# ---- mem_bus_ctl_flat ----
### src/rtl/mem_bus_ctl_pkg.sv
`default_nettype none
// ============================================================================
// Module   : mem_bus_ctl_pkg
// Brief    : Shared typedefs and width constants for the memory bus stage.
// Revision : 1.0 - initial release
// ============================================================================
package mem_bus_ctl_pkg;

    localparam int ADDR_W = 5;
    localparam int DATA_W = 8;

    typedef enum logic [1:0] {
        MB_IDLE = 2'd0,
        MB_REQ  = 2'd1,
        MB_ERR  = 2'd2
    } mem_state_t;

    // Smallest counter width able to hold t-1 (at least one bit).
    function automatic int cnt_w(input int t);
        return (t > 1) ? $clog2(t) : 1;
    endfunction

endpackage
`default_nettype wire

### src/rtl/mem_bus_ctl_if.sv
`default_nettype none
// ============================================================================
// Module   : mem_bus_ctl_if
// Brief    : CPU-side strobes and external memory request/ack bus bundle.
// Revision : 1.0 - initial release
// ============================================================================
interface mem_bus_ctl_if #(
    parameter int AW = mem_bus_ctl_pkg::ADDR_W,
    parameter int DW = mem_bus_ctl_pkg::DATA_W
);
    logic          mem_rd;
    logic          mem_wr;
    logic [AW-1:0] addr;
    logic [DW-1:0] wdata;
    logic          cpu_en;
    logic [DW-1:0] data_out;
    logic          bus_req;
    logic          bus_we;
    logic [AW-1:0] bus_addr;
    logic [DW-1:0] bus_wdata;
    logic          bus_ack;
    logic [DW-1:0] bus_rdata;
    logic          bus_err;

    // The controller serves CPU requests and drives the memory bus.
    modport slave (
        input  mem_rd, mem_wr, addr, wdata, bus_ack, bus_rdata,
        output cpu_en, data_out, bus_req, bus_we, bus_addr, bus_wdata, bus_err
    );

    modport master (
        output mem_rd, mem_wr, addr, wdata, bus_ack, bus_rdata,
        input  cpu_en, data_out, bus_req, bus_we, bus_addr, bus_wdata, bus_err
    );
endinterface
`default_nettype wire

### src/rtl/mem_req_detect.sv
`default_nettype none
// ============================================================================
// Module   : mem_req_detect
// Brief    : Turns level-style rd/wr strobes into a single-cycle start pulse.
// Revision : 1.0 - initial release
// ============================================================================
module mem_req_detect
    import mem_bus_ctl_pkg::*;
#(
    parameter int AW = ADDR_W
) (
    input  wire logic          clk,
    input  wire logic          rst_,
    input  wire logic          i_mem_rd,
    input  wire logic          i_mem_wr,
    input  wire logic [AW-1:0] i_addr,
    output logic               o_start
);
    logic          w_req_now;
    logic          r_req_prev;
    logic [AW-1:0] r_addr_prev;
    logic          r_wr_prev;

    assign w_req_now = i_mem_rd | i_mem_wr;

    always_ff @(posedge clk or negedge rst_) begin
        if (!rst_) begin
            r_req_prev  <= 1'b0;
            r_addr_prev <= '0;
            r_wr_prev   <= 1'b0;
        end else begin
            r_req_prev  <= w_req_now;
            r_addr_prev <= i_addr;
            r_wr_prev   <= i_mem_wr;
        end
    end

    // A new request is a rising strobe or a change of address/direction.
    assign o_start = w_req_now &
                     (~r_req_prev | (i_addr != r_addr_prev) | (i_mem_wr != r_wr_prev));
endmodule
`default_nettype wire

### src/rtl/mem_bus_ctl.sv
`default_nettype none
// ============================================================================
// Module   : mem_bus_ctl
// Brief    : Strobe-to-req/ack bus bridge with CPU freeze, timeout and error.
// Revision : 1.0 - initial release
// ============================================================================
module mem_bus_ctl
    import mem_bus_ctl_pkg::*;
#(
    parameter int AW      = ADDR_W,
    parameter int DW      = DATA_W,
    parameter int TIMEOUT = 16
) (
    input  wire logic     clk,
    input  wire logic     rst_,
    mem_bus_ctl_if.slave  bus
);
    localparam int CW = cnt_w(TIMEOUT);

    mem_state_t    r_state;
    logic [CW-1:0] r_wait_cnt;
    logic          r_bus_req;
    logic          r_bus_we;
    logic [AW-1:0] r_bus_addr;
    logic [DW-1:0] r_bus_wdata;
    logic [DW-1:0] r_data_out;
    logic          r_bus_err;
    logic          w_start;

    mem_req_detect #(
        .AW(AW)
    ) u_req_detect (
        .clk      (clk),
        .rst_     (rst_),
        .i_mem_rd (bus.mem_rd),
        .i_mem_wr (bus.mem_wr),
        .i_addr   (bus.addr),
        .o_start  (w_start)
    );

    always_ff @(posedge clk or negedge rst_) begin
        if (!rst_) begin
            r_state     <= MB_IDLE;
            r_wait_cnt  <= '0;
            r_bus_req   <= 1'b0;
            r_bus_we    <= 1'b0;
            r_bus_addr  <= '0;
            r_bus_wdata <= '0;
            r_data_out  <= '0;
            r_bus_err   <= 1'b0;
        end else begin
            case (r_state)
                MB_IDLE: begin
                    if (w_start) begin
                        if (bus.mem_rd && bus.mem_wr) begin
                            r_bus_err <= 1'b1;
                            r_state   <= MB_ERR;
                        end else begin
                            r_bus_addr  <= bus.addr;
                            r_bus_we    <= bus.mem_wr;
                            r_bus_wdata <= bus.wdata;
                            r_bus_req   <= 1'b1;
                            r_wait_cnt  <= '0;
                            r_state     <= MB_REQ;
                        end
                    end
                end
                MB_REQ: begin
                    if (bus.bus_ack) begin
                        r_bus_req <= 1'b0;
                        if (!r_bus_we) begin
                            r_data_out <= bus.bus_rdata;
                        end
                        r_state <= MB_IDLE;
                    end else if (r_wait_cnt == CW'(TIMEOUT - 1)) begin
                        r_bus_req <= 1'b0;
                        r_bus_err <= 1'b1;
                        r_state   <= MB_ERR;
                    end else begin
                        r_wait_cnt <= r_wait_cnt + 1'b1;
                    end
                end
                MB_ERR: begin
                    r_bus_req <= 1'b0;
                    r_bus_err <= 1'b1;
                end
                default: begin
                    r_state <= MB_IDLE;
                end
            endcase
        end
    end

    // Freeze the CPU in the very cycle a new request appears.
    assign bus.cpu_en    = (r_state == MB_IDLE) && !w_start;
    assign bus.data_out  = r_data_out;
    assign bus.bus_req   = r_bus_req;
    assign bus.bus_we    = r_bus_we;
    assign bus.bus_addr  = r_bus_addr;
    assign bus.bus_wdata = r_bus_wdata;
    assign bus.bus_err   = r_bus_err;
endmodule
`default_nettype wire

### src/flat_wrapper.sv
// flat-port wrapper written by rule: the top's interface ports become plain ports
module mem_bus_ctl_flat import mem_bus_ctl_pkg::*;
#(
    parameter int AW      = ADDR_W,
    parameter int DW      = DATA_W,
    parameter int TIMEOUT = 16
)
  (clk, rst_, bus_mem_rd, bus_mem_wr, bus_addr, bus_wdata, bus_bus_ack, bus_bus_rdata, bus_cpu_en, bus_data_out, bus_bus_req, bus_bus_we, bus_bus_addr, bus_bus_wdata, bus_bus_err);
  mem_bus_ctl_if #(.AW(AW), .DW(DW)) bus_i ();
  input  wire logic clk;
  input  wire logic rst_;
  input wire logic [$bits(bus_i.mem_rd)-1:0] bus_mem_rd;
  input wire logic [$bits(bus_i.mem_wr)-1:0] bus_mem_wr;
  input wire logic [$bits(bus_i.addr)-1:0] bus_addr;
  input wire logic [$bits(bus_i.wdata)-1:0] bus_wdata;
  input wire logic [$bits(bus_i.bus_ack)-1:0] bus_bus_ack;
  input wire logic [$bits(bus_i.bus_rdata)-1:0] bus_bus_rdata;
  output wire logic [$bits(bus_i.cpu_en)-1:0] bus_cpu_en;
  output wire logic [$bits(bus_i.data_out)-1:0] bus_data_out;
  output wire logic [$bits(bus_i.bus_req)-1:0] bus_bus_req;
  output wire logic [$bits(bus_i.bus_we)-1:0] bus_bus_we;
  output wire logic [$bits(bus_i.bus_addr)-1:0] bus_bus_addr;
  output wire logic [$bits(bus_i.bus_wdata)-1:0] bus_bus_wdata;
  output wire logic [$bits(bus_i.bus_err)-1:0] bus_bus_err;
  assign bus_i.mem_rd = bus_mem_rd;
  assign bus_i.mem_wr = bus_mem_wr;
  assign bus_i.addr = bus_addr;
  assign bus_i.wdata = bus_wdata;
  assign bus_i.bus_ack = bus_bus_ack;
  assign bus_i.bus_rdata = bus_bus_rdata;
  assign bus_cpu_en = bus_i.cpu_en;
  assign bus_data_out = bus_i.data_out;
  assign bus_bus_req = bus_i.bus_req;
  assign bus_bus_we = bus_i.bus_we;
  assign bus_bus_addr = bus_i.bus_addr;
  assign bus_bus_wdata = bus_i.bus_wdata;
  assign bus_bus_err = bus_i.bus_err;
  mem_bus_ctl #(.AW(AW), .DW(DW), .TIMEOUT(TIMEOUT)) u_core (.clk(clk), .rst_(rst_), .bus(bus_i));
endmodule
### config.mk
export PLATFORM = sky130hd
export DESIGN_NAME = mem_bus_ctl_flat
export DESIGN_NICKNAME = d
export VERILOG_FILES = /design/src/rtl/mem_bus_ctl_pkg.sv /design/src/rtl/mem_bus_ctl_if.sv /design/src/rtl/mem_req_detect.sv /design/src/rtl/mem_bus_ctl.sv /design/src/flat_wrapper.sv
export SDC_FILE = /design/constraint.sdc
export NUM_CORES = 1
export LEC_CHECK = 0
export CORE_UTILIZATION = 45
export DETAILED_ROUTE_END_ITERATION = 7
export GPL_ROUTABILITY_DRIVEN = 0
export PLACE_DENSITY_LB_ADDON = 0.12
export SETUP_SLACK_MARGIN = 0.05
export SLEW_MARGIN = 20
export SYNTH_ARGS = -nofsm -noshare
export SYNTH_HDL_FRONTEND = slang
export SYNTH_SLANG_ARGS = --single-unit
### constraint.sdc
create_clock -name clk -period 4.59 [get_ports clk]
set_input_delay 1.377 -clock clk [delete_from_list [all_inputs] [get_ports clk]]
set_output_delay 1.377 -clock clk [all_outputs]
set_load 0.05 [all_outputs]
# ---- rvvi_retire_queue ----
[src/rtl/rvvi_retire_pkg.sv]
// rvvi_retire_pkg: event layout and helpers shared by the retirement queue.
package rvvi_retire_pkg;

    typedef struct packed {
        logic [63:0] order;
        logic [31:0] pc_rdata;
        logic [31:0] insn;
        logic        trap;
        logic        debug_mode;
        logic [1:0]  mode;
        logic        x_wb_valid;
        logic [4:0]  x_wb_idx;
        logic [31:0] x_wdata;
    } event_t;

    localparam int EW = $bits(event_t);

    // Width of an event word for a given ILEN/XLEN; order is always the top 64 bits.
    function automatic int ev_width(input int ilen, input int xlen);
        return 64 + 2 * xlen + ilen + 10;
    endfunction

    function automatic int popcount(input logic [31:0] m);
        int n;
        n = 0;
        for (int i = 0; i < 32; i++) n += int'(m[i]);
        return n;
    endfunction

endpackage

[src/rtl/rvvi_retire_fifo.sv]
// rvvi_retire_fifo: per-hart multi-write single-read event buffer with order checker.
module rvvi_retire_fifo
    import rvvi_retire_pkg::*;
#(
    parameter int W = EW,
    parameter int RETIRE = 2,
    parameter int DEPTH = 8,
    localparam int PW = DEPTH > 1 ? $clog2(DEPTH) : 1,
    localparam int CW = $clog2(DEPTH) + 1
) (
    input  logic                clk,
    input  logic                rst,
    input  logic [RETIRE-1:0]   valid,
    input  logic [RETIRE*W-1:0] data,
    input  logic                pop,
    input  logic                err_clear,
    output logic [W-1:0]        head,
    output logic [CW-1:0]       occupancy,
    output logic                overflow,
    output logic                gap_err
);

    logic [W-1:0]  mem [DEPTH];
    logic [PW-1:0] wr_ptr, rd_ptr;
    logic [63:0]   expected, exp_n;
    logic          first_seen, seen_n, gap, accept;
    int            k;

    // Space is judged on registered occupancy only; a pop in the same cycle gives no credit.
    always_comb begin
        k = popcount(32'(valid));
        accept = (DEPTH - int'(occupancy)) >= k;
        exp_n = expected;
        seen_n = first_seen;
        gap = 1'b0;
        for (int r = 0; r < RETIRE; r++)
            if (accept && valid[r]) begin
                gap = gap | (seen_n && data[r*W+W-1 -: 64] != exp_n);
                exp_n = data[r*W+W-1 -: 64] + 64'd1;
                seen_n = 1'b1;
            end
    end

    always_ff @(posedge clk)
        if (accept)
            for (int r = 0; r < RETIRE; r++)
                if (valid[r])
                    mem[PW'((int'(wr_ptr) + popcount(32'(valid) & ((32'd1 << r) - 32'd1))) % DEPTH)] <= data[r*W +: W];

    always_ff @(posedge clk or posedge rst)
        if (rst) begin
            wr_ptr <= '0;
            rd_ptr <= '0;
            occupancy <= '0;
            expected <= '0;
            first_seen <= 1'b0;
            overflow <= 1'b0;
            gap_err <= 1'b0;
        end else begin
            wr_ptr <= accept ? PW'((int'(wr_ptr) + k) % DEPTH) : wr_ptr;
            rd_ptr <= pop ? PW'((int'(rd_ptr) + 1) % DEPTH) : rd_ptr;
            occupancy <= CW'(int'(occupancy) + (accept ? k : 0) - int'(pop));
            expected <= exp_n;
            first_seen <= seen_n;
            overflow <= (overflow & ~err_clear) | !accept;
            gap_err <= (gap_err & ~err_clear) | gap;
        end

    assign head = mem[rd_ptr];

endmodule

[src/rtl/rvvi_retire_queue.sv]
// rvvi_retire_queue: per-hart retirement FIFOs drained round-robin to a single valid/ready port.
module rvvi_retire_queue
    import rvvi_retire_pkg::*;
#(
    parameter int ILEN = 32,
    parameter int XLEN = 32,
    parameter int NHART = 2,
    parameter int RETIRE = 2,
    parameter int DEPTH = 8,
    localparam int W = ev_width(ILEN, XLEN),
    localparam int HW = NHART > 1 ? $clog2(NHART) : 1,
    localparam int CW = $clog2(DEPTH) + 1
) (
    input  logic                      clk,
    input  logic                      rst,
    input  logic [NHART*RETIRE-1:0]   in_valid,
    input  logic [NHART*RETIRE*W-1:0] in_event,
    output logic                      out_valid,
    input  logic                      out_ready,
    output logic [HW-1:0]             out_hart,
    output logic [W-1:0]              out_event,
    output logic [NHART*CW-1:0]       occupancy,
    output logic [NHART-1:0]          overflow,
    output logic [NHART-1:0]          gap_err,
    input  logic                      err_clear
);

    logic [NHART-1:0] pop, busy;
    logic [W-1:0]     heads [NHART];
    logic [HW-1:0]    ptr, grant, idx;
    logic             found;

    for (genvar h = 0; h < NHART; h++) begin : g_hart
        rvvi_retire_fifo #(.W(W), .RETIRE(RETIRE), .DEPTH(DEPTH)) u_fifo (
            .clk       (clk),
            .rst       (rst),
            .valid     (in_valid[h*RETIRE +: RETIRE]),
            .data      (in_event[h*RETIRE*W +: RETIRE*W]),
            .pop       (pop[h]),
            .err_clear (err_clear),
            .head      (heads[h]),
            .occupancy (occupancy[h*CW +: CW]),
            .overflow  (overflow[h]),
            .gap_err   (gap_err[h])
        );
        assign busy[h] = occupancy[h*CW +: CW] != '0;
        assign pop[h] = out_valid && out_ready && grant == HW'(h);
    end

    // First non-empty hart at or after the pointer, wrapping at NHART.
    always_comb begin
        grant = '0;
        found = 1'b0;
        idx = '0;
        for (int i = 0; i < NHART; i++) begin
            idx = HW'((int'(ptr) + i) % NHART);
            grant = (!found && busy[idx]) ? idx : grant;
            found = found | busy[idx];
        end
    end

    assign out_valid = |busy;
    assign out_hart = grant;
    assign out_event = out_valid ? heads[grant] : '0;

    always_ff @(posedge clk or posedge rst)
        if (rst) ptr <= '0;
        else if (out_valid && out_ready) ptr <= HW'((int'(grant) + 1) % NHART);

endmodule

[config.mk]
export PLATFORM = sky130hd
export DESIGN_NAME = rvvi_retire_queue
export DESIGN_NICKNAME = d
export VERILOG_FILES = /design/src/rtl/rvvi_retire_pkg.sv /design/src/rtl/rvvi_retire_fifo.sv /design/src/rtl/rvvi_retire_queue.sv
export SDC_FILE = /design/constraint.sdc
export NUM_CORES = 2
export LEC_CHECK = 0
export CAP_MARGIN = 10
export CORE_ASPECT_RATIO = 1.5
export CORE_MARGIN = 2
export CORE_UTILIZATION = 55
export DETAILED_ROUTE_END_ITERATION = 8
export HOLD_SLACK_MARGIN = 0.02
export PLACE_DENSITY = 0.74
export SLEW_MARGIN = 20
export SYNTH_ARGS = -nofsm -noshare
export SYNTH_HDL_FRONTEND = slang
export SYNTH_SLANG_ARGS = --single-unit
[constraint.sdc]
create_clock -name clk -period 31.2 [get_ports clk]
set_clock_uncertainty 0.1 [all_clocks]
set_input_delay 9.36 -clock clk [delete_from_list [all_inputs] [get_ports clk]]
set_output_delay 9.36 -clock clk [all_outputs]
set_load 0.02 [all_outputs]

==> notes/layouts.md <==
Pictures saved along the way, in no particular order.

Met3 routing.
Plate I
Bar = 100 um.
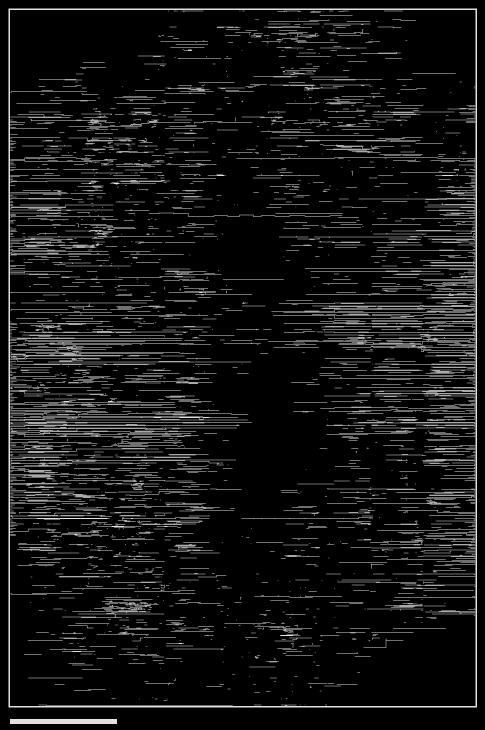
Plate II
Bar = 20 um.
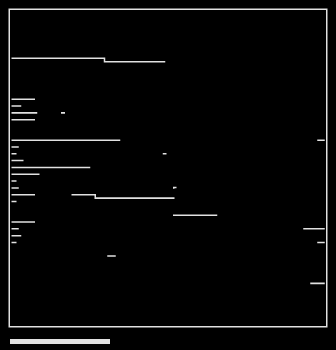
mem_bus_ctl_flat is Plate II.
rvvi_retire_queue is Plate I.
Of these, largest die: Plate I

Key to Plate II:
- longest straight run: 21.4 um
- wire length on this layer: 148 um

### The metal 1 layer, rvvi_retire_queue

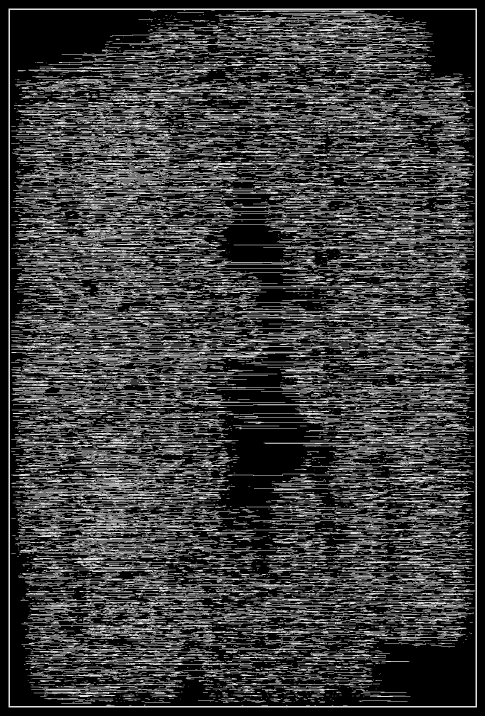
- main direction: horizontal
- nets with wire on the layer: 10875
- share of all routed wire: 34%
- longest straight run: 95.2 um
- wire length on this layer: 177 mm
total detailed-routing wirelength: 517000 um
met1 Resource Use GR: 42.6%
Vias: 99500

==> results_slide.txt, rvvi_retire_queue <==
Physical Implementation Snapshot

Outcome
  • Status: complete, no violations

Logic synthesis
  • Synth Flop Type: edfxtp_1
  • Synthesis warning total: 0
  • Logic family by area: multiplexers
  • Xor/xnor share of the synthesized area: 3.05%
  • Flops after synth: about 2900
  • Post-synth mux share: 29.5%
  • Yosys adder share: less than 1%

Place
  • Dpl cells: between 10000 and 15000
  • Hpwl dp: around 330000 um

Global routing
  • Busiest grt layer: met2
  • First-pass GRT wire length: about 730000 um
  • Initial antenna violation count: ~180
  • M3 GR Usage: 8.40%
  • Number of global-route vias before repair: between 100k and 150k

Critical path
  • Delay-heaviest family, CP: buffers and inverters
  • Critical path capture point type: output pin
  • CP Capture Point: out_event[102]
  • Origin of the worst setup path: g_hart[0].u_fifo.rd_ptr[0]$_DFFE_PP0P_
  • Flop-to-flop setup slack: between 20 and 25 ns
  • Critical path peak fanout: 46

Worst hold path
  • Hold Path Class: flop to flop

Die
  • Die Y: about 650 um

Clock tree
  • Clock sink count: approximately 2900
  • Post-CTS sizing: 0
  • Worst-skew pair later-pin latency: between 0.8 and 0.9 ns
  • Root buf cell: clkbuf_16

STA
  • Slew margin rel.: between 8 and 9%
  • RSZ-0062 raised after global routing: false
  • Final Hold Fails: 0

Cells and area
  • Fin util: a little over three fifths
rvvi_retire_queue: per-stage QoR:
stage	power [mW]	setup slack, ns	cell area [um2]
2_1_floorplan	10.0	1.61	154000
3_3_place_gp	12.6	14.99	166000
3_5_place_dp	12.7	15.11	166000
4_1_cts	16.2	15.04	175000
5_1_grt	16.6	14.79	175000
6_report	16.2	15.18	175000
rvvi_retire_queue: area by class of cell:
type                    count  area [um2]
diodes                    148         370
clock buffers             375        7890
clock inverters           135        1160
fillers                 20400      103000
inverters                  97         372
multi-input cells        6312       64500
flip-flops and latches   2875       85600
well taps                3704        4630
repair buffers           1099       10800
### Congestion heat map, mem_bus_ctl_flat

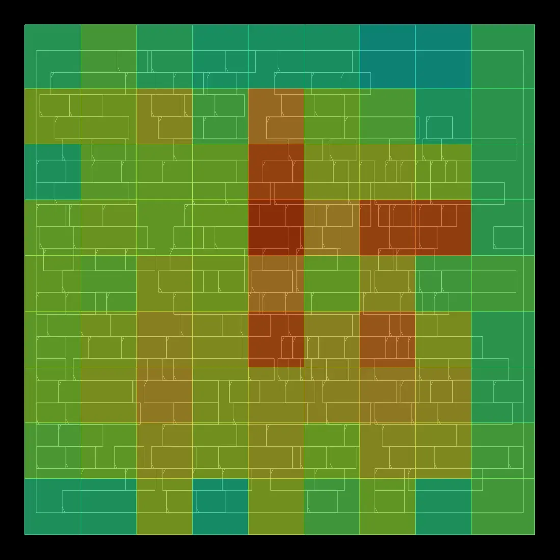
M3 GR Usage: 5.29%
met1 Resource Use GR: 21.8%
met2 usage: 28.9%

==> results_slide.txt, mem_bus_ctl_flat <==
Physical Implementation Snapshot

Outcome
  • Status: complete, no violations

STA
  • Hold Worst Slack: around 0.48 ns
  • Slew margin rel.: 46.7%
  • Final Skew: roughly 0.0082 ns

Pwr
  • Top power group: combinational logic
  • Sw Pwr: 0.750 mW
  • Sequential group power: 0.519 mW

Place
  • Dpl cells: 215

Die
  • Die Wd: ~63 um
  • Core Region: 3440 um2

Cells and area
  • Top logic cells by instance count in the layout: clkdlybuf4s50_1 (48), dfrtp_1 (37), mux2_2 (13)
  • Final nets: about 210
  • Filler instances: approximately 270
  • Top cell excl fill/tap: clkdlybuf4s50_1
  • Top cell category: flip-flops and latches

Critical path
  • Critical path depth: 6
  • Reg2reg end: u_core.r_wait_cnt[3]$_DFFE_PN0P_
  • Crit-path max cell delay: about 0.51 ns

Clock tree
  • Post-CTS Setup Inserts: 0
  • Root buf cell: clkbuf_8
  • Post-CTS sizing: 0
  • CTS tree: built
  • Hold-fix buffers, CTS: 0
  • Clock slew at reported path FFs: 0.07 ns

Routing
  • Highest metal used: met4
  • Total detailed-routing wirelength: about 3200 um

Logic synthesis
  • Seq/Total Area, Yosys: around 55%
  • Logic family by area: multiplexers
  • Yosys cell count: 121
  • Dominant cell area share: a little under three fifths
  • Synthesized cell area: about 1700 um2

Worst hold path
  • Hold path start: u_core.bus.bus_err$_DFFE_PN0P_
[mem_bus_ctl_flat: synth_stat cells (2+ instances only)]
| cell | n |
|---|---|
| a22o_1 | 3 |
| clkbuf_1 | 2 |
| dfrtp_1 | 37 |
| ha_1 | 5 |
| inv_1 | 5 |
| mux2_2 | 13 |
| mux2_4 | 10 |
| nand2_1 | 6 |
| nand3_1 | 4 |
| nor2_1 | 2 |
| o21ai_0 | 6 |
| o31ai_1 | 3 |
| xnor2_1 | 6 |

# ---- mem_stage_lsu_flat ----
### Congestion heat map, mem_stage_lsu_flat

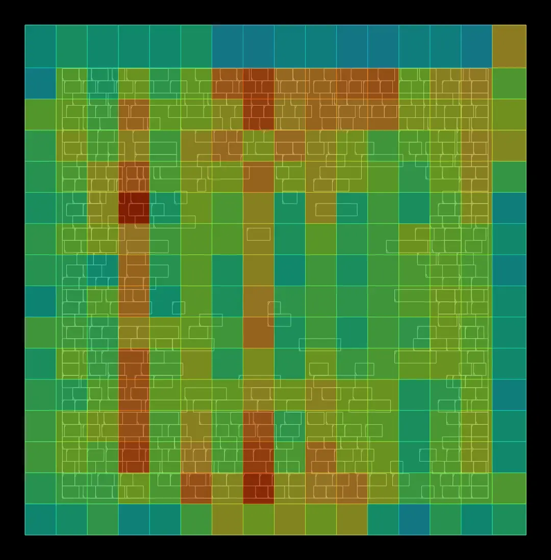

### src/rtl/mem_stage_lsu_pkg.sv
// Shared constants for the MEM stage: datapath width and request FSM state encodings.
package mem_stage_lsu_pkg;

    localparam int INSTR_WIDTH = 32;

    typedef logic [1:0] mem_state_t;

    localparam logic [1:0] MEM_ST_IDLE = 2'd0;
    localparam logic [1:0] MEM_ST_REQ  = 2'd1;
    localparam logic [1:0] MEM_ST_WAIT = 2'd2;
    localparam logic [1:0] MEM_ST_DONE = 2'd3;

endpackage

### src/rtl/mem_stage_lsu_if.sv
// Data-memory bus between the MEM stage (master) and the data memory (slave).
// Handshake: dreq_o is a valid that stays high with daddr_o/dwr_o/dwdata_o stable until
// daddr_ok_i (ready) is seen in the same cycle; ddata_ok_i is a completion strobe that
// only counts once the request has been accepted (same cycle or later).
interface mem_stage_lsu_if #(
    parameter int DATA_WIDTH = mem_stage_lsu_pkg::INSTR_WIDTH
);
    logic                  dreq_o;
    logic                  dwr_o;
    logic [DATA_WIDTH-1:0] daddr_o;
    logic [DATA_WIDTH-1:0] dwdata_o;
    logic                  daddr_ok_i;
    logic                  ddata_ok_i;
    logic [DATA_WIDTH-1:0] drdata_i;

    modport master (
        output dreq_o, dwr_o, daddr_o, dwdata_o,
        input  daddr_ok_i, ddata_ok_i, drdata_i
    );

    modport slave (
        input  dreq_o, dwr_o, daddr_o, dwdata_o,
        output daddr_ok_i, ddata_ok_i, drdata_i
    );
endinterface

### src/rtl/mem_stage_lsu_mem_req_fsm.sv
// Request sequencer for the MEM stage: state register plus next-state, dreq and stall decode.
module mem_stage_lsu_mem_req_fsm
    import mem_stage_lsu_pkg::*;
(
    input  logic       clk,
    input  logic       rst,
    input  logic       mem_op,
    input  logic       addr_ok,
    input  logic       data_ok,
    output logic       dreq,
    output logic       stall,
    output logic       data_done,
    output mem_state_t state
);

    mem_state_t state_q;
    mem_state_t state_d;

    // IDLE with a pending op behaves exactly like REQ so the request goes out in the first cycle.
    always_comb begin
        state_d   = state_q;
        dreq      = 1'b0;
        data_done = 1'b0;
        case (state_q)
            MEM_ST_IDLE, MEM_ST_REQ: begin
                if (mem_op || (state_q == MEM_ST_REQ)) begin
                    dreq = 1'b1;
                    if (addr_ok) begin
                        if (data_ok) begin
                            state_d   = MEM_ST_DONE;
                            data_done = 1'b1;
                        end else begin
                            state_d = MEM_ST_WAIT;
                        end
                    end else begin
                        state_d = MEM_ST_REQ;
                    end
                end
            end
            MEM_ST_WAIT: begin
                if (data_ok) begin
                    state_d   = MEM_ST_DONE;
                    data_done = 1'b1;
                end
            end
            MEM_ST_DONE: state_d = MEM_ST_IDLE;
            default:     state_d = MEM_ST_IDLE;
        endcase
    end

    always_ff @(posedge clk or posedge rst) begin
        if (rst) begin
            state_q <= MEM_ST_IDLE;
        end else begin
            state_q <= state_d;
        end
    end

    // DONE releases the stall so EX/MEM advances and the access is not re-issued.
    assign stall = mem_op & (state_q != MEM_ST_DONE);
    assign state = state_q;

endmodule

### src/rtl/mem_stage_lsu.sv
// MIPS MEM stage: issues word loads/stores, stalls while outstanding, selects the write-back value.
// Optional build macro: MEM_ALIGN_CHECK_EN (reject misaligned loads/stores with addr_err_o).
module mem_stage_lsu
    import mem_stage_lsu_pkg::*;
#(
    parameter int DATA_WIDTH = INSTR_WIDTH
) (
    input  logic                  clk,
    input  logic                  rst,
    input  logic [DATA_WIDTH-1:0] alu_res_i,
    input  logic [DATA_WIDTH-1:0] rt_data_i,
    input  logic [4:0]            rd_i,
    input  logic                  mem_r_i,
    input  logic                  w_mem_ena_i,
    input  logic                  w_reg_ena_i,
    input  logic                  wb_sel_i,
    input  logic [31:0]           pc_i,
    mem_stage_lsu_if.master       dmem,
    output logic [DATA_WIDTH-1:0] wb_data_o,
    output logic [4:0]            rd_o,
    output logic                  w_reg_ena_o,
    output logic [31:0]           pc_o,
    output logic                  stall_o,
    output logic                  addr_err_o,
    output mem_state_t            dbg_state_o
);

    logic                  mem_op;
    logic                  misaligned;
    logic                  issue_op;
    logic                  dreq;
    logic                  stall;
    logic                  data_done;
    logic [DATA_WIDTH-1:0] rdata_q;

    assign mem_op = mem_r_i | w_mem_ena_i;

`ifdef MEM_ALIGN_CHECK_EN
    assign misaligned = mem_op & (alu_res_i[1:0] != 2'b00);
`else
    assign misaligned = 1'b0;
`endif

    // A rejected access never reaches the sequencer, so it neither requests nor stalls.
    assign issue_op = mem_op & ~misaligned;

    mem_stage_lsu_mem_req_fsm u_fsm (
        .clk       (clk),
        .rst       (rst),
        .mem_op    (issue_op),
        .addr_ok   (dmem.daddr_ok_i),
        .data_ok   (dmem.ddata_ok_i),
        .dreq      (dreq),
        .stall     (stall),
        .data_done (data_done),
        .state     (dbg_state_o)
    );

    always_ff @(posedge clk or posedge rst) begin
        if (rst) begin
            rdata_q <= '0;
        end else if (data_done & mem_r_i) begin
            rdata_q <= dmem.drdata_i;
        end
    end

    assign dmem.dreq_o   = dreq;
    assign dmem.dwr_o    = w_mem_ena_i;
    assign dmem.daddr_o  = {alu_res_i[DATA_WIDTH-1:2], 2'b00};
    assign dmem.dwdata_o = rt_data_i;

    assign wb_data_o   = (wb_sel_i & mem_r_i) ? rdata_q : alu_res_i;
    assign rd_o        = rd_i;
    assign pc_o        = pc_i;
    assign stall_o     = stall;
    assign w_reg_ena_o = w_reg_ena_i & ~stall & ~misaligned;
    assign addr_err_o  = misaligned;

endmodule

### src/flat_wrapper.sv
// flat-port wrapper written by rule: the top's interface ports become plain ports
module mem_stage_lsu_flat import mem_stage_lsu_pkg::*;
#(
    parameter int DATA_WIDTH = INSTR_WIDTH
)
  (clk, rst, alu_res_i, rt_data_i, rd_i, mem_r_i, w_mem_ena_i, w_reg_ena_i, wb_sel_i, pc_i, wb_data_o, rd_o, w_reg_ena_o, pc_o, stall_o, addr_err_o, dbg_state_o, dmem_dreq_o, dmem_dwr_o, dmem_daddr_o, dmem_dwdata_o, dmem_daddr_ok_i, dmem_ddata_ok_i, dmem_drdata_i);
  mem_stage_lsu_if #(.DATA_WIDTH(DATA_WIDTH)) dmem_i ();
  input  logic clk;
  input  logic rst;
  input  logic [DATA_WIDTH-1:0] alu_res_i;
  input  logic [DATA_WIDTH-1:0] rt_data_i;
  input  logic [4:0] rd_i;
  input  logic mem_r_i;
  input  logic w_mem_ena_i;
  input  logic w_reg_ena_i;
  input  logic wb_sel_i;
  input  logic [31:0] pc_i;
  output logic [DATA_WIDTH-1:0] wb_data_o;
  output logic [4:0] rd_o;
  output logic w_reg_ena_o;
  output logic [31:0] pc_o;
  output logic stall_o;
  output logic addr_err_o;
  output mem_state_t dbg_state_o;
  output wire logic [$bits(dmem_i.dreq_o)-1:0] dmem_dreq_o;
  output wire logic [$bits(dmem_i.dwr_o)-1:0] dmem_dwr_o;
  output wire logic [$bits(dmem_i.daddr_o)-1:0] dmem_daddr_o;
  output wire logic [$bits(dmem_i.dwdata_o)-1:0] dmem_dwdata_o;
  input wire logic [$bits(dmem_i.daddr_ok_i)-1:0] dmem_daddr_ok_i;
  input wire logic [$bits(dmem_i.ddata_ok_i)-1:0] dmem_ddata_ok_i;
  input wire logic [$bits(dmem_i.drdata_i)-1:0] dmem_drdata_i;
  assign dmem_dreq_o = dmem_i.dreq_o;
  assign dmem_dwr_o = dmem_i.dwr_o;
  assign dmem_daddr_o = dmem_i.daddr_o;
  assign dmem_dwdata_o = dmem_i.dwdata_o;
  assign dmem_i.daddr_ok_i = dmem_daddr_ok_i;
  assign dmem_i.ddata_ok_i = dmem_ddata_ok_i;
  assign dmem_i.drdata_i = dmem_drdata_i;
  mem_stage_lsu #(.DATA_WIDTH(DATA_WIDTH)) u_core (.clk(clk), .rst(rst), .alu_res_i(alu_res_i), .rt_data_i(rt_data_i), .rd_i(rd_i), .mem_r_i(mem_r_i), .w_mem_ena_i(w_mem_ena_i), .w_reg_ena_i(w_reg_ena_i), .wb_sel_i(wb_sel_i), .pc_i(pc_i), .dmem(dmem_i), .wb_data_o(wb_data_o), .rd_o(rd_o), .w_reg_ena_o(w_reg_ena_o), .pc_o(pc_o), .stall_o(stall_o), .addr_err_o(addr_err_o), .dbg_state_o(dbg_state_o));
endmodule
### config.mk
export PLATFORM = sky130hd
export DESIGN_NAME = mem_stage_lsu_flat
export DESIGN_NICKNAME = d
export VERILOG_FILES = /design/src/rtl/mem_stage_lsu_pkg.sv /design/src/rtl/mem_stage_lsu_if.sv /design/src/rtl/mem_stage_lsu_mem_req_fsm.sv /design/src/rtl/mem_stage_lsu.sv /design/src/flat_wrapper.sv
export SDC_FILE = /design/constraint.sdc
export NUM_CORES = 1
export LEC_CHECK = 0
export CORE_AREA = 8 8 103 105
export DETAILED_ROUTE_END_ITERATION = 8
export DIE_AREA = 0 0 111 113
export GPL_ROUTABILITY_DRIVEN = 0
export GPL_TIMING_DRIVEN = 0
export PLACE_DENSITY = 0.82
export SLEW_MARGIN = 15
export SYNTH_ARGS = -nofsm -noshare
export SYNTH_HDL_FRONTEND = slang
export SYNTH_HIERARCHICAL = 1
export SYNTH_SLANG_ARGS = --single-unit
### constraint.sdc
create_clock -name clk -period 3.3 [get_ports clk]
set_input_delay 0.66 -clock clk [delete_from_list [all_inputs] [get_ports clk]]
set_output_delay 0.66 -clock clk [all_outputs]
set_load 0.02 [all_outputs]
# ---- lbp_code_gen_flat ----
`src/rtl/lbp_code_gen_if.sv`:
```
// Bus bundle for lbp_code_gen: neighbour samples in, LBP code/label out.
// LBP_MAGNITUDE_EN adds the mag_o signal.
interface lbp_code_gen_if #(
  parameter int CNT_W = 20
);
  // Valid-only stream with no ready: a beat is taken on every clk edge with valid_i=1,
  // and each output beat is presented for exactly one cycle with valid_o=1.
  logic             valid_i;
  logic [7:0]       center_i;
  logic [23:0]      S1_i, S2_i, S3_i, S4_i, S5_i, S6_i, S7_i, S8_i;
  logic             done_i;
  logic             progress_done_i;
  logic             valid_o;
  logic [7:0]       code_o;
  logic [3:0]       riu2_o;
  logic [CNT_W-1:0] code_count_o;
  logic             done_o;
  logic             progress_done_o;
`ifdef LBP_MAGNITUDE_EN
  logic             mag_o;
`endif

  modport master (
    output valid_i, center_i, S1_i, S2_i, S3_i, S4_i, S5_i, S6_i, S7_i, S8_i,
    output done_i, progress_done_i,
`ifdef LBP_MAGNITUDE_EN
    input  mag_o,
`endif
    input  valid_o, code_o, riu2_o, code_count_o, done_o, progress_done_o
  );

  modport slave (
    input  valid_i, center_i, S1_i, S2_i, S3_i, S4_i, S5_i, S6_i, S7_i, S8_i,
    input  done_i, progress_done_i,
`ifdef LBP_MAGNITUDE_EN
    output mag_o,
`endif
    output valid_o, code_o, riu2_o, code_count_o, done_o, progress_done_o
  );
endinterface

```
`src/rtl/lbp_code_gen.sv`:
```
// 4-stage LBP code / riu2 label generator with per-frame beat counter.
// Define LBP_MAGNITUDE_EN to add the CLBP magnitude bit (mag_o).
module lbp_code_gen #(
  parameter int         CNT_W    = 20,
  parameter logic [7:0] M_THRESH = 8'd16
) (
  input logic          clk,
  input logic          rst,
  lbp_code_gen_if.slave bus
);
  logic [23:0] s [8];
  logic [23:0] center_fx;

  assign s[0] = bus.S1_i;
  assign s[1] = bus.S2_i;
  assign s[2] = bus.S3_i;
  assign s[3] = bus.S4_i;
  assign s[4] = bus.S5_i;
  assign s[5] = bus.S6_i;
  assign s[6] = bus.S7_i;
  assign s[7] = bus.S8_i;
  assign center_fx = {bus.center_i, 16'h0000};

  // Stage 1: threshold each neighbour, fractional bits included
  logic [7:0] code_c;
  always_comb begin
    code_c = '0;
    for (int k = 0; k < 8; k++) code_c[k] = (s[k] >= center_fx);
  end

  logic       s1_valid, s1_done, s1_prog;
  logic [7:0] s1_code;
  always_ff @(posedge clk) begin
    if (rst) begin
      s1_valid <= 1'b0;
      s1_done  <= 1'b0;
      s1_prog  <= 1'b0;
      s1_code  <= '0;
    end else begin
      s1_valid <= bus.valid_i;
      s1_done  <= bus.done_i;
      s1_prog  <= bus.progress_done_i;
      s1_code  <= code_c;
    end
  end

  // Stage 2: ones count and circular transition count
  logic [7:0] rot_x;
  logic [3:0] ones_c, trans_c;
  always_comb begin
    rot_x   = s1_code ^ {s1_code[0], s1_code[7:1]};
    ones_c  = '0;
    trans_c = '0;
    for (int k = 0; k < 8; k++) begin
      ones_c  = ones_c + {3'b000, s1_code[k]};
      trans_c = trans_c + {3'b000, rot_x[k]};
    end
  end

  logic       s2_valid, s2_done, s2_prog;
  logic [7:0] s2_code;
  logic [3:0] s2_ones, s2_trans;
  always_ff @(posedge clk) begin
    if (rst) begin
      s2_valid <= 1'b0;
      s2_done  <= 1'b0;
      s2_prog  <= 1'b0;
      s2_code  <= '0;
      s2_ones  <= '0;
      s2_trans <= '0;
    end else begin
      s2_valid <= s1_valid;
      s2_done  <= s1_done;
      s2_prog  <= s1_prog;
      s2_code  <= s1_code;
      s2_ones  <= ones_c;
      s2_trans <= trans_c;
    end
  end

  // Stage 3: uniform patterns keep their ones count, all others collapse to 9
  logic       s3_valid, s3_done, s3_prog;
  logic [7:0] s3_code;
  logic [3:0] s3_riu2;
  always_ff @(posedge clk) begin
    if (rst) begin
      s3_valid <= 1'b0;
      s3_done  <= 1'b0;
      s3_prog  <= 1'b0;
      s3_code  <= '0;
      s3_riu2  <= '0;
    end else begin
      s3_valid <= s2_valid;
      s3_done  <= s2_done;
      s3_prog  <= s2_prog;
      s3_code  <= s2_code;
      s3_riu2  <= (s2_trans <= 4'd2) ? s2_ones : 4'd9;
    end
  end

  // Stage 4: output registers; the counter clears the cycle after done_o
  logic             valid_r, done_r, prog_r;
  logic [7:0]       code_r;
  logic [3:0]       riu2_r;
  logic [CNT_W-1:0] cnt_r;
  always_ff @(posedge clk) begin
    if (rst) begin
      valid_r <= 1'b0;
      done_r  <= 1'b0;
      prog_r  <= 1'b0;
      code_r  <= '0;
      riu2_r  <= '0;
      cnt_r   <= '0;
    end else begin
      valid_r <= s3_valid;
      done_r  <= s3_done;
      prog_r  <= s3_prog;
      if (s3_valid) begin
        code_r <= s3_code;
        riu2_r <= s3_riu2;
      end
      if (done_r) cnt_r <= {{(CNT_W-1){1'b0}}, s3_valid};
      else        cnt_r <= cnt_r + {{(CNT_W-1){1'b0}}, s3_valid};
    end
  end

  assign bus.valid_o         = valid_r;
  assign bus.done_o          = done_r;
  assign bus.progress_done_o = prog_r;
  assign bus.code_o          = code_r;
  assign bus.riu2_o          = riu2_r;
  assign bus.code_count_o    = cnt_r;

`ifdef LBP_MAGNITUDE_EN
  // Mean |diff| >= M_THRESH is tested as sum >= 8*M_THRESH
  localparam logic [10:0] MAG_LIMIT = {M_THRESH, 3'b000};

  logic [7:0]  d_c [8];
  logic [7:0]  s1_d [8];
  logic [10:0] sum_c, s2_sum;
  logic        s3_mag, mag_r;

  always_comb begin
    for (int k = 0; k < 8; k++)
      d_c[k] = (s[k][23:16] >= bus.center_i) ? (s[k][23:16] - bus.center_i)
                                             : (bus.center_i - s[k][23:16]);
  end

  always_comb begin
    sum_c = '0;
    for (int k = 0; k < 8; k++) sum_c = sum_c + {3'b000, s1_d[k]};
  end

  always_ff @(posedge clk) begin
    if (rst) begin
      for (int k = 0; k < 8; k++) s1_d[k] <= '0;
      s2_sum <= '0;
      s3_mag <= 1'b0;
      mag_r  <= 1'b0;
    end else begin
      for (int k = 0; k < 8; k++) s1_d[k] <= d_c[k];
      s2_sum <= sum_c;
      s3_mag <= (s2_sum >= MAG_LIMIT);
      if (s3_valid) mag_r <= s3_mag;
    end
  end

  assign bus.mag_o = mag_r;
`endif
endmodule

```
`src/flat_wrapper.sv`:
```
// flat-port wrapper written by rule: the top's interface ports become plain ports
module lbp_code_gen_flat 
#(
  parameter int         CNT_W    = 20,
  parameter logic [7:0] M_THRESH = 8'd16
)
  (clk, rst, bus_valid_i, bus_center_i, bus_S1_i, bus_S2_i, bus_S3_i, bus_S4_i, bus_S5_i, bus_S6_i, bus_S7_i, bus_S8_i, bus_done_i, bus_progress_done_i, bus_valid_o, bus_code_o, bus_riu2_o, bus_code_count_o, bus_done_o, bus_progress_done_o);
  lbp_code_gen_if #(.CNT_W(CNT_W)) bus_i ();
  input logic clk;
  input logic rst;
  input wire logic [$bits(bus_i.valid_i)-1:0] bus_valid_i;
  input wire logic [$bits(bus_i.center_i)-1:0] bus_center_i;
  input wire logic [$bits(bus_i.S1_i)-1:0] bus_S1_i;
  input wire logic [$bits(bus_i.S2_i)-1:0] bus_S2_i;
  input wire logic [$bits(bus_i.S3_i)-1:0] bus_S3_i;
  input wire logic [$bits(bus_i.S4_i)-1:0] bus_S4_i;
  input wire logic [$bits(bus_i.S5_i)-1:0] bus_S5_i;
  input wire logic [$bits(bus_i.S6_i)-1:0] bus_S6_i;
  input wire logic [$bits(bus_i.S7_i)-1:0] bus_S7_i;
  input wire logic [$bits(bus_i.S8_i)-1:0] bus_S8_i;
  input wire logic [$bits(bus_i.done_i)-1:0] bus_done_i;
  input wire logic [$bits(bus_i.progress_done_i)-1:0] bus_progress_done_i;
  output wire logic [$bits(bus_i.valid_o)-1:0] bus_valid_o;
  output wire logic [$bits(bus_i.code_o)-1:0] bus_code_o;
  output wire logic [$bits(bus_i.riu2_o)-1:0] bus_riu2_o;
  output wire logic [$bits(bus_i.code_count_o)-1:0] bus_code_count_o;
  output wire logic [$bits(bus_i.done_o)-1:0] bus_done_o;
  output wire logic [$bits(bus_i.progress_done_o)-1:0] bus_progress_done_o;
  assign bus_i.valid_i = bus_valid_i;
  assign bus_i.center_i = bus_center_i;
  assign bus_i.S1_i = bus_S1_i;
  assign bus_i.S2_i = bus_S2_i;
  assign bus_i.S3_i = bus_S3_i;
  assign bus_i.S4_i = bus_S4_i;
  assign bus_i.S5_i = bus_S5_i;
  assign bus_i.S6_i = bus_S6_i;
  assign bus_i.S7_i = bus_S7_i;
  assign bus_i.S8_i = bus_S8_i;
  assign bus_i.done_i = bus_done_i;
  assign bus_i.progress_done_i = bus_progress_done_i;
  assign bus_valid_o = bus_i.valid_o;
  assign bus_code_o = bus_i.code_o;
  assign bus_riu2_o = bus_i.riu2_o;
  assign bus_code_count_o = bus_i.code_count_o;
  assign bus_done_o = bus_i.done_o;
  assign bus_progress_done_o = bus_i.progress_done_o;
  lbp_code_gen #(.CNT_W(CNT_W), .M_THRESH(M_THRESH)) u_core (.clk(clk), .rst(rst), .bus(bus_i));
endmodule
```
`config.mk`:
```
export PLATFORM = sky130hd
export DESIGN_NAME = lbp_code_gen_flat
export DESIGN_NICKNAME = d
export VERILOG_FILES = /design/src/rtl/lbp_code_gen_if.sv /design/src/rtl/lbp_code_gen.sv /design/src/flat_wrapper.sv
export SDC_FILE = /design/constraint.sdc
export NUM_CORES = 1
export LEC_CHECK = 0
export CAP_MARGIN = 30
export CORE_MARGIN = 5
export CORE_UTILIZATION = 35
export DETAILED_ROUTE_END_ITERATION = 7
export HOLD_SLACK_MARGIN = 0.03
export PLACE_DENSITY_LB_ADDON = 0.08
export SYNTH_ARGS = -nofsm -noshare
export SYNTH_HDL_FRONTEND = slang
export SYNTH_SLANG_ARGS = --single-unit
```
`constraint.sdc`:
```
create_clock -name clk -period 2.8 [get_ports clk]
set_input_delay 0.56 -clock clk [delete_from_list [all_inputs] [get_ports clk]]
set_output_delay 0.56 -clock clk [all_outputs]
set_load 0.02 [all_outputs]
```
### Signal wires on met4, lbp_code_gen_flat

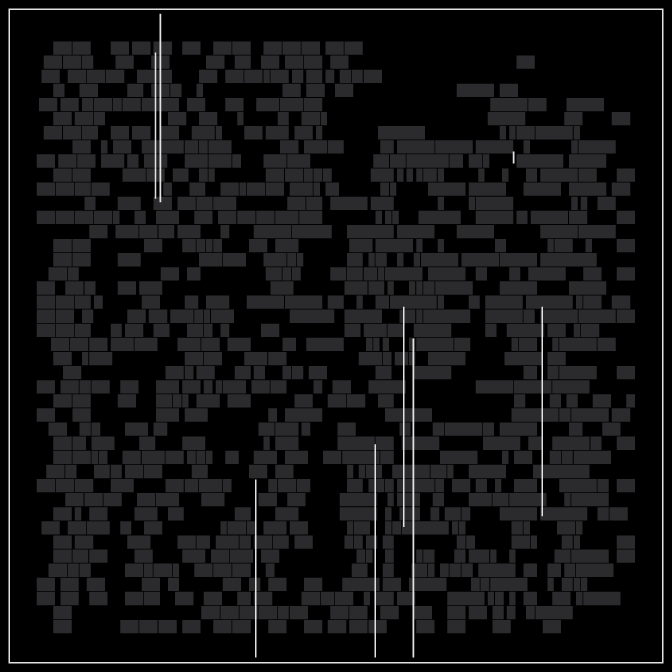
- main direction: vertical
- share of all routed wire: 1.9%
- nets with wire on the layer: 6
- longest straight run: 61.2 um
total detailed-routing wirelength: 15200 um
Vias: 4497

==> results_slide.txt, lbp_code_gen_flat <==
Physical Implementation Snapshot

Cells and area
  • Non-clock buffer share: between 30% and 40%
  • Layout clock area frac: around 4.3%

Pwr
  • VDD IR-drop max: 0.000388 V
  • P_comb: between 0.7 and 0.8 mW
  • Power Clock: between 1 and 1.5 mW
  • Logic pwr share: a little under a quarter

Logic synthesis
  • EDFF count, synth: 0
  • Main area contributors: dfxtp_1 (34%), ha_1 (20%), nor2b_1 (4.0%), nor2_1 (3.5%), fa_1 (3.0%)
  • Yosys simple share: a little over a fifth
  • Dominant cell area share: between 30% and 40%
  • FFs w/ async S/R, synth: 0%

Clock tree
  • Hold-fix buffers, CTS: 0
  • Clock slew at reported path FFs: roughly 0.060 ns

Critical path
  • CP Capture Point: u_core.s2_ones[1]$_SDFF_PP0_
  • Setup CP Type: flop to flop
  • Origin of the worst setup path: u_core.s1_code[0]$_SDFF_PP0_
  • Reg2reg path depth: 7

Die
  • Ports: 240
  • Die Wd: ~130 um

Routing
  • WL met1: ~5700 um

Flow run
  • OpenROAD warning count: 26

Outcome
  • Status: complete, no violations

Global routing
  • Initial antenna violation count: 0
  • First-pass GRT wire length: 23900 um
  • Number of global-route vias before repair: between 4000 and 5000
  • All-Layer GR Usage: 18.7%

STA
  • Final Setup Violations: 0
  • Period minus WS final: 2.70 ns

Place
  • Routability cong.: a little under 0.9
  • PortBufs: ~240
  • Hpwl dp: 13100 um

Worst hold path
  • Min-Delay Endpoint: u_core.s3_code[2]$_SDFF_PP0_
  • Hold path depth: 1
[lbp_code_gen_flat: stage by stage]
step	std cells	setup WS [ns]	total power, mW	setup TNS (ns)
after floorplan	489	0.134	1.62	0
after global placement	899	-0.00466	2.00	-0.00466
after detailed placement	899	-0.0605	2.03	-0.0618
after CTS	915	0.0273	3.30	0
after global routing	916	0.0106	3.46	0
final	916	0.0972	3.28	0
[lbp_code_gen_flat: critical path, stage by stage, from the launching register on]
cell and delay [ns]:
dfxtp_4 0.37, ha_4 0.26, inv_1 0.04, fa_1 0.45, fa_1 0.50, fa_2 0.39
fa_2 0.52, nor2_1 0.04
### Met3 routing, mem_stage_lsu_flat

Bar = 20 um.
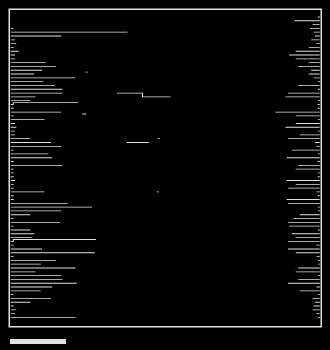
- wire length on this layer: 1190 um
- nets with wire on the layer: 159
- main direction: horizontal
- longest straight run: 41.4 um
total detailed-routing wirelength: 9110 um
M3 GR Usage: 8.10%

About 'Congestion heat map' of mem_stage_lsu_flat:
All-Layer GR Usage: 14.0%
met2 usage: 26.0%
fin util: 53.6%

==> results_slide.txt, mem_stage_lsu_flat <==
Physical Implementation Snapshot

Die
  • Die Y: 113 um
  • DIE AREA: 12500 um2
  • Tapcells: 111
  • Core Region: 8980 um2

STA
  • RSZ-0062 raised after global routing: false
  • Fin crit share: 94.1%

Pwr
  • Sequential share of power: 34.5%
  • Sequential group power: between 0.7 and 0.8 mW
  • Switching share of power: approximately 34%
  • P_comb: around 1.1 mW
  • Power Clock: approximately 0.31 mW

Cells and area
  • Non-clk bufs: approximately 320
  • Filler instances: between 700 and 800
  • Seq area share: 17.7%
  • Flop count: 34
  • Cell area after layout: between 4000 and 5000 um2
  • Non-clock buffer share: roughly three fifths
  • Gate Area: about 800 um2

Routing
  • DRC viols: 0
  • Vias: around 2300
  • Antenna-violating nets left: 0

Global routing
  • Grt total ovfl: 0
  • Initial antenna violation count: 0

Logic synthesis
  • Synthesized cell area: roughly 2500 um2
  • Cell count after synthesis: about 220
  • Flops after synth: 34

Clock tree
  • Root buf cell: clkbuf_8
  • Max clock buf depth: 2

Critical path
  • Reg2reg end: u_core/rdata_q[18]$_DFFE_PP0P_
  • Critical path depth: 5
  • Startpoint Class: input port
  • Reg2reg path depth: 5

Outcome
  • Status: complete, no violations
[mem_stage_lsu_flat: cells by family after synthesis]
logic type | after synthesis | share of synthesized area [%]
flip-flops | 34 | 34.2
AND/OR/NAND/NOR | 9 | 1.91
other | 1 | 0.151
buffers and inverters | 112 | 33.3
multiplexers | 64 | 28.9
AND-OR/OR-AND | 4 | 1.56
[mem_stage_lsu_flat: flip-flops by register name, summed over array words and instances (netlist names)]
| register | cells |
|---|---|
| u_core/rdata_q | 32 |
| u_core/u_fsm/state | 2 |

# ---- mux_4_1_rr_sel ----
===== src/rtl/mux_4_1_rr_sel.sv =====
// mux_4_1_rr_sel: round-robin grant/select generator feeding Sel1/Sel0 of a 4:1 mux.
// Optional BUSY watchdog with forced release is built when RR_SEL_TIMEOUT_EN is defined.
module mux_4_1_rr_sel #(
    parameter int HOLD_MIN = 1,
    parameter int TIMEOUT  = 16
) (
    input  logic       Clk,
    input  logic       Rst,
    input  logic [3:0] Req,
    input  logic       Done,
    output logic       Sel1,
    output logic       Sel0,
    output logic [3:0] Grant,
    output logic       Valid,
    output logic       Timeout
);

    typedef enum logic [1:0] {
        ST_IDLE    = 2'd0,
        ST_BUSY    = 2'd1,
        ST_RELEASE = 2'd2
    } state_t;

    localparam logic [7:0] HOLD_MIN_C = 8'(HOLD_MIN);

    if ((HOLD_MIN < 1) || (HOLD_MIN > 255) || (TIMEOUT < 2) || (TIMEOUT > 255)) begin : g_param_check
        $error("mux_4_1_rr_sel: HOLD_MIN or TIMEOUT outside legal range");
    end

    // First requester at or after ptr, wrapping mod 4; the i=0 candidate wins last.
    function automatic logic [1:0] rr_pick(input logic [3:0] req, input logic [1:0] ptr);
        logic [1:0] idx;
        logic [1:0] pick;
        pick = ptr;
        for (int i = 3; i >= 0; i--) begin
            idx = ptr + 2'(i);
            if (req[idx]) begin
                pick = idx;
            end else begin
                pick = pick;
            end
        end
        return pick;
    endfunction

    state_t     state_q, state_d;
    logic [1:0] sel_q, sel_d;
    logic [3:0] grant_q, grant_d;
    logic       valid_q, valid_d;
    logic       timeout_q, timeout_d;
    logic [1:0] ptr_q, ptr_d;
    logic [7:0] hold_q, hold_d;
    logic [1:0] pick_s;
    logic       normal_rel_s;
    logic       force_rel_s;

`ifdef RR_SEL_TIMEOUT_EN
    localparam logic [7:0] TIMEOUT_C = 8'(TIMEOUT);
    logic [7:0] wd_q, wd_d;
`endif

    // Next-state and next-output logic for the IDLE/BUSY/RELEASE sequence.
    always_comb begin
        state_d      = state_q;
        sel_d        = sel_q;
        grant_d      = grant_q;
        valid_d      = valid_q;
        timeout_d    = 1'b0;
        ptr_d        = ptr_q;
        hold_d       = hold_q;
        pick_s       = rr_pick(Req, ptr_q);
        normal_rel_s = (Done && (hold_q >= HOLD_MIN_C)) || !Req[sel_q];
`ifdef RR_SEL_TIMEOUT_EN
        wd_d         = wd_q;
        force_rel_s  = (wd_q >= TIMEOUT_C);
`else
        force_rel_s  = 1'b0;
`endif

        case (state_q)
            ST_IDLE: begin
                if (Req != 4'b0000) begin
                    state_d = ST_BUSY;
                    sel_d   = pick_s;
                    grant_d = 4'b0001 << pick_s;
                    valid_d = 1'b1;
                    hold_d  = 8'd1;
`ifdef RR_SEL_TIMEOUT_EN
                    wd_d    = 8'd1;
`endif
                end else begin
                    state_d = ST_IDLE;
                end
            end
            ST_BUSY: begin
                if (normal_rel_s || force_rel_s) begin
                    state_d   = ST_RELEASE;
                    grant_d   = 4'b0000;
                    valid_d   = 1'b0;
                    ptr_d     = sel_q + 2'd1;
                    // A normal release in the same cycle suppresses the timeout pulse.
                    timeout_d = force_rel_s && !normal_rel_s;
                end else begin
                    hold_d = (hold_q < HOLD_MIN_C) ? (hold_q + 8'd1) : hold_q;
`ifdef RR_SEL_TIMEOUT_EN
                    wd_d   = wd_q + 8'd1;
`endif
                end
            end
            ST_RELEASE: begin
                state_d = ST_IDLE;
                grant_d = 4'b0000;
                valid_d = 1'b0;
            end
            default: begin
                state_d = ST_IDLE;
                grant_d = 4'b0000;
                valid_d = 1'b0;
            end
        endcase
    end

    // State and registered outputs; Rst overrides every other input.
    always_ff @(posedge Clk) begin
        if (Rst) begin
            state_q   <= ST_IDLE;
            sel_q     <= 2'b00;
            grant_q   <= 4'b0000;
            valid_q   <= 1'b0;
            timeout_q <= 1'b0;
            ptr_q     <= 2'b00;
            hold_q    <= 8'd0;
`ifdef RR_SEL_TIMEOUT_EN
            wd_q      <= 8'd0;
`endif
        end else begin
            state_q   <= state_d;
            sel_q     <= sel_d;
            grant_q   <= grant_d;
            valid_q   <= valid_d;
            timeout_q <= timeout_d;
            ptr_q     <= ptr_d;
            hold_q    <= hold_d;
`ifdef RR_SEL_TIMEOUT_EN
            wd_q      <= wd_d;
`endif
        end
    end

    assign Sel1    = sel_q[1];
    assign Sel0    = sel_q[0];
    assign Grant   = grant_q;
    assign Valid   = valid_q;
    assign Timeout = timeout_q;

endmodule


===== config.mk =====
export PLATFORM = sky130hd
export DESIGN_NAME = mux_4_1_rr_sel
export DESIGN_NICKNAME = d
export VERILOG_FILES = /design/src/rtl/mux_4_1_rr_sel.sv
export SDC_FILE = /design/constraint.sdc
export NUM_CORES = 1
export LEC_CHECK = 0
export ABC_AREA = 1
export CORE_UTILIZATION = 35
export CTS_CLUSTER_DIAMETER = 50
export CTS_CLUSTER_SIZE = 30
export DETAILED_ROUTE_END_ITERATION = 10
export GPL_TIMING_DRIVEN = 0
export PLACE_DENSITY_LB_ADDON = 0.2
export SETUP_SLACK_MARGIN = 0.2
export SLEW_MARGIN = 0
export SYNTH_ARGS = -nofsm -noshare
export SYNTH_HDL_FRONTEND = slang
export SYNTH_SLANG_ARGS = --single-unit

===== constraint.sdc =====
create_clock -name Clk -period 3.75 [get_ports Clk]
set_input_delay 1.125 -clock Clk [delete_from_list [all_inputs] [get_ports Clk]]
set_output_delay 1.125 -clock Clk [all_outputs]
set_load 0.03 [all_outputs]

# ---- axis_rr_arbiter ----
`config.mk`:
```
export PLATFORM = sky130hd
export DESIGN_NAME = axis_rr_arbiter
export DESIGN_NICKNAME = d
export VERILOG_FILES = /design/src/rtl/axis_arb_pkg.sv /design/src/rtl/axis_rr_pick.sv /design/src/rtl/axis_rr_arbiter.sv
export SDC_FILE = /design/constraint.sdc
export NUM_CORES = 1
export LEC_CHECK = 0
export ABC_CLOCK_PERIOD_IN_PS = 11100
export CAP_MARGIN = 20
export CORE_ASPECT_RATIO = 1.2
export CORE_MARGIN = 5
export CORE_UTILIZATION = 50
export CTS_CLUSTER_SIZE = 24
export DETAILED_ROUTE_END_ITERATION = 16
export DONT_BUFFER_PORTS = 1
export GPL_TIMING_DRIVEN = 0
export PLACE_DENSITY = 0.76
export SLEW_MARGIN = 20
export SYNTH_ARGS = -nofsm -noshare
export SYNTH_HDL_FRONTEND = slang
export SYNTH_SLANG_ARGS = --single-unit
export TNS_END_PERCENT = 5
```
`constraint.sdc`:
```
create_clock -name clk -period 11.1 [get_ports clk]
set_clock_uncertainty 0.2 [all_clocks]
set_input_delay 1.665 -clock clk [delete_from_list [all_inputs] [get_ports clk]]
set_output_delay 1.665 -clock clk [all_outputs]
set_load 0.01 [all_outputs]
```
`src/rtl/axis_arb_pkg.sv`:
```
// Shared helpers for the packet-aware stream arbiter: source-index width and the
// rotating first-requester search used to pick the next grant.
package axis_arb_pkg;

  localparam int unsigned MAX_N = 32;
  localparam int unsigned MAX_W = 5;

  typedef struct packed {
    logic             found;
    logic [MAX_W-1:0] idx;
  } pick_t;

  function automatic int unsigned src_w(input int unsigned n);
    return (n > 1) ? $clog2(n) : 1;
  endfunction

  // Only the low n bits of req are live; ptr < n keeps every candidate below 2n,
  // so one conditional subtraction performs the modulo.
  function automatic pick_t rr_pick(input logic [MAX_N-1:0] req,
                                    input logic [MAX_W-1:0] ptr,
                                    input int unsigned      n);
    pick_t       res;
    logic [31:0] idx;
    res = '0;
    for (int unsigned k = 0; k < MAX_N; k++) begin
      if (k < n) begin
        idx = 32'(ptr) + k;
        if (idx >= n) idx = idx - n;
        if (!res.found && req[idx[MAX_W-1:0]]) begin
          res.found = 1'b1;
          res.idx   = idx[MAX_W-1:0];
        end
      end
    end
    return res;
  endfunction

endpackage

```
`src/rtl/axis_rr_pick.sv`:
```
// Round-robin requester search: first asserted req at or after ptr, wrapping modulo N.
module axis_rr_pick
  import axis_arb_pkg::*;
#(
  parameter  int unsigned N     = 4,
  localparam int unsigned SRC_W = src_w(N)
) (
  input  logic [N-1:0]     req,
  input  logic [SRC_W-1:0] ptr,
  output logic [SRC_W-1:0] gnt,
  output logic             gnt_vld
);

  logic [MAX_N-1:0] req_ext;
  pick_t            pick;

  always_comb begin
    req_ext        = '0;
    req_ext[N-1:0] = req;
    pick           = rr_pick(req_ext, MAX_W'(ptr), N);
    gnt            = SRC_W'(pick.idx);
    gnt_vld        = pick.found;
  end

endmodule

```
`src/rtl/axis_rr_arbiter.sv`:
```
// N-to-1 stream arbiter: round-robin between packets, grant locked until last,
// single registered output stage giving one beat per cycle.
module axis_rr_arbiter
  import axis_arb_pkg::*;
#(
  parameter  int unsigned N      = 4,
  parameter  type         data_t = logic [31:0],
  localparam int unsigned SRC_W  = src_w(N)
) (
  input  logic             clk,
  input  logic             rst,
  input  logic [N-1:0]     in_valid,
  output logic [N-1:0]     in_ready,
  input  data_t            in_data [N],
  input  logic [N-1:0]     in_last,
  output logic             out_valid,
  input  logic             out_ready,
  output data_t            out_data,
  output logic             out_last,
  output logic [SRC_W-1:0] out_src
);

  logic             out_valid_q, out_valid_d;
  data_t            out_data_q, out_data_d;
  logic             out_last_q, out_last_d;
  logic [SRC_W-1:0] out_src_q, out_src_d;
  logic [SRC_W-1:0] rr_ptr_q, rr_ptr_d;
  logic             locked_q, locked_d;
  logic [SRC_W-1:0] lock_src_q, lock_src_d;

  logic [SRC_W-1:0] pick_gnt;
  logic             pick_vld;
  logic [SRC_W-1:0] gnt;
  logic             gnt_vld;
  logic             load;
  logic             acc;

  axis_rr_pick #(.N(N)) u_pick (
    .req     (in_valid),
    .ptr     (rr_ptr_q),
    .gnt     (pick_gnt),
    .gnt_vld (pick_vld)
  );

  // While a packet is open only its owner can be granted, even if it idles.
  always_comb begin
    load    = ~out_valid_q | out_ready;
    gnt     = pick_gnt;
    gnt_vld = pick_vld;
    if (locked_q) begin
      gnt     = lock_src_q;
      gnt_vld = in_valid[lock_src_q];
    end
  end

  for (genvar gi = 0; gi < N; gi++) begin : g_ready
    assign in_ready[gi] = rst & load & gnt_vld & (gnt == SRC_W'(gi));
  end

  assign acc = in_valid[gnt] & in_ready[gnt];

  always_comb begin
    out_valid_d = out_valid_q;
    out_data_d  = out_data_q;
    out_last_d  = out_last_q;
    out_src_d   = out_src_q;
    rr_ptr_d    = rr_ptr_q;
    locked_d    = locked_q;
    lock_src_d  = lock_src_q;
    if (acc) begin
      out_valid_d = 1'b1;
      out_data_d  = in_data[gnt];
      out_last_d  = in_last[gnt];
      out_src_d   = gnt;
      if (in_last[gnt]) begin
        locked_d = 1'b0;
        rr_ptr_d = (gnt == SRC_W'(N - 1)) ? '0 : gnt + SRC_W'(1);
      end else begin
        locked_d   = 1'b1;
        lock_src_d = gnt;
      end
    end else if (out_ready) begin
      out_valid_d = 1'b0;
    end
  end

  always_ff @(posedge clk or negedge rst) begin
    if (!rst) begin
      out_valid_q <= 1'b0;
      out_data_q  <= '0;
      out_last_q  <= 1'b0;
      out_src_q   <= '0;
      rr_ptr_q    <= '0;
      locked_q    <= 1'b0;
      lock_src_q  <= '0;
    end else begin
      out_valid_q <= out_valid_d;
      out_data_q  <= out_data_d;
      out_last_q  <= out_last_d;
      out_src_q   <= out_src_d;
      rr_ptr_q    <= rr_ptr_d;
      locked_q    <= locked_d;
      lock_src_q  <= lock_src_d;
    end
  end

  assign out_valid = out_valid_q;
  assign out_data  = out_data_q;
  assign out_last  = out_last_q;
  assign out_src   = out_src_q;

endmodule
```
# ---- shift_arbiter_8 ----
==> src/rtl/shift_arbiter_8_pkg.sv <==
`default_nettype none
// ============================================================================
// Module      : shift_arbiter_8_pkg
// Description : Shared widths and state encoding for the shift arbiter.
// Revision    : 1.0 - initial release
// ============================================================================
package shift_arbiter_8_pkg;

    localparam int NUM_REQ = 4;
    localparam int DATA_W  = 8;
    localparam int SHAMT_W = 3;
    localparam int ID_W    = 2;

    typedef enum logic [0:0] {
        EMPTY = 1'b0,
        FULL  = 1'b1
    } state_t;

endpackage
`default_nettype wire

==> src/rtl/shift_arbiter_8_shifter.sv <==
`default_nettype none
// ============================================================================
// Module      : shift_arbiter_8_shifter
// Description : 8-bit zero-filling left shifter shared by all requesters.
// Revision    : 1.0 - initial release
// ============================================================================
module shift_arbiter_8_shifter
    import shift_arbiter_8_pkg::*;
(
    input  logic [DATA_W-1:0]  i_data,
    input  logic [SHAMT_W-1:0] i_shamt,
    output logic [DATA_W-1:0]  o_data
);

    assign o_data = i_data << i_shamt;

endmodule
`default_nettype wire

==> src/rtl/shift_arbiter_8.sv <==
`default_nettype none
// ============================================================================
// Module      : shift_arbiter_8
// Description : Round-robin arbiter feeding one shared left shifter into a
//               single-entry result register.
// Revision    : 1.0 - initial release
// ============================================================================
module shift_arbiter_8
    import shift_arbiter_8_pkg::*;
(
    input  logic                         i_clk,
    input  logic                         i_rst_n,
    input  logic [NUM_REQ-1:0]           i_req_valid,
    input  logic [NUM_REQ*DATA_W-1:0]    i_req_data,
    input  logic [NUM_REQ*SHAMT_W-1:0]   i_req_shamt,
    output logic [NUM_REQ-1:0]           o_req_ready,
    output logic                         o_rsp_valid,
    output logic [DATA_W-1:0]            o_rsp_data,
    output logic [ID_W-1:0]              o_rsp_id,
    input  logic                         i_rsp_ready
);

    state_t              state_q, state_d;
    logic [ID_W-1:0]     ptr_q, ptr_d;
    logic [DATA_W-1:0]   rsp_data_q, rsp_data_d;
    logic [ID_W-1:0]     rsp_id_q, rsp_id_d;

    logic [NUM_REQ-1:0]  w_rot;
    logic                w_any;
    logic [ID_W-1:0]     w_off;
    logic [ID_W-1:0]     w_winner;
    logic                w_can_accept;
    logic                w_xfer;
    logic                w_drain;
    logic [DATA_W-1:0]   w_operand;
    logic [SHAMT_W-1:0]  w_shamt;
    logic [DATA_W-1:0]   w_shifted;

    // Rotate so that bit 0 is the requester at ptr; the lowest set bit wins.
    always_comb begin
        w_rot = NUM_REQ'({i_req_valid, i_req_valid} >> ptr_q);
        w_any = |w_rot;
        w_off = '0;
        for (int i = NUM_REQ - 1; i >= 0; i--) begin
            if (w_rot[i]) begin
                w_off = ID_W'(i);
            end
        end
        w_winner = ptr_q + w_off;
    end

    assign w_can_accept = i_rst_n && ((state_q == EMPTY) || i_rsp_ready);
    assign o_req_ready  = (w_any && w_can_accept) ? (NUM_REQ'(1) << w_winner) : '0;
    assign w_xfer       = |(i_req_valid & o_req_ready);
    assign w_drain      = (state_q == FULL) && i_rsp_ready;

    assign w_operand = i_req_data[w_winner*DATA_W +: DATA_W];
    assign w_shamt   = i_req_shamt[w_winner*SHAMT_W +: SHAMT_W];

    shift_arbiter_8_shifter u_shifter (
        .i_data  (w_operand),
        .i_shamt (w_shamt),
        .o_data  (w_shifted)
    );

    always_comb begin
        state_d    = state_q;
        ptr_d      = ptr_q;
        rsp_data_d = rsp_data_q;
        rsp_id_d   = rsp_id_q;
        case (state_q)
            EMPTY:   if (w_xfer)              state_d = FULL;
            FULL:    if (w_drain && !w_xfer)  state_d = EMPTY;
            default:                          state_d = EMPTY;
        endcase
        if (w_xfer) begin
            rsp_data_d = w_shifted;
            rsp_id_d   = w_winner;
            ptr_d      = w_winner + ID_W'(1);
        end
    end

    always_ff @(posedge i_clk) begin
        if (!i_rst_n) begin
            state_q    <= EMPTY;
            ptr_q      <= '0;
            rsp_data_q <= '0;
            rsp_id_q   <= '0;
        end else begin
            state_q    <= state_d;
            ptr_q      <= ptr_d;
            rsp_data_q <= rsp_data_d;
            rsp_id_q   <= rsp_id_d;
        end
    end

    assign o_rsp_valid = (state_q == FULL);
    assign o_rsp_data  = rsp_data_q;
    assign o_rsp_id    = rsp_id_q;

endmodule
`default_nettype wire

==> config.mk <==
export PLATFORM = sky130hd
export DESIGN_NAME = shift_arbiter_8
export DESIGN_NICKNAME = d
export VERILOG_FILES = /design/src/rtl/shift_arbiter_8_pkg.sv /design/src/rtl/shift_arbiter_8_shifter.sv /design/src/rtl/shift_arbiter_8.sv
export SDC_FILE = /design/constraint.sdc
export NUM_CORES = 1
export LEC_CHECK = 0
export ABC_CLOCK_PERIOD_IN_PS = 7200
export CORE_AREA = 3 3 63 65
export CTS_BUF_LIST = sky130_fd_sc_hd__clkbuf_16
export DETAILED_ROUTE_END_ITERATION = 12
export DIE_AREA = 0 0 66 68
export PLACE_DENSITY_LB_ADDON = 0.3
export SYNTH_ARGS = -nofsm -noshare
export SYNTH_HDL_FRONTEND = slang
export SYNTH_SLANG_ARGS = --single-unit
==> constraint.sdc <==
create_clock -name i_clk -period 7.2 [get_ports i_clk]
set_input_delay 1.08 -clock i_clk [delete_from_list [all_inputs] [get_ports i_clk]]
set_output_delay 1.08 -clock i_clk [all_outputs]
set_load 0.1 [all_outputs]
# ---- piso_frame_tx_flat ----
`config.mk`:
```
export PLATFORM = sky130hd
export DESIGN_NAME = piso_frame_tx_flat
export DESIGN_NICKNAME = d
export VERILOG_FILES = /design/src/rtl/piso_frame_tx_if.sv /design/src/rtl/piso_frame_tx.sv /design/src/flat_wrapper.sv
export SDC_FILE = /design/constraint.sdc
export NUM_CORES = 1
export LEC_CHECK = 0
export ABC_AREA = 1
export CORE_MARGIN = 3
export CORE_UTILIZATION = 53
export DETAILED_ROUTE_END_ITERATION = 16
export PLACE_DENSITY = 0.91
export SLEW_MARGIN = 20
export SYNTH_ARGS = -nofsm -noshare
export SYNTH_HDL_FRONTEND = slang
export SYNTH_SLANG_ARGS = --single-unit
```
`constraint.sdc`:
```
create_clock -name clk -period 3.9 [get_ports clk]
set_input_delay 1.17 -clock clk [delete_from_list [all_inputs] [get_ports clk]]
set_output_delay 1.17 -clock clk [all_outputs]
set_load 0.03 [all_outputs]
```
`src/rtl/piso_frame_tx_if.sv`:
```
// Word handshake between a producer and the piso_frame_tx serializer.
// The producer drives din/din_valid; the transmitter answers with din_ready.
interface piso_frame_tx_if #(
    parameter int unsigned WIDTH = 8
);
    logic [WIDTH-1:0] din;
    logic             din_valid;
    logic             din_ready;

    modport master (
        output din,
        output din_valid,
        input  din_ready
    );

    modport slave (
        input  din,
        input  din_valid,
        output din_ready
    );
endinterface

```
`src/rtl/piso_frame_tx.sv`:
```
// Framed parallel-to-serial transmitter: start bit (0), WIDTH data bits, stop bit (1),
// each held for CLKS_PER_BIT clocks. tx/busy/done are registered.
module piso_frame_tx #(
    parameter int unsigned WIDTH        = 8,
    parameter int unsigned CLKS_PER_BIT = 4,
    parameter bit          LSB_FIRST    = 1'b1
) (
    input  logic             clk,
    input  logic             rst,
    piso_frame_tx_if.slave   bus,
    output logic             tx,
    output logic             busy,
    output logic             done
);
    localparam int unsigned PerW = (CLKS_PER_BIT > 1) ? $clog2(CLKS_PER_BIT) : 1;
    localparam int unsigned BitW = $clog2(WIDTH + 1);
    localparam logic [PerW-1:0] PerLast = PerW'(CLKS_PER_BIT - 1);
    localparam logic [BitW-1:0] BitLast = BitW'(WIDTH - 1);

    typedef enum logic [1:0] {StIdle, StStart, StData, StStop} state_e;

    state_e            state_q, state_d;
    logic [WIDTH-1:0]  shreg_q, shreg_d;
    logic [BitW-1:0]   bit_cnt_q, bit_cnt_d;
    logic [PerW-1:0]   per_cnt_q, per_cnt_d;
    logic              tx_q, tx_d;
    logic              busy_q, busy_d;
    logic              done_q, done_d;
    logic              ready;
    logic              accept;
    logic              per_end;

    assign ready         = (state_q == StIdle) && !rst;
    assign bus.din_ready = ready;
    assign accept        = bus.din_valid && ready;
    assign per_end       = (per_cnt_q == PerLast);

    assign tx   = tx_q;
    assign busy = busy_q;
    assign done = done_q;

    always_ff @(posedge clk) begin
        if (rst) begin
            state_q   <= StIdle;
            shreg_q   <= '0;
            bit_cnt_q <= '0;
            per_cnt_q <= '0;
            tx_q      <= 1'b1;
            busy_q    <= 1'b0;
            done_q    <= 1'b0;
        end else begin
            state_q   <= state_d;
            shreg_q   <= shreg_d;
            bit_cnt_q <= bit_cnt_d;
            per_cnt_q <= per_cnt_d;
            tx_q      <= tx_d;
            busy_q    <= busy_d;
            done_q    <= done_d;
        end
    end

    // The period counter restarts at every bit boundary, which also covers every state change.
    always_comb begin
        state_d   = state_q;
        shreg_d   = shreg_q;
        bit_cnt_d = bit_cnt_q;
        per_cnt_d = per_end ? '0 : per_cnt_q + PerW'(1);
        unique case (state_q)
            StIdle: begin
                per_cnt_d = '0;
                bit_cnt_d = '0;
                if (accept) begin
                    shreg_d = bus.din;
                    state_d = StStart;
                end
            end
            StStart: begin
                if (per_end) state_d = StData;
            end
            StData: begin
                if (per_end) begin
                    if (bit_cnt_q == BitLast) begin
                        state_d   = StStop;
                        bit_cnt_d = '0;
                    end else begin
                        bit_cnt_d = bit_cnt_q + BitW'(1);
                        shreg_d   = (LSB_FIRST != 1'b0) ? (shreg_q >> 1) : (shreg_q << 1);
                    end
                end
            end
            StStop: begin
                if (per_end) state_d = StIdle;
            end
            default: state_d = StIdle;
        endcase
    end

    // Outputs are computed from the next state so that they land registered with it.
    always_comb begin
        tx_d   = 1'b1;
        busy_d = (state_d != StIdle);
        done_d = (state_q == StStop) && per_end;
        unique case (state_d)
            StStart: tx_d = 1'b0;
            StData:  tx_d = (LSB_FIRST != 1'b0) ? shreg_d[0] : shreg_d[WIDTH-1];
            default: tx_d = 1'b1;
        endcase
    end
endmodule

```
`src/flat_wrapper.sv`:
```
// flat-port wrapper written by rule: the top's interface ports become plain ports
module piso_frame_tx_flat 
#(
    parameter int unsigned WIDTH        = 8,
    parameter int unsigned CLKS_PER_BIT = 4,
    parameter bit          LSB_FIRST    = 1'b1
)
  (clk, rst, tx, busy, done, bus_din, bus_din_valid, bus_din_ready);
  piso_frame_tx_if #(.WIDTH(WIDTH)) bus_i ();
  input  logic clk;
  input  logic rst;
  output logic tx;
  output logic busy;
  output logic done;
  input wire logic [$bits(bus_i.din)-1:0] bus_din;
  input wire logic [$bits(bus_i.din_valid)-1:0] bus_din_valid;
  output wire logic [$bits(bus_i.din_ready)-1:0] bus_din_ready;
  assign bus_i.din = bus_din;
  assign bus_i.din_valid = bus_din_valid;
  assign bus_din_ready = bus_i.din_ready;
  piso_frame_tx #(.WIDTH(WIDTH), .CLKS_PER_BIT(CLKS_PER_BIT), .LSB_FIRST(LSB_FIRST)) u_core (.clk(clk), .rst(rst), .bus(bus_i), .tx(tx), .busy(busy), .done(done));
endmodule
```
# ---- lc3b_mem_responder ----
==> src/rtl/lc3b_mem_responder.sv <==
// LC-3b memory-side responder: word-organised byte-addressable array that
// answers each read/write after WAIT_CYCLES wait states with a one-cycle
// ready strobe. Requests seen while busy are dropped, not queued.
// DEPTH_WORDS must be a power of two no larger than 16384.
module lc3b_mem_responder #(
    parameter int DEPTH_WORDS = 256,
    parameter int WAIT_CYCLES = 2
) (
    input  logic        clk,
    input  logic        reset,
    input  logic        mem_rd,
    input  logic        mem_wr,
    input  logic        byte_acc,
    input  logic [15:0] addr,
    input  logic [15:0] wdata,
    output logic [15:0] rdata,
    output logic        ready,
    output logic        err,
    output logic        busy
);
    localparam int K = $clog2(DEPTH_WORDS);

    typedef enum logic [1:0] {
        ST_IDLE = 2'd0,
        ST_WAIT = 2'd1,
        ST_RESP = 2'd2
    } state_t;

    // Everything the transaction needs after the accept edge; the requester
    // is free to change its inputs once the request is taken.
    typedef struct packed {
        logic         rd;
        logic         wr;
        logic         byte_acc;
        logic         err;
        logic         hi;
        logic [K-1:0] idx;
        logic [15:0]  wdata;
    } req_t;

    state_t      state, state_nxt;
    req_t        req;
    logic [3:0]  cnt;
    logic        accept, commit;
    logic [15:0] mem [DEPTH_WORDS];
    logic [15:0] word_q, rd_val;
    logic        addr_unused;

    // Upper address bits alias onto the array (wrap modulo 2*DEPTH_WORDS bytes).
    assign addr_unused = ^addr[15:K+1];

    assign accept = (state == ST_IDLE) && (mem_rd || mem_wr);
    assign commit = (state == ST_WAIT) && (cnt == 4'd0);

    // State register; async reset aborts any transaction in flight.
    always_ff @(posedge clk or negedge reset) begin
        if (!reset) state <= ST_IDLE;
        else        state <= state_nxt;
    end

    // Next-state and strobe outputs.
    always_comb begin
        state_nxt = state;
        ready     = 1'b0;
        err       = 1'b0;
        busy      = 1'b1;
        case (state)
            ST_IDLE: begin
                busy = 1'b0;
                if (mem_rd || mem_wr) state_nxt = ST_WAIT;
            end
            ST_WAIT: begin
                if (cnt == 4'd0) state_nxt = ST_RESP;
            end
            ST_RESP: begin
                ready     = 1'b1;
                err       = req.err;
                state_nxt = ST_IDLE;
            end
            default: begin
                busy      = 1'b0;
                state_nxt = ST_IDLE;
            end
        endcase
    end

    // Read lane selection from the latched request; byte reads zero-extend.
    always_comb begin
        word_q = mem[req.idx];
        rd_val = word_q;
        if (req.byte_acc) rd_val = {8'h00, req.hi ? word_q[15:8] : word_q[7:0]};
    end

    // Request latch, wait counter and registered read data.
    always_ff @(posedge clk or negedge reset) begin
        if (!reset) begin
            cnt   <= 4'd0;
            req   <= '0;
            rdata <= 16'h0000;
        end else begin
            if (accept) begin
                cnt          <= 4'(WAIT_CYCLES);
                req.rd       <= mem_rd;
                req.wr       <= mem_wr;
                req.byte_acc <= byte_acc;
                req.err      <= (mem_rd && mem_wr) || (!byte_acc && addr[0]);
                req.hi       <= addr[0];
                req.idx      <= addr[K:1];
                req.wdata    <= wdata;
            end else if (state == ST_WAIT && cnt != 4'd0) begin
                cnt <= cnt - 4'd1;
            end
            // Writes and errored requests return zero data.
            if (commit) rdata <= (req.rd && !req.err) ? rd_val : 16'h0000;
        end
    end

    // Storage array; deliberately not reset so contents survive reset.
    always_ff @(posedge clk) begin
        if (commit && req.wr && !req.err) begin
            if (!req.byte_acc)  mem[req.idx]       <= req.wdata;
            else if (req.hi)    mem[req.idx][15:8] <= req.wdata[7:0];
            else                mem[req.idx][7:0]  <= req.wdata[7:0];
        end
    end
endmodule

==> config.mk <==
export PLATFORM = sky130hd
export DESIGN_NAME = lc3b_mem_responder
export DESIGN_NICKNAME = d
export VERILOG_FILES = /design/src/rtl/lc3b_mem_responder.sv
export SDC_FILE = /design/constraint.sdc
export NUM_CORES = 2
export LEC_CHECK = 0
export CAP_MARGIN = 25
export CORE_AREA = 10 10 811 813
export CTS_CLUSTER_DIAMETER = 50
export DETAILED_ROUTE_END_ITERATION = 10
export DIE_AREA = 0 0 821 823
export SYNTH_ARGS = -nofsm -noshare
export SYNTH_HDL_FRONTEND = slang
export SYNTH_SLANG_ARGS = --single-unit
==> constraint.sdc <==
create_clock -name clk -period 5.65 [get_ports clk]
set_input_delay 0.565 -clock clk [delete_from_list [all_inputs] [get_ports clk]]
set_output_delay 0.565 -clock clk [all_outputs]
set_load 0.02 [all_outputs]
### Met3 routing, mux_4_1_rr_sel

Bar = 20 um.
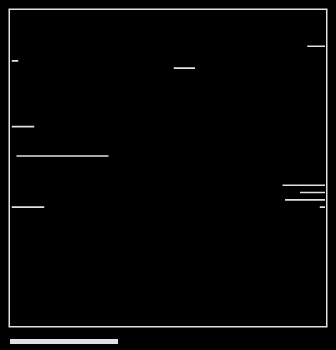
- nets with wire on the layer: 9
- wire length on this layer: 53.8 um
- main direction: horizontal
- longest straight run: 16.8 um
total detailed-routing wirelength: 2110 um
M3 GR Usage: 1.32%
Vias: 970

==> results_slide.txt, mux_4_1_rr_sel <==
Physical Implementation Snapshot

Outcome
  • Status: complete, no violations

Pwr
  • Logic pwr share: around half
  • Leakage Power: approximately 0.59 nW

Critical path
  • Crit-path max cell delay: between 0.7 and 0.8 ns
  • Flop-to-flop setup slack: 2.13 ns
  • Critical path depth: 1
  • CP Capture Point: Sel0
  • Critical path peak fanout: 6
  • Critical-path cell list: clkdlybuf4s50_1

Logic synthesis
  • Cell count after synthesis: around 150
  • Yosys cell count: about 150
  • FFs w/ async S/R, synth: 0%
  • EDFF count, synth: 0
  • Synthesis warning total: 0
  • Dominant cell area share: between 30% and 40%

Cells and area
  • Fin util: approximately 44%
  • Gate Area: roughly 640 um2
  • Filler instances: ~340

Die
  • Core Region: around 3100 um2

Clock tree
  • Clock slew at reported path FFs: approximately 0.11 ns
  • Post-CTS Setup Inserts: 0

STA
  • Period minus WS final: about 2.6 ns

Routing
  • Initial DRC Count: ~60
mux_4_1_rr_sel: metal layers:
metal / vias up / GRT usage [%] / wire length [um]
met5: - / 0 / 0
met4: 0 / 6.12 / 17
met3: 2 / 1.32 / 53
met2: 10 / 25.8 / 1060
met1: 441 / 17.0 / 974
li1: 517 / - / -
mux_4_1_rr_sel: area by class of cell:
class	count	share of cell area, %
clock buffers	3	1.68
flip-flops and latches	19	28.4
plain buffers	3	1.68
multi-input cells	108	47.4
repair buffers	13	9.71
inverters	22	6.63
clock inverters	1	0.373
well taps	44	4.11
### Signal wires on met2, piso_frame_tx_flat

Bar = 10 um.
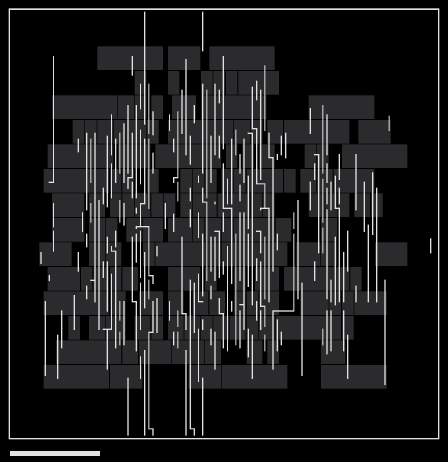
- main direction: vertical
- nets with wire on the layer: 122
- share of all routed wire: 52%

==> results_slide.txt, piso_frame_tx_flat <==
Physical Implementation Snapshot

STA
  • Period minus WS final: between 3 and 4 ns
  • RSZ-0062 raised after global routing: false
  • Max Freq: approximately 300 MHz
  • Setup ws final: 0.629 ns

Routing
  • Met2 wire len: approximately 980 um
  • Vias per cell: roughly 5.5

Worst hold path
  • Hold path start: u_core.per_cnt_q[0]$_SDFF_PP0_

Global routing
  • Initial antenna violation count: 0

Flow run
  • OpenROAD warning count: 26

Critical path
  • Origin of the worst setup path: rst
  • Worst r2r src: u_core.bit_cnt_q[0]$_SDFFE_PP0P_

Cells and area
  • Inverters excl. clock: 12

Place
  • PortBufs: 14

Clock tree
  • Post-CTS Setup Inserts: 0

Logic synthesis
  • Flops after synth: 19

Outcome
  • Status: complete, no violations

Pwr
  • Sequential share of power: around 57%
[piso_frame_tx_flat: cell families after synthesis]
group	after synthesis	synth area share, %
flip-flops	19	41.6
AND-OR/OR-AND	18	11.2
XOR/XNOR	1	0.959
adder cells (fa/ha/maj)	2	2.74
AND/OR/NAND/NOR	69	36.0
buffers and inverters	15	7.40
[piso_frame_tx_flat: flip-flops by register name, indices dropped and copies added (netlist names)]
| name | cells |
|---|---|
| u_core.bit_cnt_q | 4 |
| u_core.busy | 1 |
| u_core.done | 1 |
| u_core.per_cnt_q | 2 |
| u_core.shreg_q | 8 |
| u_core.state_q | 2 |
| u_core.tx | 1 |
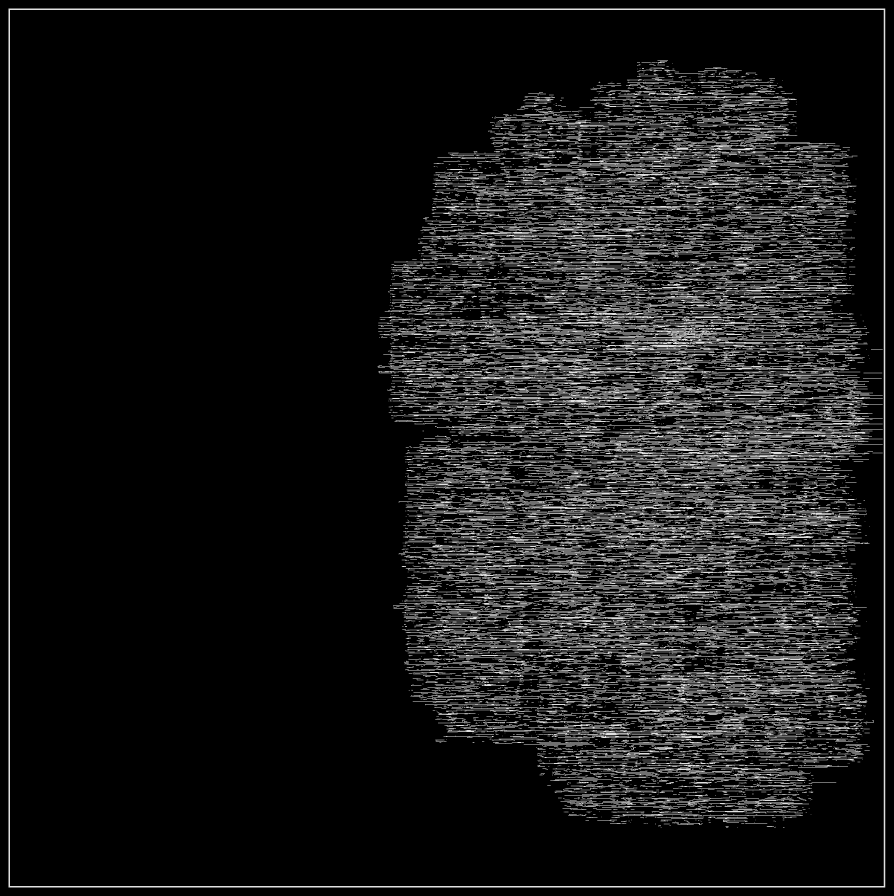
*The metal 1 layer, lc3b_mem_responder*
- nets with wire on the layer: 7418
- share of all routed wire: 38%
- main direction: horizontal
- longest straight run: 112 um
- wire length on this layer: 163 mm
total detailed-routing wirelength: 425000 um
Vias: 77100
met1 Resource Use GR: 15.7%

==> results_slide.txt, lc3b_mem_responder <==
Physical Implementation Snapshot

Cells and area
  • Clock buffer count: around 460
  • Combinational Gates: around 2600
  • Inverters excl. clock: 10
  • Seq area share: roughly 67%

Logic synthesis
  • AO/OA Area Share: between 2 and 2.5%
  • Yosys adder share: less than 1%
  • Post-synth mux share: 16.5%
  • Synth area leader: edfxtp_1
  • Synthesized cell area: approximately 160000 um2
  • Yosys simple share: roughly 2.3%
  • Area reported by Yosys stat: ~160000 um2
  • Main area contributors: edfxtp_1 (77%), mux4_2 (16%), nor2_1 (1.3%), a22oi_1 (1.1%), dfrtp_1 (0.80%)

Global routing
  • Initial antenna violation count: 14
  • Met2 usage: slightly below 20%

Die
  • DIE AREA: 676000 um2
  • Tapcells: ~8600
  • Cell row count: a little under 300

STA
  • Hold Worst Slack: 0.151 ns

Pwr
  • Leakage Power: ~55 nW

Worst hold path
  • Hold path start: wdata[4]
  • Hold Path Class: input port to flop

Critical path
  • Origin of the worst setup path: req[16]$_DFFE_PN0P_
  • Reg2reg end: rdata[0]$_DFFE_PN0N_

Clock tree
  • CTS tree: built

Routing
  • DR pass1 iterations: 6
  • WL per Instance: 25.9 um
  • WL met1: around 160000 um

Outcome
  • Status: complete, no violations
==> lc3b_mem_responder: report_power, final <==
| group | leakage (nW) | switching [mW] | internal (mW) | total, mW |
|---|---|---|---|---|
| clock network | 6.08 | 11.4 | 14.7 | 26.2 |
| logic | 11.3 | 18.4 | 10.4 | 28.7 |
| registers | 37.7 | 1.01 | 38.3 | 39.3 |
| total | 55.1 | 30.8 | 63.4 | 94.2 |
==> lc3b_mem_responder: sequential cells by signal, summed over array words and instances, names as in the netlist <==
name,flops
state,2
req,29
cnt,4
mem,4096
rdata,16
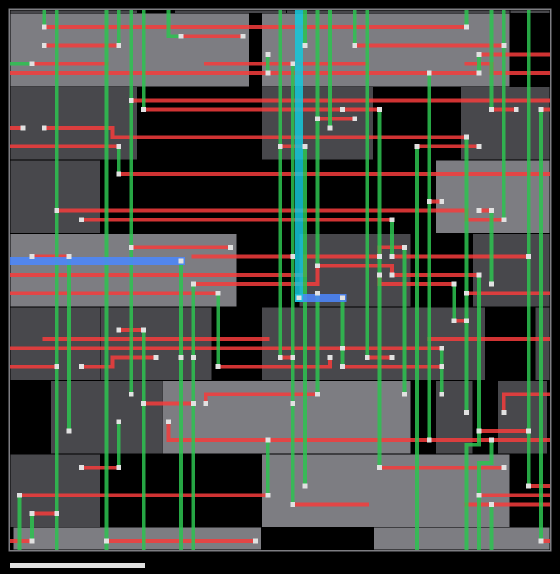
*Zoomed window, axis_rr_arbiter*
Bar = 5 um. Window x 10 to 30, y 59 to 79 um. Cells in grey, sequential cells in the stronger grey; small squares are vias.
- red: metal 1
- blue: metal 3
- cyan: metal 4
- green: metal 2
- cells with their middle in the window: 14
- sequential cells in the window: 5
- most frequent: mux2_2 (6), dfrtp_1 (5)
- netlist names of flops here include: out_data (5)

==> results_slide.txt, axis_rr_arbiter <==
Physical Implementation Snapshot

Outcome
  • Status: complete, no violations

Critical path
  • Crit path DRT: ~9.2 ns
  • Critical path peak fanout: 10
  • Delay-heaviest family, CP: simple AND/OR/NAND/NOR gates
  • Origin of the worst setup path: in_valid[3]
  • Setup CP Type: input port to output pin
  • Worst r2r src: rr_ptr_q[1]$_DFFE_PN0P_

Routing
  • Initial DRC Count: around 73
  • Total detailed-routing wirelength: 7580 um

Logic synthesis
  • Top-count cell post-synth: dfrtp_1
  • Seq/Total Area, Yosys: approximately 36%
  • Synthesis warning total: 0
  • Synth Flop Type: dfrtp_1
  • Syn Area/Cell: 14.0 um2
  • Yosys cell count: 201

STA
  • Max Freq: approximately 160 MHz
  • Final Hold Fails: 0

Pwr
  • Top power group: combinational logic
  • P_comb: ~0.6 mW
  • Logic pwr share: between 50 and 60%

Clock tree
  • Post-CTS Setup Inserts: 0
  • Hold-fix buffers, CTS: 0
  • Root buf cell: clkbuf_8

Die
  • Core Region: 5560 um2
  • Ports: ~180
  • Cell row count: 30

Cells and area
  • Cell area after layout: between 2000 and 3000 um2
  • Inverters excl. clock: 6
  • Clock buffer count: 6
  • Max FFs per register: 32
  • Final non-filler cell total: between 200 and 300
  • Layout clock area frac: ~2.7%

Place
  • Dpl cells: 265
  • Routability cong.: approximately 0.83

Global routing
  • All-Layer GR Usage: a little over a fifth
  • Grt total ovfl: 0
  • Initial antenna violation count: 0

Flow run
  • OpenROAD warning count: 29

Worst hold path
  • Hold path depth: 2
==> axis_rr_arbiter: kinds of logic after synthesis <==
| family | synth area share (%) |
|---|---|
| multiplexers | 45.3 |
| flip-flops | 36.4 |
| AND/OR/NAND/NOR | 5.90 |
| AND-OR/OR-AND | 6.08 |
| buffers and inverters | 4.17 |
| adder cells (fa/ha/maj) | 2.22 |
==> axis_rr_arbiter: layer usage <==
metal  vias up  share of wire [%]
li1        808                  -
met4         0                1.6
met1       974                 36
met2       115                 55
met3        10                7.5
met5         -                  0
### Signal wires on met2, shift_arbiter_8

Bar = 20 um.
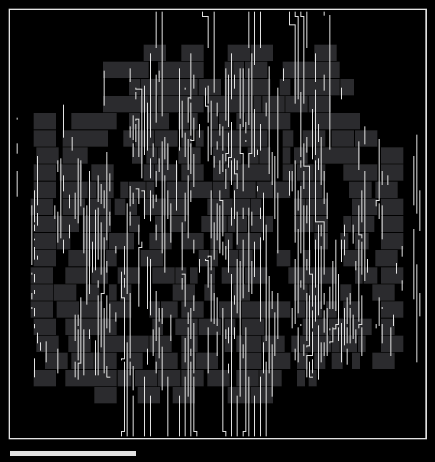
- longest straight run: 25.7 um
- nets with wire on the layer: 263
- share of all routed wire: 53%
- main direction: vertical

==> results_slide.txt, shift_arbiter_8 <==
Physical Implementation Snapshot

Critical path
  • Critical path capture point type: output pin
  • Startpoint Class: input port
  • Critical path depth: 12
  • CP Capture Point: o_req_ready[0]
  • Reg2reg path depth: 13

Logic synthesis
  • List of most frequent post-synthesis cells: mux2i_1 (34), a21oi_1 (24), nand2_1 (18), dfxtp_1 (13), nor2_1 (12)
  • Floorplan Nets: around 250
  • Flops after synth: 13
  • Synthesized cell area: ~1500 um2
  • Dominant cell area share: between 20 and 25%

Cells and area
  • Clock buffer count: 3
  • Area delta synth->final: 47.4%
  • Final non-filler cell total: 297

Routing
  • Vias per cell: about 5.5
  • Met2 wire len: 2070 um

Die
  • DIE AREA: around 4500 um2

Outcome
  • Status: complete, no violations

STA
  • Final Hold Fails: 0
  • Max Freq: about 170 MHz
  • Max-slew violation count: 0

Pwr
  • Switching share of power: between 50% and 60%
  • Logic pwr share: between 70% and 80%

Flow run
  • Total of max-cap violations: 0

Clock tree
  • Hold-fix buffers, CTS: 0
  • Post-CTS sizing: 0
  • CTS tree: built

Place
  • PortBufs: between 60 and 70

Global routing
  • M3 GR Usage: approximately 3.1%
==> shift_arbiter_8: power groups by stage <==
stage,logic [mW],clock network (mW),registers (mW)
after detailed placement,0.867,0,0.120
after global routing,0.939,0.111,0.123
after floorplan,0.575,0,0.267
final,0.867,0.104,0.119
after global placement,0.861,0,0.120
after CTS,0.869,0.104,0.120
==> shift_arbiter_8: flip-flops by register name (all words and copies together), names as in the netlist <==
register	count
o_rsp_data	8
o_rsp_id	2
ptr_q	2
o_rsp_valid	1

==> notes/layouts.md <==
Pictures saved along the way, in no particular order.

Congestion heat map.
(a)
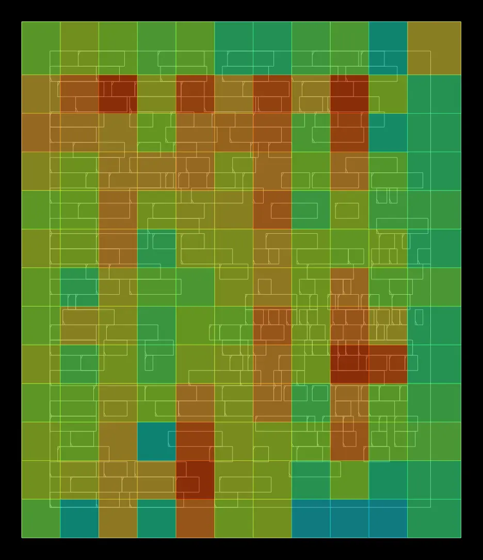
(b)
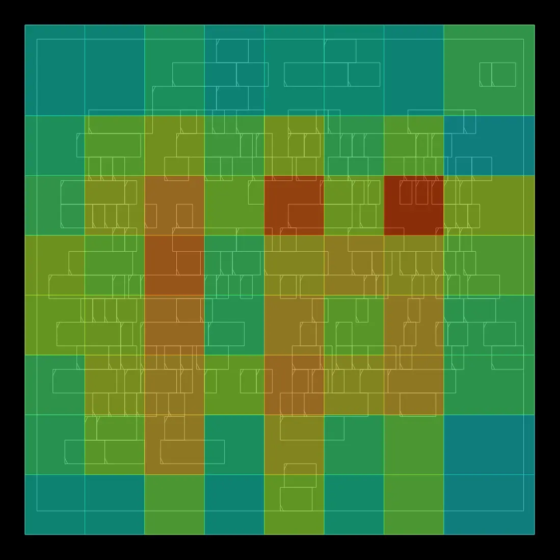
(c)
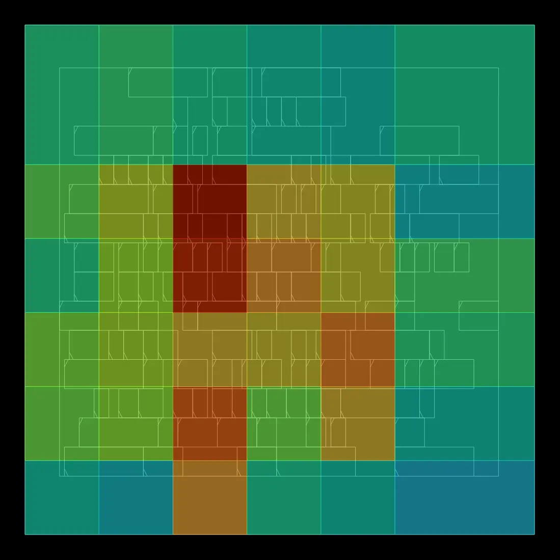
(d)
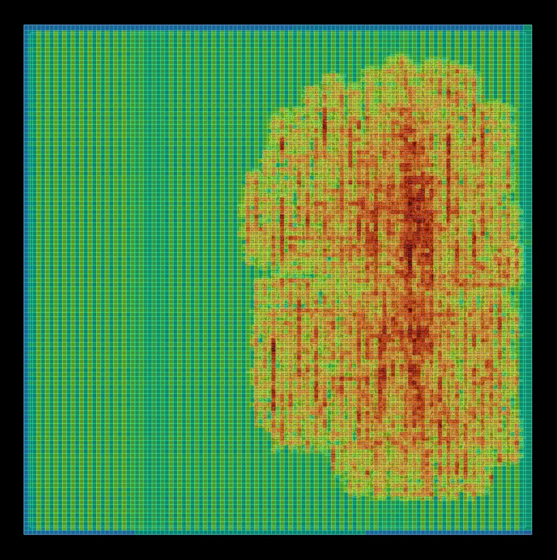
(e)
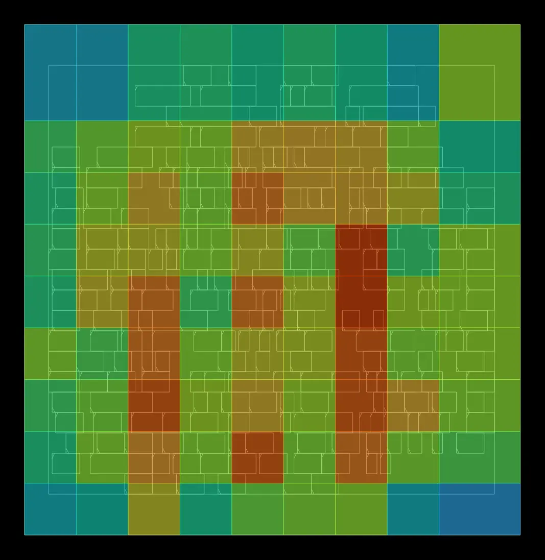
For mux_4_1_rr_sel, see (b).
For shift_arbiter_8, see (e).
For lc3b_mem_responder, see (d).
For piso_frame_tx_flat, see (c).
For axis_rr_arbiter, see (a).
Of these, lowest track usage: (d)
Of these, lowest utilization: (d)


# ---- vend_seq_ctrl ----
### The metal 1 layer, vend_seq_ctrl

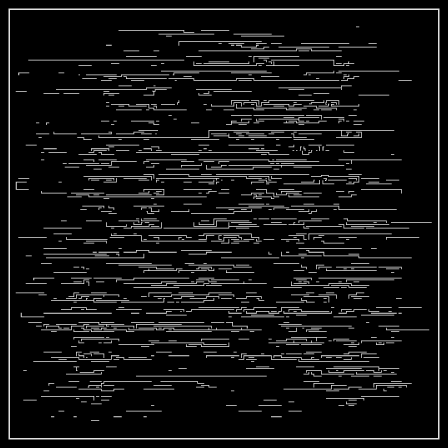

## src/rtl/vend_seq_ctrl.sv

```systemverilog
// Vending transaction sequencer: collects coins against a latched price, times the
// dispense output, then pays change one coin at a time and keeps any sub-coin credit.
module vend_seq_ctrl #(
    parameter int W           = 8,
    parameter int CHANGE_VAL  = 25,
    parameter int DISP_CYC    = 5,
    parameter int TIMEOUT_CYC = 50
) (
    input  logic         clk_i,
    input  logic         rst_ni,
    input  logic         coin_i,
    input  logic [W-1:0] coin_val_i,
    input  logic [W-1:0] price_i,
    input  logic         cancel_i,
    output logic [W-1:0] total_o,
    output logic         disp_o,
    output logic         change_o,
    output logic         reject_o,
    output logic         busy_o
);

    localparam int CNT_MAX = (DISP_CYC > TIMEOUT_CYC) ? DISP_CYC : TIMEOUT_CYC;
    localparam int CW      = $clog2(CNT_MAX + 1);
    localparam logic [W-1:0] CV_W  = W'(CHANGE_VAL);
    localparam logic [W:0]   CV_W1 = (W+1)'(CHANGE_VAL);

    typedef enum logic [1:0] {S_IDLE, S_COLLECT, S_DISPENSE, S_CHANGE} state_t;

    state_t        r_state, w_state_next;
    logic [W-1:0]  r_total, w_total_next;
    logic [W-1:0]  r_price, w_price_next;
    logic [W-1:0]  r_rem,   w_rem_next;
    logic [CW-1:0] r_cnt,   w_cnt_next;
    logic          r_gap,   w_gap_next;
    logic          r_disp,  w_disp_next;
    logic          r_change, w_change_next;
    logic          r_reject, w_reject_next;
    logic          r_busy,  w_busy_next;

    logic [W:0]    w_sum;
    logic          w_fits;
    logic [W-1:0]  w_total_acc;
    logic          w_paid;
    logic          w_timeout;
    logic          w_refund;
    logic          w_disp_last;
    logic          w_can_pay;

    // Overflow is detected in W+1 bits; a coin that does not fit leaves credit untouched.
    assign w_sum       = {1'b0, r_total} + {1'b0, coin_val_i};
    assign w_fits      = ~w_sum[W];
    assign w_total_acc = (coin_i && w_fits) ? w_sum[W-1:0] : r_total;
    assign w_paid      = (r_total >= r_price);
    assign w_timeout   = !coin_i && (r_cnt == CW'(TIMEOUT_CYC - 1));
    assign w_refund    = cancel_i || w_timeout;
    assign w_disp_last = (r_cnt == CW'(DISP_CYC - 1));
    assign w_can_pay   = ({1'b0, r_rem} >= CV_W1);

    always_ff @(posedge clk_i or negedge rst_ni) begin
        if (!rst_ni) begin
            r_state  <= S_IDLE;
            r_total  <= '0;
            r_price  <= '0;
            r_rem    <= '0;
            r_cnt    <= '0;
            r_gap    <= 1'b0;
            r_disp   <= 1'b0;
            r_change <= 1'b0;
            r_reject <= 1'b0;
            r_busy   <= 1'b0;
        end else begin
            r_state  <= w_state_next;
            r_total  <= w_total_next;
            r_price  <= w_price_next;
            r_rem    <= w_rem_next;
            r_cnt    <= w_cnt_next;
            r_gap    <= w_gap_next;
            r_disp   <= w_disp_next;
            r_change <= w_change_next;
            r_reject <= w_reject_next;
            r_busy   <= w_busy_next;
        end
    end

    always_comb begin
        w_state_next = r_state;
        case (r_state)
            S_IDLE: begin
                if (cancel_i && (w_total_acc != '0)) w_state_next = S_CHANGE;
                else if (coin_i)                     w_state_next = S_COLLECT;
            end
            S_COLLECT: begin
                // A satisfied price wins over a cancel or timeout in the same cycle.
                if (w_paid)        w_state_next = S_DISPENSE;
                else if (w_refund) w_state_next = S_CHANGE;
            end
            S_DISPENSE: begin
                if (w_disp_last) w_state_next = S_CHANGE;
            end
            S_CHANGE: begin
                if (!r_gap && !w_can_pay) w_state_next = S_IDLE;
            end
            default: w_state_next = S_IDLE;
        endcase
    end

    always_comb begin
        w_total_next  = r_total;
        w_price_next  = r_price;
        w_rem_next    = r_rem;
        w_cnt_next    = r_cnt;
        w_gap_next    = 1'b0;
        w_change_next = 1'b0;
        w_reject_next = 1'b0;
        case (r_state)
            S_IDLE: begin
                w_total_next  = w_total_acc;
                w_reject_next = coin_i && !w_fits;
                w_cnt_next    = '0;
                if (coin_i)   w_price_next = price_i;
                if (cancel_i) w_rem_next   = w_total_acc;
            end
            S_COLLECT: begin
                if (w_paid) begin
                    w_rem_next    = r_total - r_price;
                    w_total_next  = r_total - r_price;
                    w_cnt_next    = '0;
                    w_reject_next = coin_i;
                end else begin
                    w_total_next  = w_total_acc;
                    w_reject_next = coin_i && !w_fits;
                    w_cnt_next    = coin_i ? '0 : r_cnt + 1'b1;
                    if (w_refund) w_rem_next = w_total_acc;
                end
            end
            S_DISPENSE: begin
                w_reject_next = coin_i;
                w_cnt_next    = r_cnt + 1'b1;
            end
            S_CHANGE: begin
                w_reject_next = coin_i;
                // Every pulse is followed by one forced low cycle.
                if (!r_gap) begin
                    if (w_can_pay) begin
                        w_change_next = 1'b1;
                        w_rem_next    = r_rem - CV_W;
                        w_total_next  = r_rem - CV_W;
                        w_gap_next    = 1'b1;
                    end else begin
                        w_total_next  = r_rem;
                    end
                end
            end
            default: ;
        endcase
        w_disp_next = (w_state_next == S_DISPENSE);
        w_busy_next = (w_state_next == S_DISPENSE) || (w_state_next == S_CHANGE);
    end

    assign total_o  = r_total;
    assign disp_o   = r_disp;
    assign change_o = r_change;
    assign reject_o = r_reject;
    assign busy_o   = r_busy;

endmodule

```

## config.mk

```make
export PLATFORM = sky130hd
export DESIGN_NAME = vend_seq_ctrl
export DESIGN_NICKNAME = d
export VERILOG_FILES = /design/src/rtl/vend_seq_ctrl.sv
export SDC_FILE = /design/constraint.sdc
export NUM_CORES = 1
export LEC_CHECK = 0
export CAP_MARGIN = 20
export CORE_UTILIZATION = 50
export DETAILED_ROUTE_END_ITERATION = 7
export GPL_TIMING_DRIVEN = 1
export PLACE_DENSITY = 0.71
export SLEW_MARGIN = 20
export SYNTH_ARGS = -nofsm -noshare
export SYNTH_HDL_FRONTEND = slang
export SYNTH_SLANG_ARGS = --single-unit
```

## constraint.sdc

```tcl
create_clock -name clk_i -period 3.8 [get_ports clk_i]
set_input_delay 0.76 -clock clk_i [delete_from_list [all_inputs] [get_ports clk_i]]
set_output_delay 0.76 -clock clk_i [all_outputs]
set_load 0.01 [all_outputs]
```

# ---- decode_stage ----
===== src/rtl/pipeline_pkg.sv =====
// Shared pipeline definitions: opcode values, decode FSM encoding, NOP word.
// Latency: n/a (constants and a pure helper function only).
// Backpressure: n/a.
package pipeline_pkg;

    localparam logic [5:0] OP_NOP   = 6'd0;
    localparam logic [5:0] OP_LOAD  = 6'd1;
    localparam logic [5:0] OP_STORE = 6'd2;
    localparam logic [5:0] OP_ALU   = 6'd3;
    localparam logic [5:0] OP_BEQ   = 6'd4;
    localparam logic [5:0] OP_BNE   = 6'd5;
    localparam logic [5:0] OP_JMP   = 6'd6;

    localparam logic [31:0] NOP_WORD = 32'h0000_0000;

    typedef enum logic [1:0] {
        ST_RUN   = 2'd0,
        ST_STALL = 2'd1,
        ST_FLUSH = 2'd2
    } state_t;

    // Opcodes outside the defined set travel down the pipe as NOP.
    function automatic logic [5:0] legal_op(input logic [5:0] op);
        return (op <= OP_JMP) ? op : OP_NOP;
    endfunction

endpackage


===== src/rtl/hazard_unit.sv =====
// Load-use detector: instruction in decode reads the register an in-flight LOAD writes.
// Latency: combinational, 0 cycles.
// Backpressure: none; result feeds the decode stall.
// Ports: ex_op/ex_rd = ID/EX latch contents, rs/rt = decode read addresses, load_use = hazard.
module hazard_unit
    import pipeline_pkg::*;
(
    input  logic [5:0] ex_op,
    input  logic [4:0] ex_rd,
    input  logic [4:0] rs,
    input  logic [4:0] rt,
    output logic       load_use
);

    // Bubbles carry OP_NOP, so op alone tells whether a valid LOAD is in flight.
    // Register 0 is hard-wired and can never be a real dependency.
    assign load_use = (ex_op == OP_LOAD) && (ex_rd != 5'd0) &&
                      ((ex_rd == rs) || (ex_rd == rt));

endmodule


===== src/rtl/decode_stage.sv =====
// Instruction decode with ID/EX latch, load-use stall and branch/jump redirect + squash.
// Latency: 1 cycle instr -> ID/EX latch; stall/dec/pc_target/rs_addr/rt_addr combinational.
// Backpressure: stall holds fetch for one cycle on load-use; dec redirects fetch, then FLUSH_CYCLES squashed.
// Ports: clk, rst (async active-low); instr/pc_in/in_valid from fetch; rs_data/rt_data from regfile;
//        rs_addr/rt_addr to regfile; stall/dec/pc_target to fetch; out_* = registered ID/EX latch.
// Optional: define DECODE_STATS_EN to add redirect_cnt, a saturating 16-bit count of dec pulses.
module decode_stage
    import pipeline_pkg::*;
#(
    parameter int PC_W         = 7,   // must not exceed 16 (target built from imm)
    parameter int FLUSH_CYCLES = 2    // 1..3
) (
    input  logic            clk,
    input  logic            rst,
    input  logic [31:0]     instr,
    input  logic [PC_W-1:0] pc_in,
    input  logic            in_valid,
    input  logic [31:0]     rs_data,
    input  logic [31:0]     rt_data,
    output logic [4:0]      rs_addr,
    output logic [4:0]      rt_addr,
    output logic            stall,
    output logic            dec,
    output logic [PC_W-1:0] pc_target,
    output logic            out_valid,
    output logic [5:0]      out_op,
    output logic [4:0]      out_rd,
    output logic [31:0]     out_a,
    output logic [31:0]     out_b,
    output logic [15:0]     out_imm,
`ifdef DECODE_STATS_EN
    output logic [15:0]     redirect_cnt,
`endif
    output logic [PC_W-1:0] out_pc
);

    logic [5:0]  op_f;
    logic [4:0]  rd_f;
    logic [15:0] imm_f;

    assign op_f    = instr[31:26];
    assign rs_addr = instr[25:21];
    assign rt_addr = instr[20:16];
    assign rd_f    = instr[15:11];
    assign imm_f   = instr[15:0];

    state_t          state_q, state_d;
    logic [1:0]      flush_cnt_q, flush_cnt_d;
    logic            valid_q, valid_d;
    logic [5:0]      op_q, op_d;
    logic [4:0]      rd_q, rd_d;
    logic [31:0]     a_q, a_d;
    logic [31:0]     b_q, b_d;
    logic [15:0]     imm_q, imm_d;
    logic [PC_W-1:0] pc_q, pc_d;

    logic load_use;
    logic take_c;
    logic hold_c;

    hazard_unit u_hazard (
        .ex_op    (op_q),
        .ex_rd    (rd_q),
        .rs       (rs_addr),
        .rt       (rt_addr),
        .load_use (load_use)
    );

    // Target arithmetic wraps naturally at PC_W bits.
    logic [PC_W-1:0] jmp_tgt;
    logic [PC_W-1:0] br_tgt;
    assign jmp_tgt   = instr[PC_W-1:0];
    assign br_tgt    = pc_in + PC_W'(1) + imm_f[PC_W-1:0];
    assign pc_target = (op_f == OP_JMP) ? jmp_tgt : br_tgt;

    always_comb begin
        state_d     = state_q;
        flush_cnt_d = flush_cnt_q;
        take_c      = 1'b0;
        hold_c      = 1'b0;
        // Default latch load is a bubble.
        valid_d     = 1'b0;
        op_d        = OP_NOP;
        rd_d        = 5'd0;
        a_d         = 32'd0;
        b_d         = 32'd0;
        imm_d       = 16'd0;
        pc_d        = '0;

        case (state_q)
            // STALL is the single reissue cycle after a load-use bubble: the held
            // instruction decodes exactly as in RUN, and the LOAD has already left
            // ID/EX so it cannot stall again. A stalled branch resolves here.
            ST_RUN, ST_STALL: begin
                if (!in_valid) begin
                    state_d = ST_RUN;
                end else if ((state_q == ST_RUN) && load_use) begin
                    hold_c  = 1'b1;
                    state_d = ST_STALL;
                end else begin
                    valid_d = 1'b1;
                    op_d    = legal_op(op_f);
                    rd_d    = rd_f;
                    a_d     = rs_data;
                    b_d     = rt_data;
                    imm_d   = imm_f;
                    pc_d    = pc_in;
                    take_c  = (op_f == OP_JMP) ||
                              ((op_f == OP_BEQ) && (rs_data == rt_data)) ||
                              ((op_f == OP_BNE) && (rs_data != rt_data));
                    state_d     = take_c ? ST_FLUSH : ST_RUN;
                    flush_cnt_d = 2'd0;
                end
            end
            // Wrong-path slots are squashed whether or not fetch marked them valid.
            ST_FLUSH: begin
                if (flush_cnt_q == 2'(FLUSH_CYCLES - 1)) begin
                    state_d     = ST_RUN;
                    flush_cnt_d = 2'd0;
                end else begin
                    flush_cnt_d = flush_cnt_q + 2'd1;
                end
            end
            default: begin
                state_d     = ST_RUN;
                flush_cnt_d = 2'd0;
            end
        endcase
    end

    // Strobes are forced low while reset is held so fetch never sees a redirect or hold.
    assign dec   = take_c & rst;
    assign stall = hold_c & rst;

    always_ff @(posedge clk or negedge rst) begin
        if (!rst) begin
            state_q     <= ST_RUN;
            flush_cnt_q <= 2'd0;
            valid_q     <= 1'b0;
            op_q        <= OP_NOP;
            rd_q        <= 5'd0;
            a_q         <= 32'd0;
            b_q         <= 32'd0;
            imm_q       <= 16'd0;
            pc_q        <= '0;
        end else begin
            state_q     <= state_d;
            flush_cnt_q <= flush_cnt_d;
            valid_q     <= valid_d;
            op_q        <= op_d;
            rd_q        <= rd_d;
            a_q         <= a_d;
            b_q         <= b_d;
            imm_q       <= imm_d;
            pc_q        <= pc_d;
        end
    end

    assign out_valid = valid_q;
    assign out_op    = op_q;
    assign out_rd    = rd_q;
    assign out_a     = a_q;
    assign out_b     = b_q;
    assign out_imm   = imm_q;
    assign out_pc    = pc_q;

`ifdef DECODE_STATS_EN
    logic [15:0] redirect_cnt_q, redirect_cnt_d;

    always_comb begin
        redirect_cnt_d = redirect_cnt_q;
        if (dec && (redirect_cnt_q != 16'hFFFF)) begin
            redirect_cnt_d = redirect_cnt_q + 16'd1;
        end
    end

    always_ff @(posedge clk or negedge rst) begin
        if (!rst) begin
            redirect_cnt_q <= 16'd0;
        end else begin
            redirect_cnt_q <= redirect_cnt_d;
        end
    end

    assign redirect_cnt = redirect_cnt_q;
`endif

endmodule


===== config.mk =====
export PLATFORM = sky130hd
export DESIGN_NAME = decode_stage
export DESIGN_NICKNAME = d
export VERILOG_FILES = /design/src/rtl/pipeline_pkg.sv /design/src/rtl/hazard_unit.sv /design/src/rtl/decode_stage.sv
export SDC_FILE = /design/constraint.sdc
export NUM_CORES = 1
export LEC_CHECK = 0
export CAP_MARGIN = 5
export CORE_AREA = 4 4 110 112
export CTS_CLUSTER_SIZE = 30
export DETAILED_ROUTE_END_ITERATION = 7
export DIE_AREA = 0 0 114 116
export GPL_ROUTABILITY_DRIVEN = 0
export PLACE_DENSITY = 0.78
export SLEW_MARGIN = 20
export SYNTH_ARGS = -nofsm -noshare
export SYNTH_HDL_FRONTEND = slang
export SYNTH_SLANG_ARGS = --single-unit

===== constraint.sdc =====
create_clock -name clk -period 2.8 [get_ports clk]
set_input_delay 0.42 -clock clk [delete_from_list [all_inputs] [get_ports clk]]
set_output_delay 0.42 -clock clk [all_outputs]
set_load 0.03 [all_outputs]


==> layout pictures side by side <==
Signal wires on met2.
Bar = 20 um.
panel A
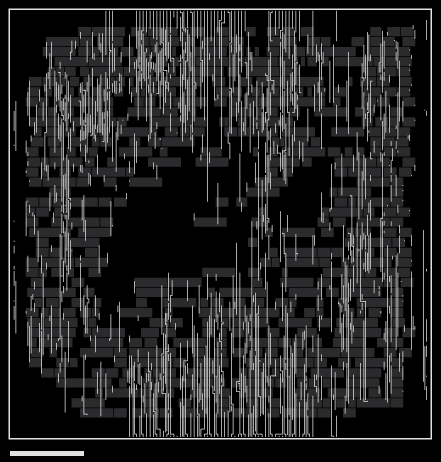
panel B
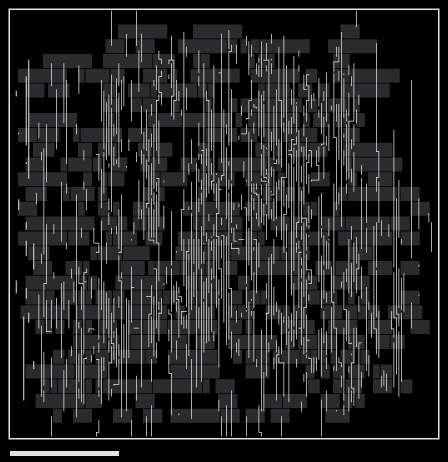
panel B: vend_seq_ctrl
panel A: decode_stage
- largest die: panel A

### Congestion heat map, decode_stage

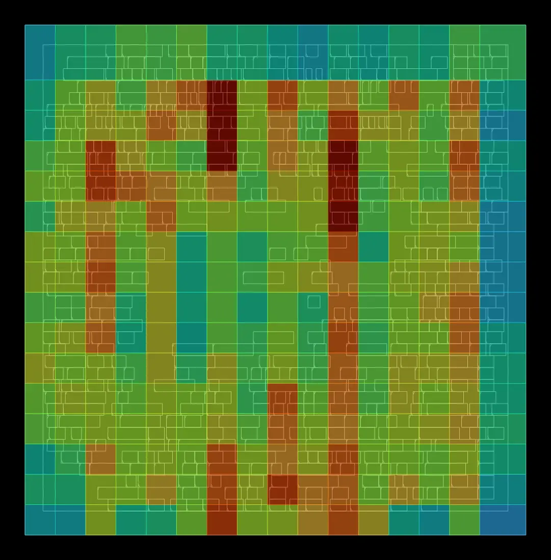
All-Layer GR Usage: 17.5%
M3 GR Usage: 5.33%
WL per Instance: 15.7 um

==> results_slide.txt, decode_stage <==
Physical Implementation Snapshot

Logic synthesis
  • Synth Flop Type: dfrtp_1
  • Flops after synth: 98
  • EDFF count, synth: 0
  • Yosys cell count: 350
  • Area reported by Yosys stat: approximately 4200 um2
  • Synth area leader: dfrtp_1
  • Synthesis warning total: 0

Pwr
  • Leakage Power: 3.04 nW
  • Tot Pwr: between 4 and 5 mW
  • Power Internal: slightly below 3 mW
  • VDD IR-drop max: about 0.0004 V
  • Sw Pwr: between 1 and 1.5 mW
  • Clock share of power: 27.0%

Critical path
  • Reg2reg end: out_b[8]$_DFF_PN0_
  • Delay-heaviest family, CP: simple AND/OR/NAND/NOR gates
  • Reg2reg path depth: 6

Place
  • Hpwl dp: between 9000 and 10000 um
  • Area post-placement: approximately 6600 um2
  • PortBufs: roughly 220

Flow run
  • Total of max-cap violations: 0
  • OpenROAD warning count: 28

Cells and area
  • Share of cells above drive strength 1: 13.7%
  • Logic share of the area: a little under a quarter
  • Flop count: slightly below 100
  • Area delta synth->final: 65.9%
  • Fin util: 62.5%

Global routing
  • Grt total ovfl: 0
  • Busiest grt layer: met2
  • Largest net degree at the start of global routing: about 53
  • First-pass GRT wire length: around 18000 um
  • Met1 Resource Use GR: 19.7%

Worst hold path
  • Hold Path Class: input port to async pin

Die
  • Die Y: between 100 and 150 um
  • Die Wd: roughly 110 um
  • Ports: roughly 220

STA
  • Final Hold Fails: 0
  • Slew margin rel.: a little under three fifths
  • Fin crit share: between 90% and 100%

Routing
  • Total detailed-routing wirelength: 11600 um
  • Antenna-violating nets left: 0
  • Vias per cell: ~4.5
  • DR pass1 iterations: 4

Clock tree
  • Worst-skew pair later-pin latency: about 0.34 ns

Outcome
  • Status: complete, no violations
==> decode_stage: what timing repair did <==
| item | CTS | global route |
|---|---|---|
| setup buffers | 8 | 1 |
| setup endpoints to repair | 5 | 5 |
| resized | 35 | 10 |
| endpoints found under the hold margin | 0 | 0 |
| pin swaps | 8 | 10 |
==> decode_stage: metrics by stage <==
stage | instances | hold WS [ns]
2_1_floorplan | 352 | 0.124
3_3_place_gp | 717 | 0.472
3_5_place_dp | 717 | 0.498
4_1_cts | 741 | 0.206
5_1_grt | 741 | 0.248
6_report | 741 | 0.197
### Signal wires on met4, vend_seq_ctrl

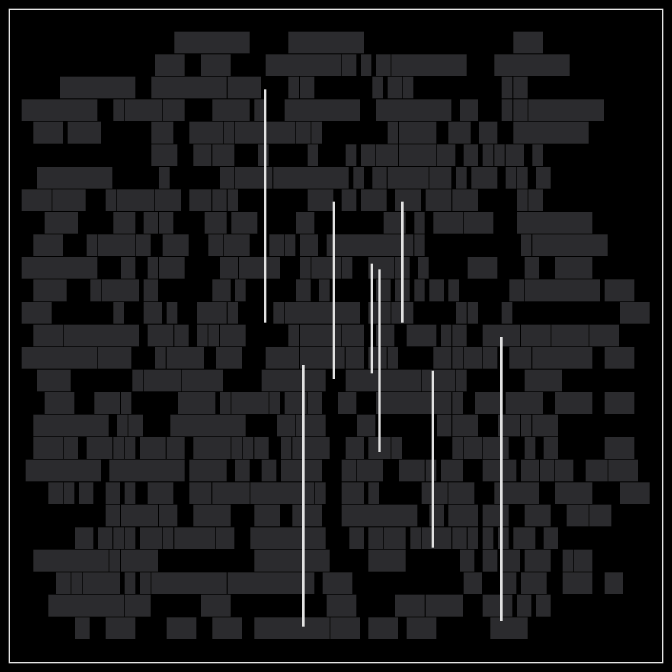
- wire length on this layer: 184 um
- share of all routed wire: 2.5%
- nets with wire on the layer: 8

## Picture notes: 'The metal 1 layer' of vend_seq_ctrl
- nets with wire on the layer: 380
- main direction: horizontal
- wire length on this layer: 3170 um

==> results_slide.txt, vend_seq_ctrl <==
Physical Implementation Snapshot

Critical path
  • Origin of the worst setup path: coin_val_i[0]
  • Slowest-stage cell, CP: fa_1
  • Critical-path cell list: clkdlybuf4s50_1 -> ha_1 -> fa_1 -> a211oi_2 -> o2111ai_1 -> a21oi_1 -> a41oi_1 -> a211o_1 -> o311a_4 -> nor2b_2
  • Reg2reg end: disp_o$_DFF_PN0_

Logic synthesis
  • Seq/Total Area, Yosys: 30.6%
  • Yosys adder share: 13.3%
  • EDFF count, synth: 0
  • Main area contributors: dfrtp_1 (31%), ha_1 (12%), a21oi_1 (4.9%), nor2_1 (4.7%), nand2_1 (4.2%)
  • Area reported by Yosys stat: 2940 um2
  • List of most frequent post-synthesis cells: nor2_1 (37), dfrtp_1 (36), nand2_1 (33), a21oi_1 (29), ha_1 (28)
  • FFs w/ async S/R, synth: 100%
  • Synth area leader: dfrtp_1

Clock tree
  • Max clock buf depth: 2
  • Max H-tree Level: 2

Pwr
  • Clock share of power: roughly 8.4%
  • Logic pwr share: 68.7%

Place
  • Dpl cells: 436
  • Hpwl dp: 5440 um

Global routing
  • Met2 usage: a little over two fifths
  • Busiest grt layer: met2
  • Initial antenna violation count: 0

STA
  • Final setup TNS: 0 ns
  • Worst slew pin tran: slightly above 0.8 ns
  • Slew margin rel.: roughly 46%
  • Final Setup Violations: 0
  • Max-slew violation count: 0

Routing
  • Vias per cell: 6.06
  • Met2 wire len: approximately 3500 um

Flow run
  • Total of max-cap violations: 0
  • OpenROAD warning count: 35

Cells and area
  • Gate Area: around 1900 um2

Worst hold path
  • Min-Delay Endpoint: change_o$_DFF_PN0_

Outcome
  • Status: complete, no violations
## vend_seq_ctrl: registers in the layout, summed over array words and instances, names as in the netlist, 2 cells and up
signal / count
r_cnt: 6
r_state: 2
total_o: 8
r_price: 8
r_rem: 8
## vend_seq_ctrl: cell type report
class / count / share of cell area [%]
Multi-Input combinational cell: 274 / 56.4
Clock buffer: 7 / 2.83
Inverter: 22 / 2.43
Timing Repair Buffer: 32 / 9.19
Sequential cell: 36 / 26.5
Tap cell: 72 / 2.65


==> notes/layouts.md <==
Pictures saved along the way, in no particular order.

Met3 routing.
shot_01.png
Bar = 20 um.
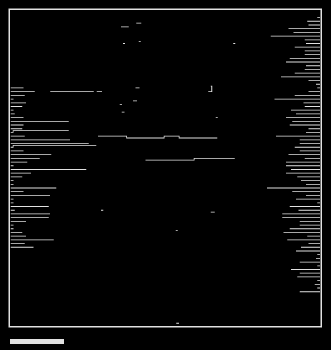
shot_02.png
Bar = 200 um.
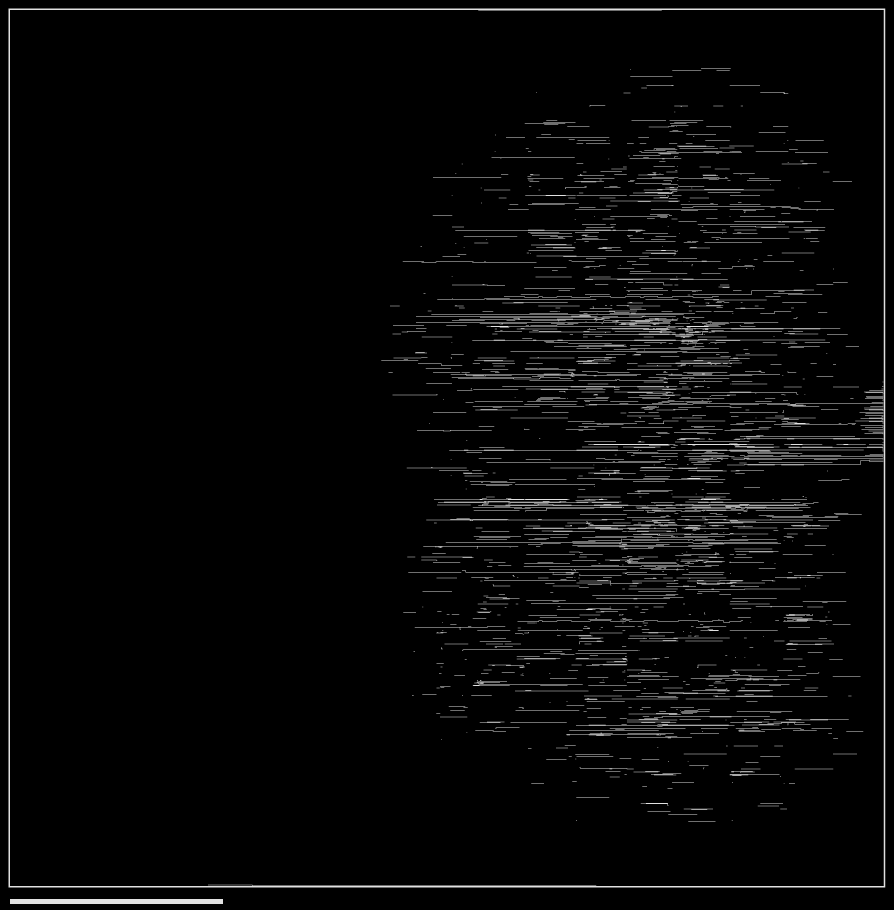
shot_03.png
Bar = 20 um.
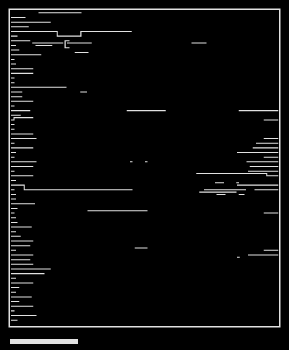
shot_04.png
Bar = 10 um.
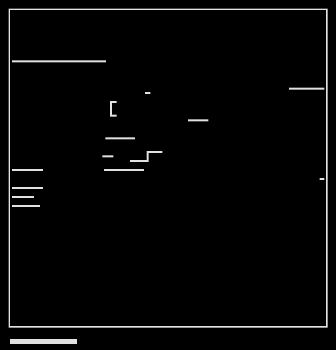
shot_05.png
Bar = 20 um.
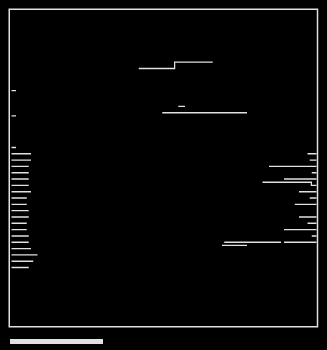
shot_06.png
Bar = 50 um.
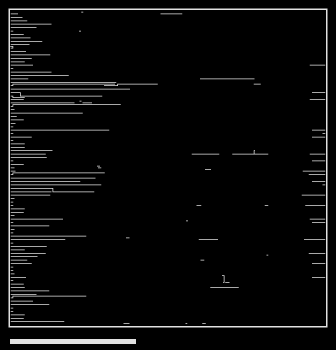
shot_04.png -> piso_frame_tx_flat
shot_01.png -> decode_stage
shot_06.png -> lbp_code_gen_flat
shot_03.png -> axis_rr_arbiter
shot_02.png -> lc3b_mem_responder
shot_05.png -> shift_arbiter_8


## Gallery

Signal wires on met2.
image #1
Bar = 50 um.
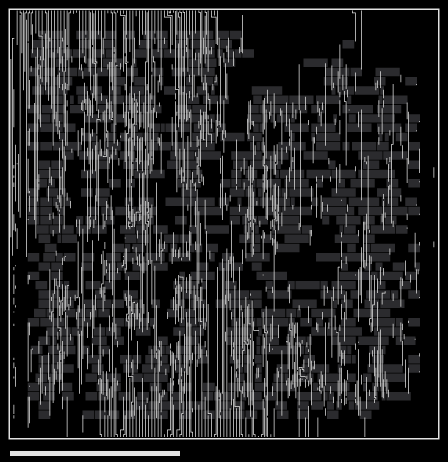
image #2
Bar = 200 um.
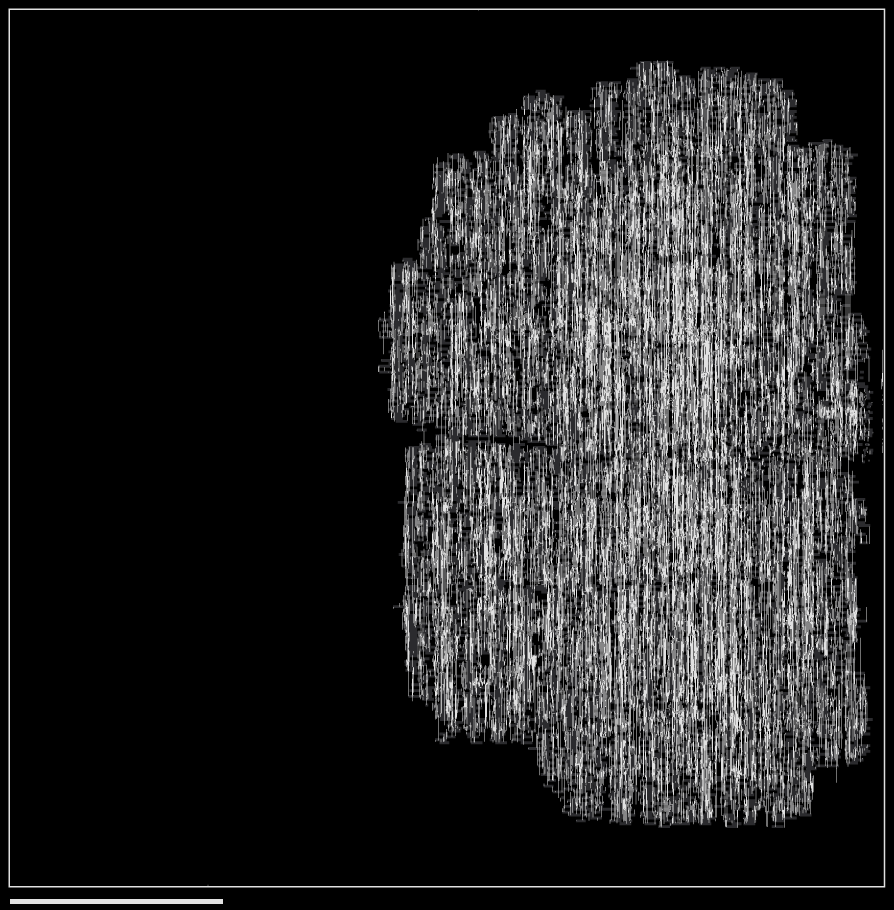
image #3
Bar = 20 um.
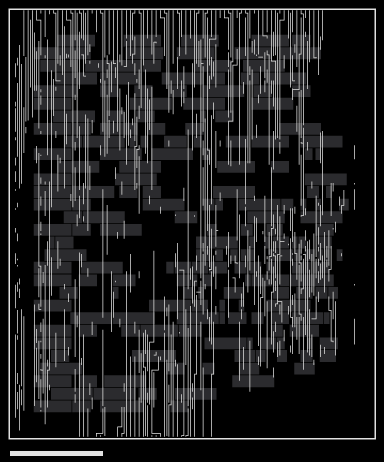
image #4
Bar = 20 um.
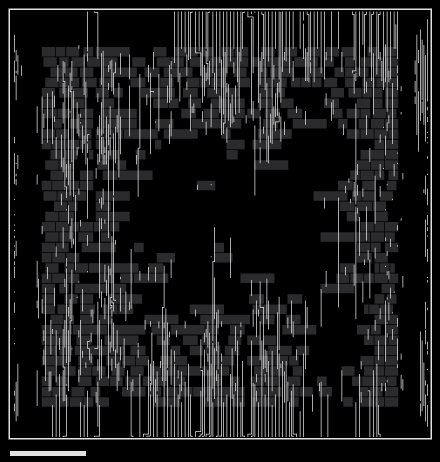
image #5
Bar = 100 um.
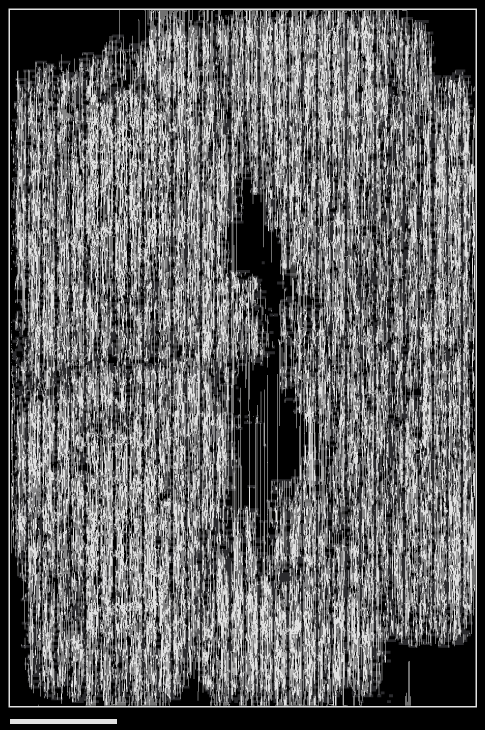
image #6
Bar = 20 um.
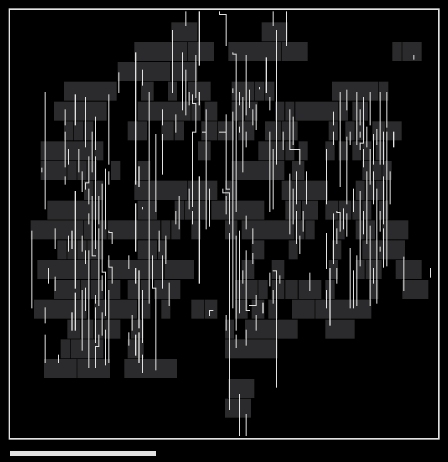
Image #3 is axis_rr_arbiter.
Image #5 is rvvi_retire_queue.
Image #4 is mem_stage_lsu_flat.
Image #1 is lbp_code_gen_flat.
Image #2 is lc3b_mem_responder.
Image #6 is mux_4_1_rr_sel.
The one with the smallest die is image #6.

Key to image #4:
- longest straight run: 34.8 um
- share of all routed wire: 52%

No activity file was given, so power comes from the tool's default toggle rates.
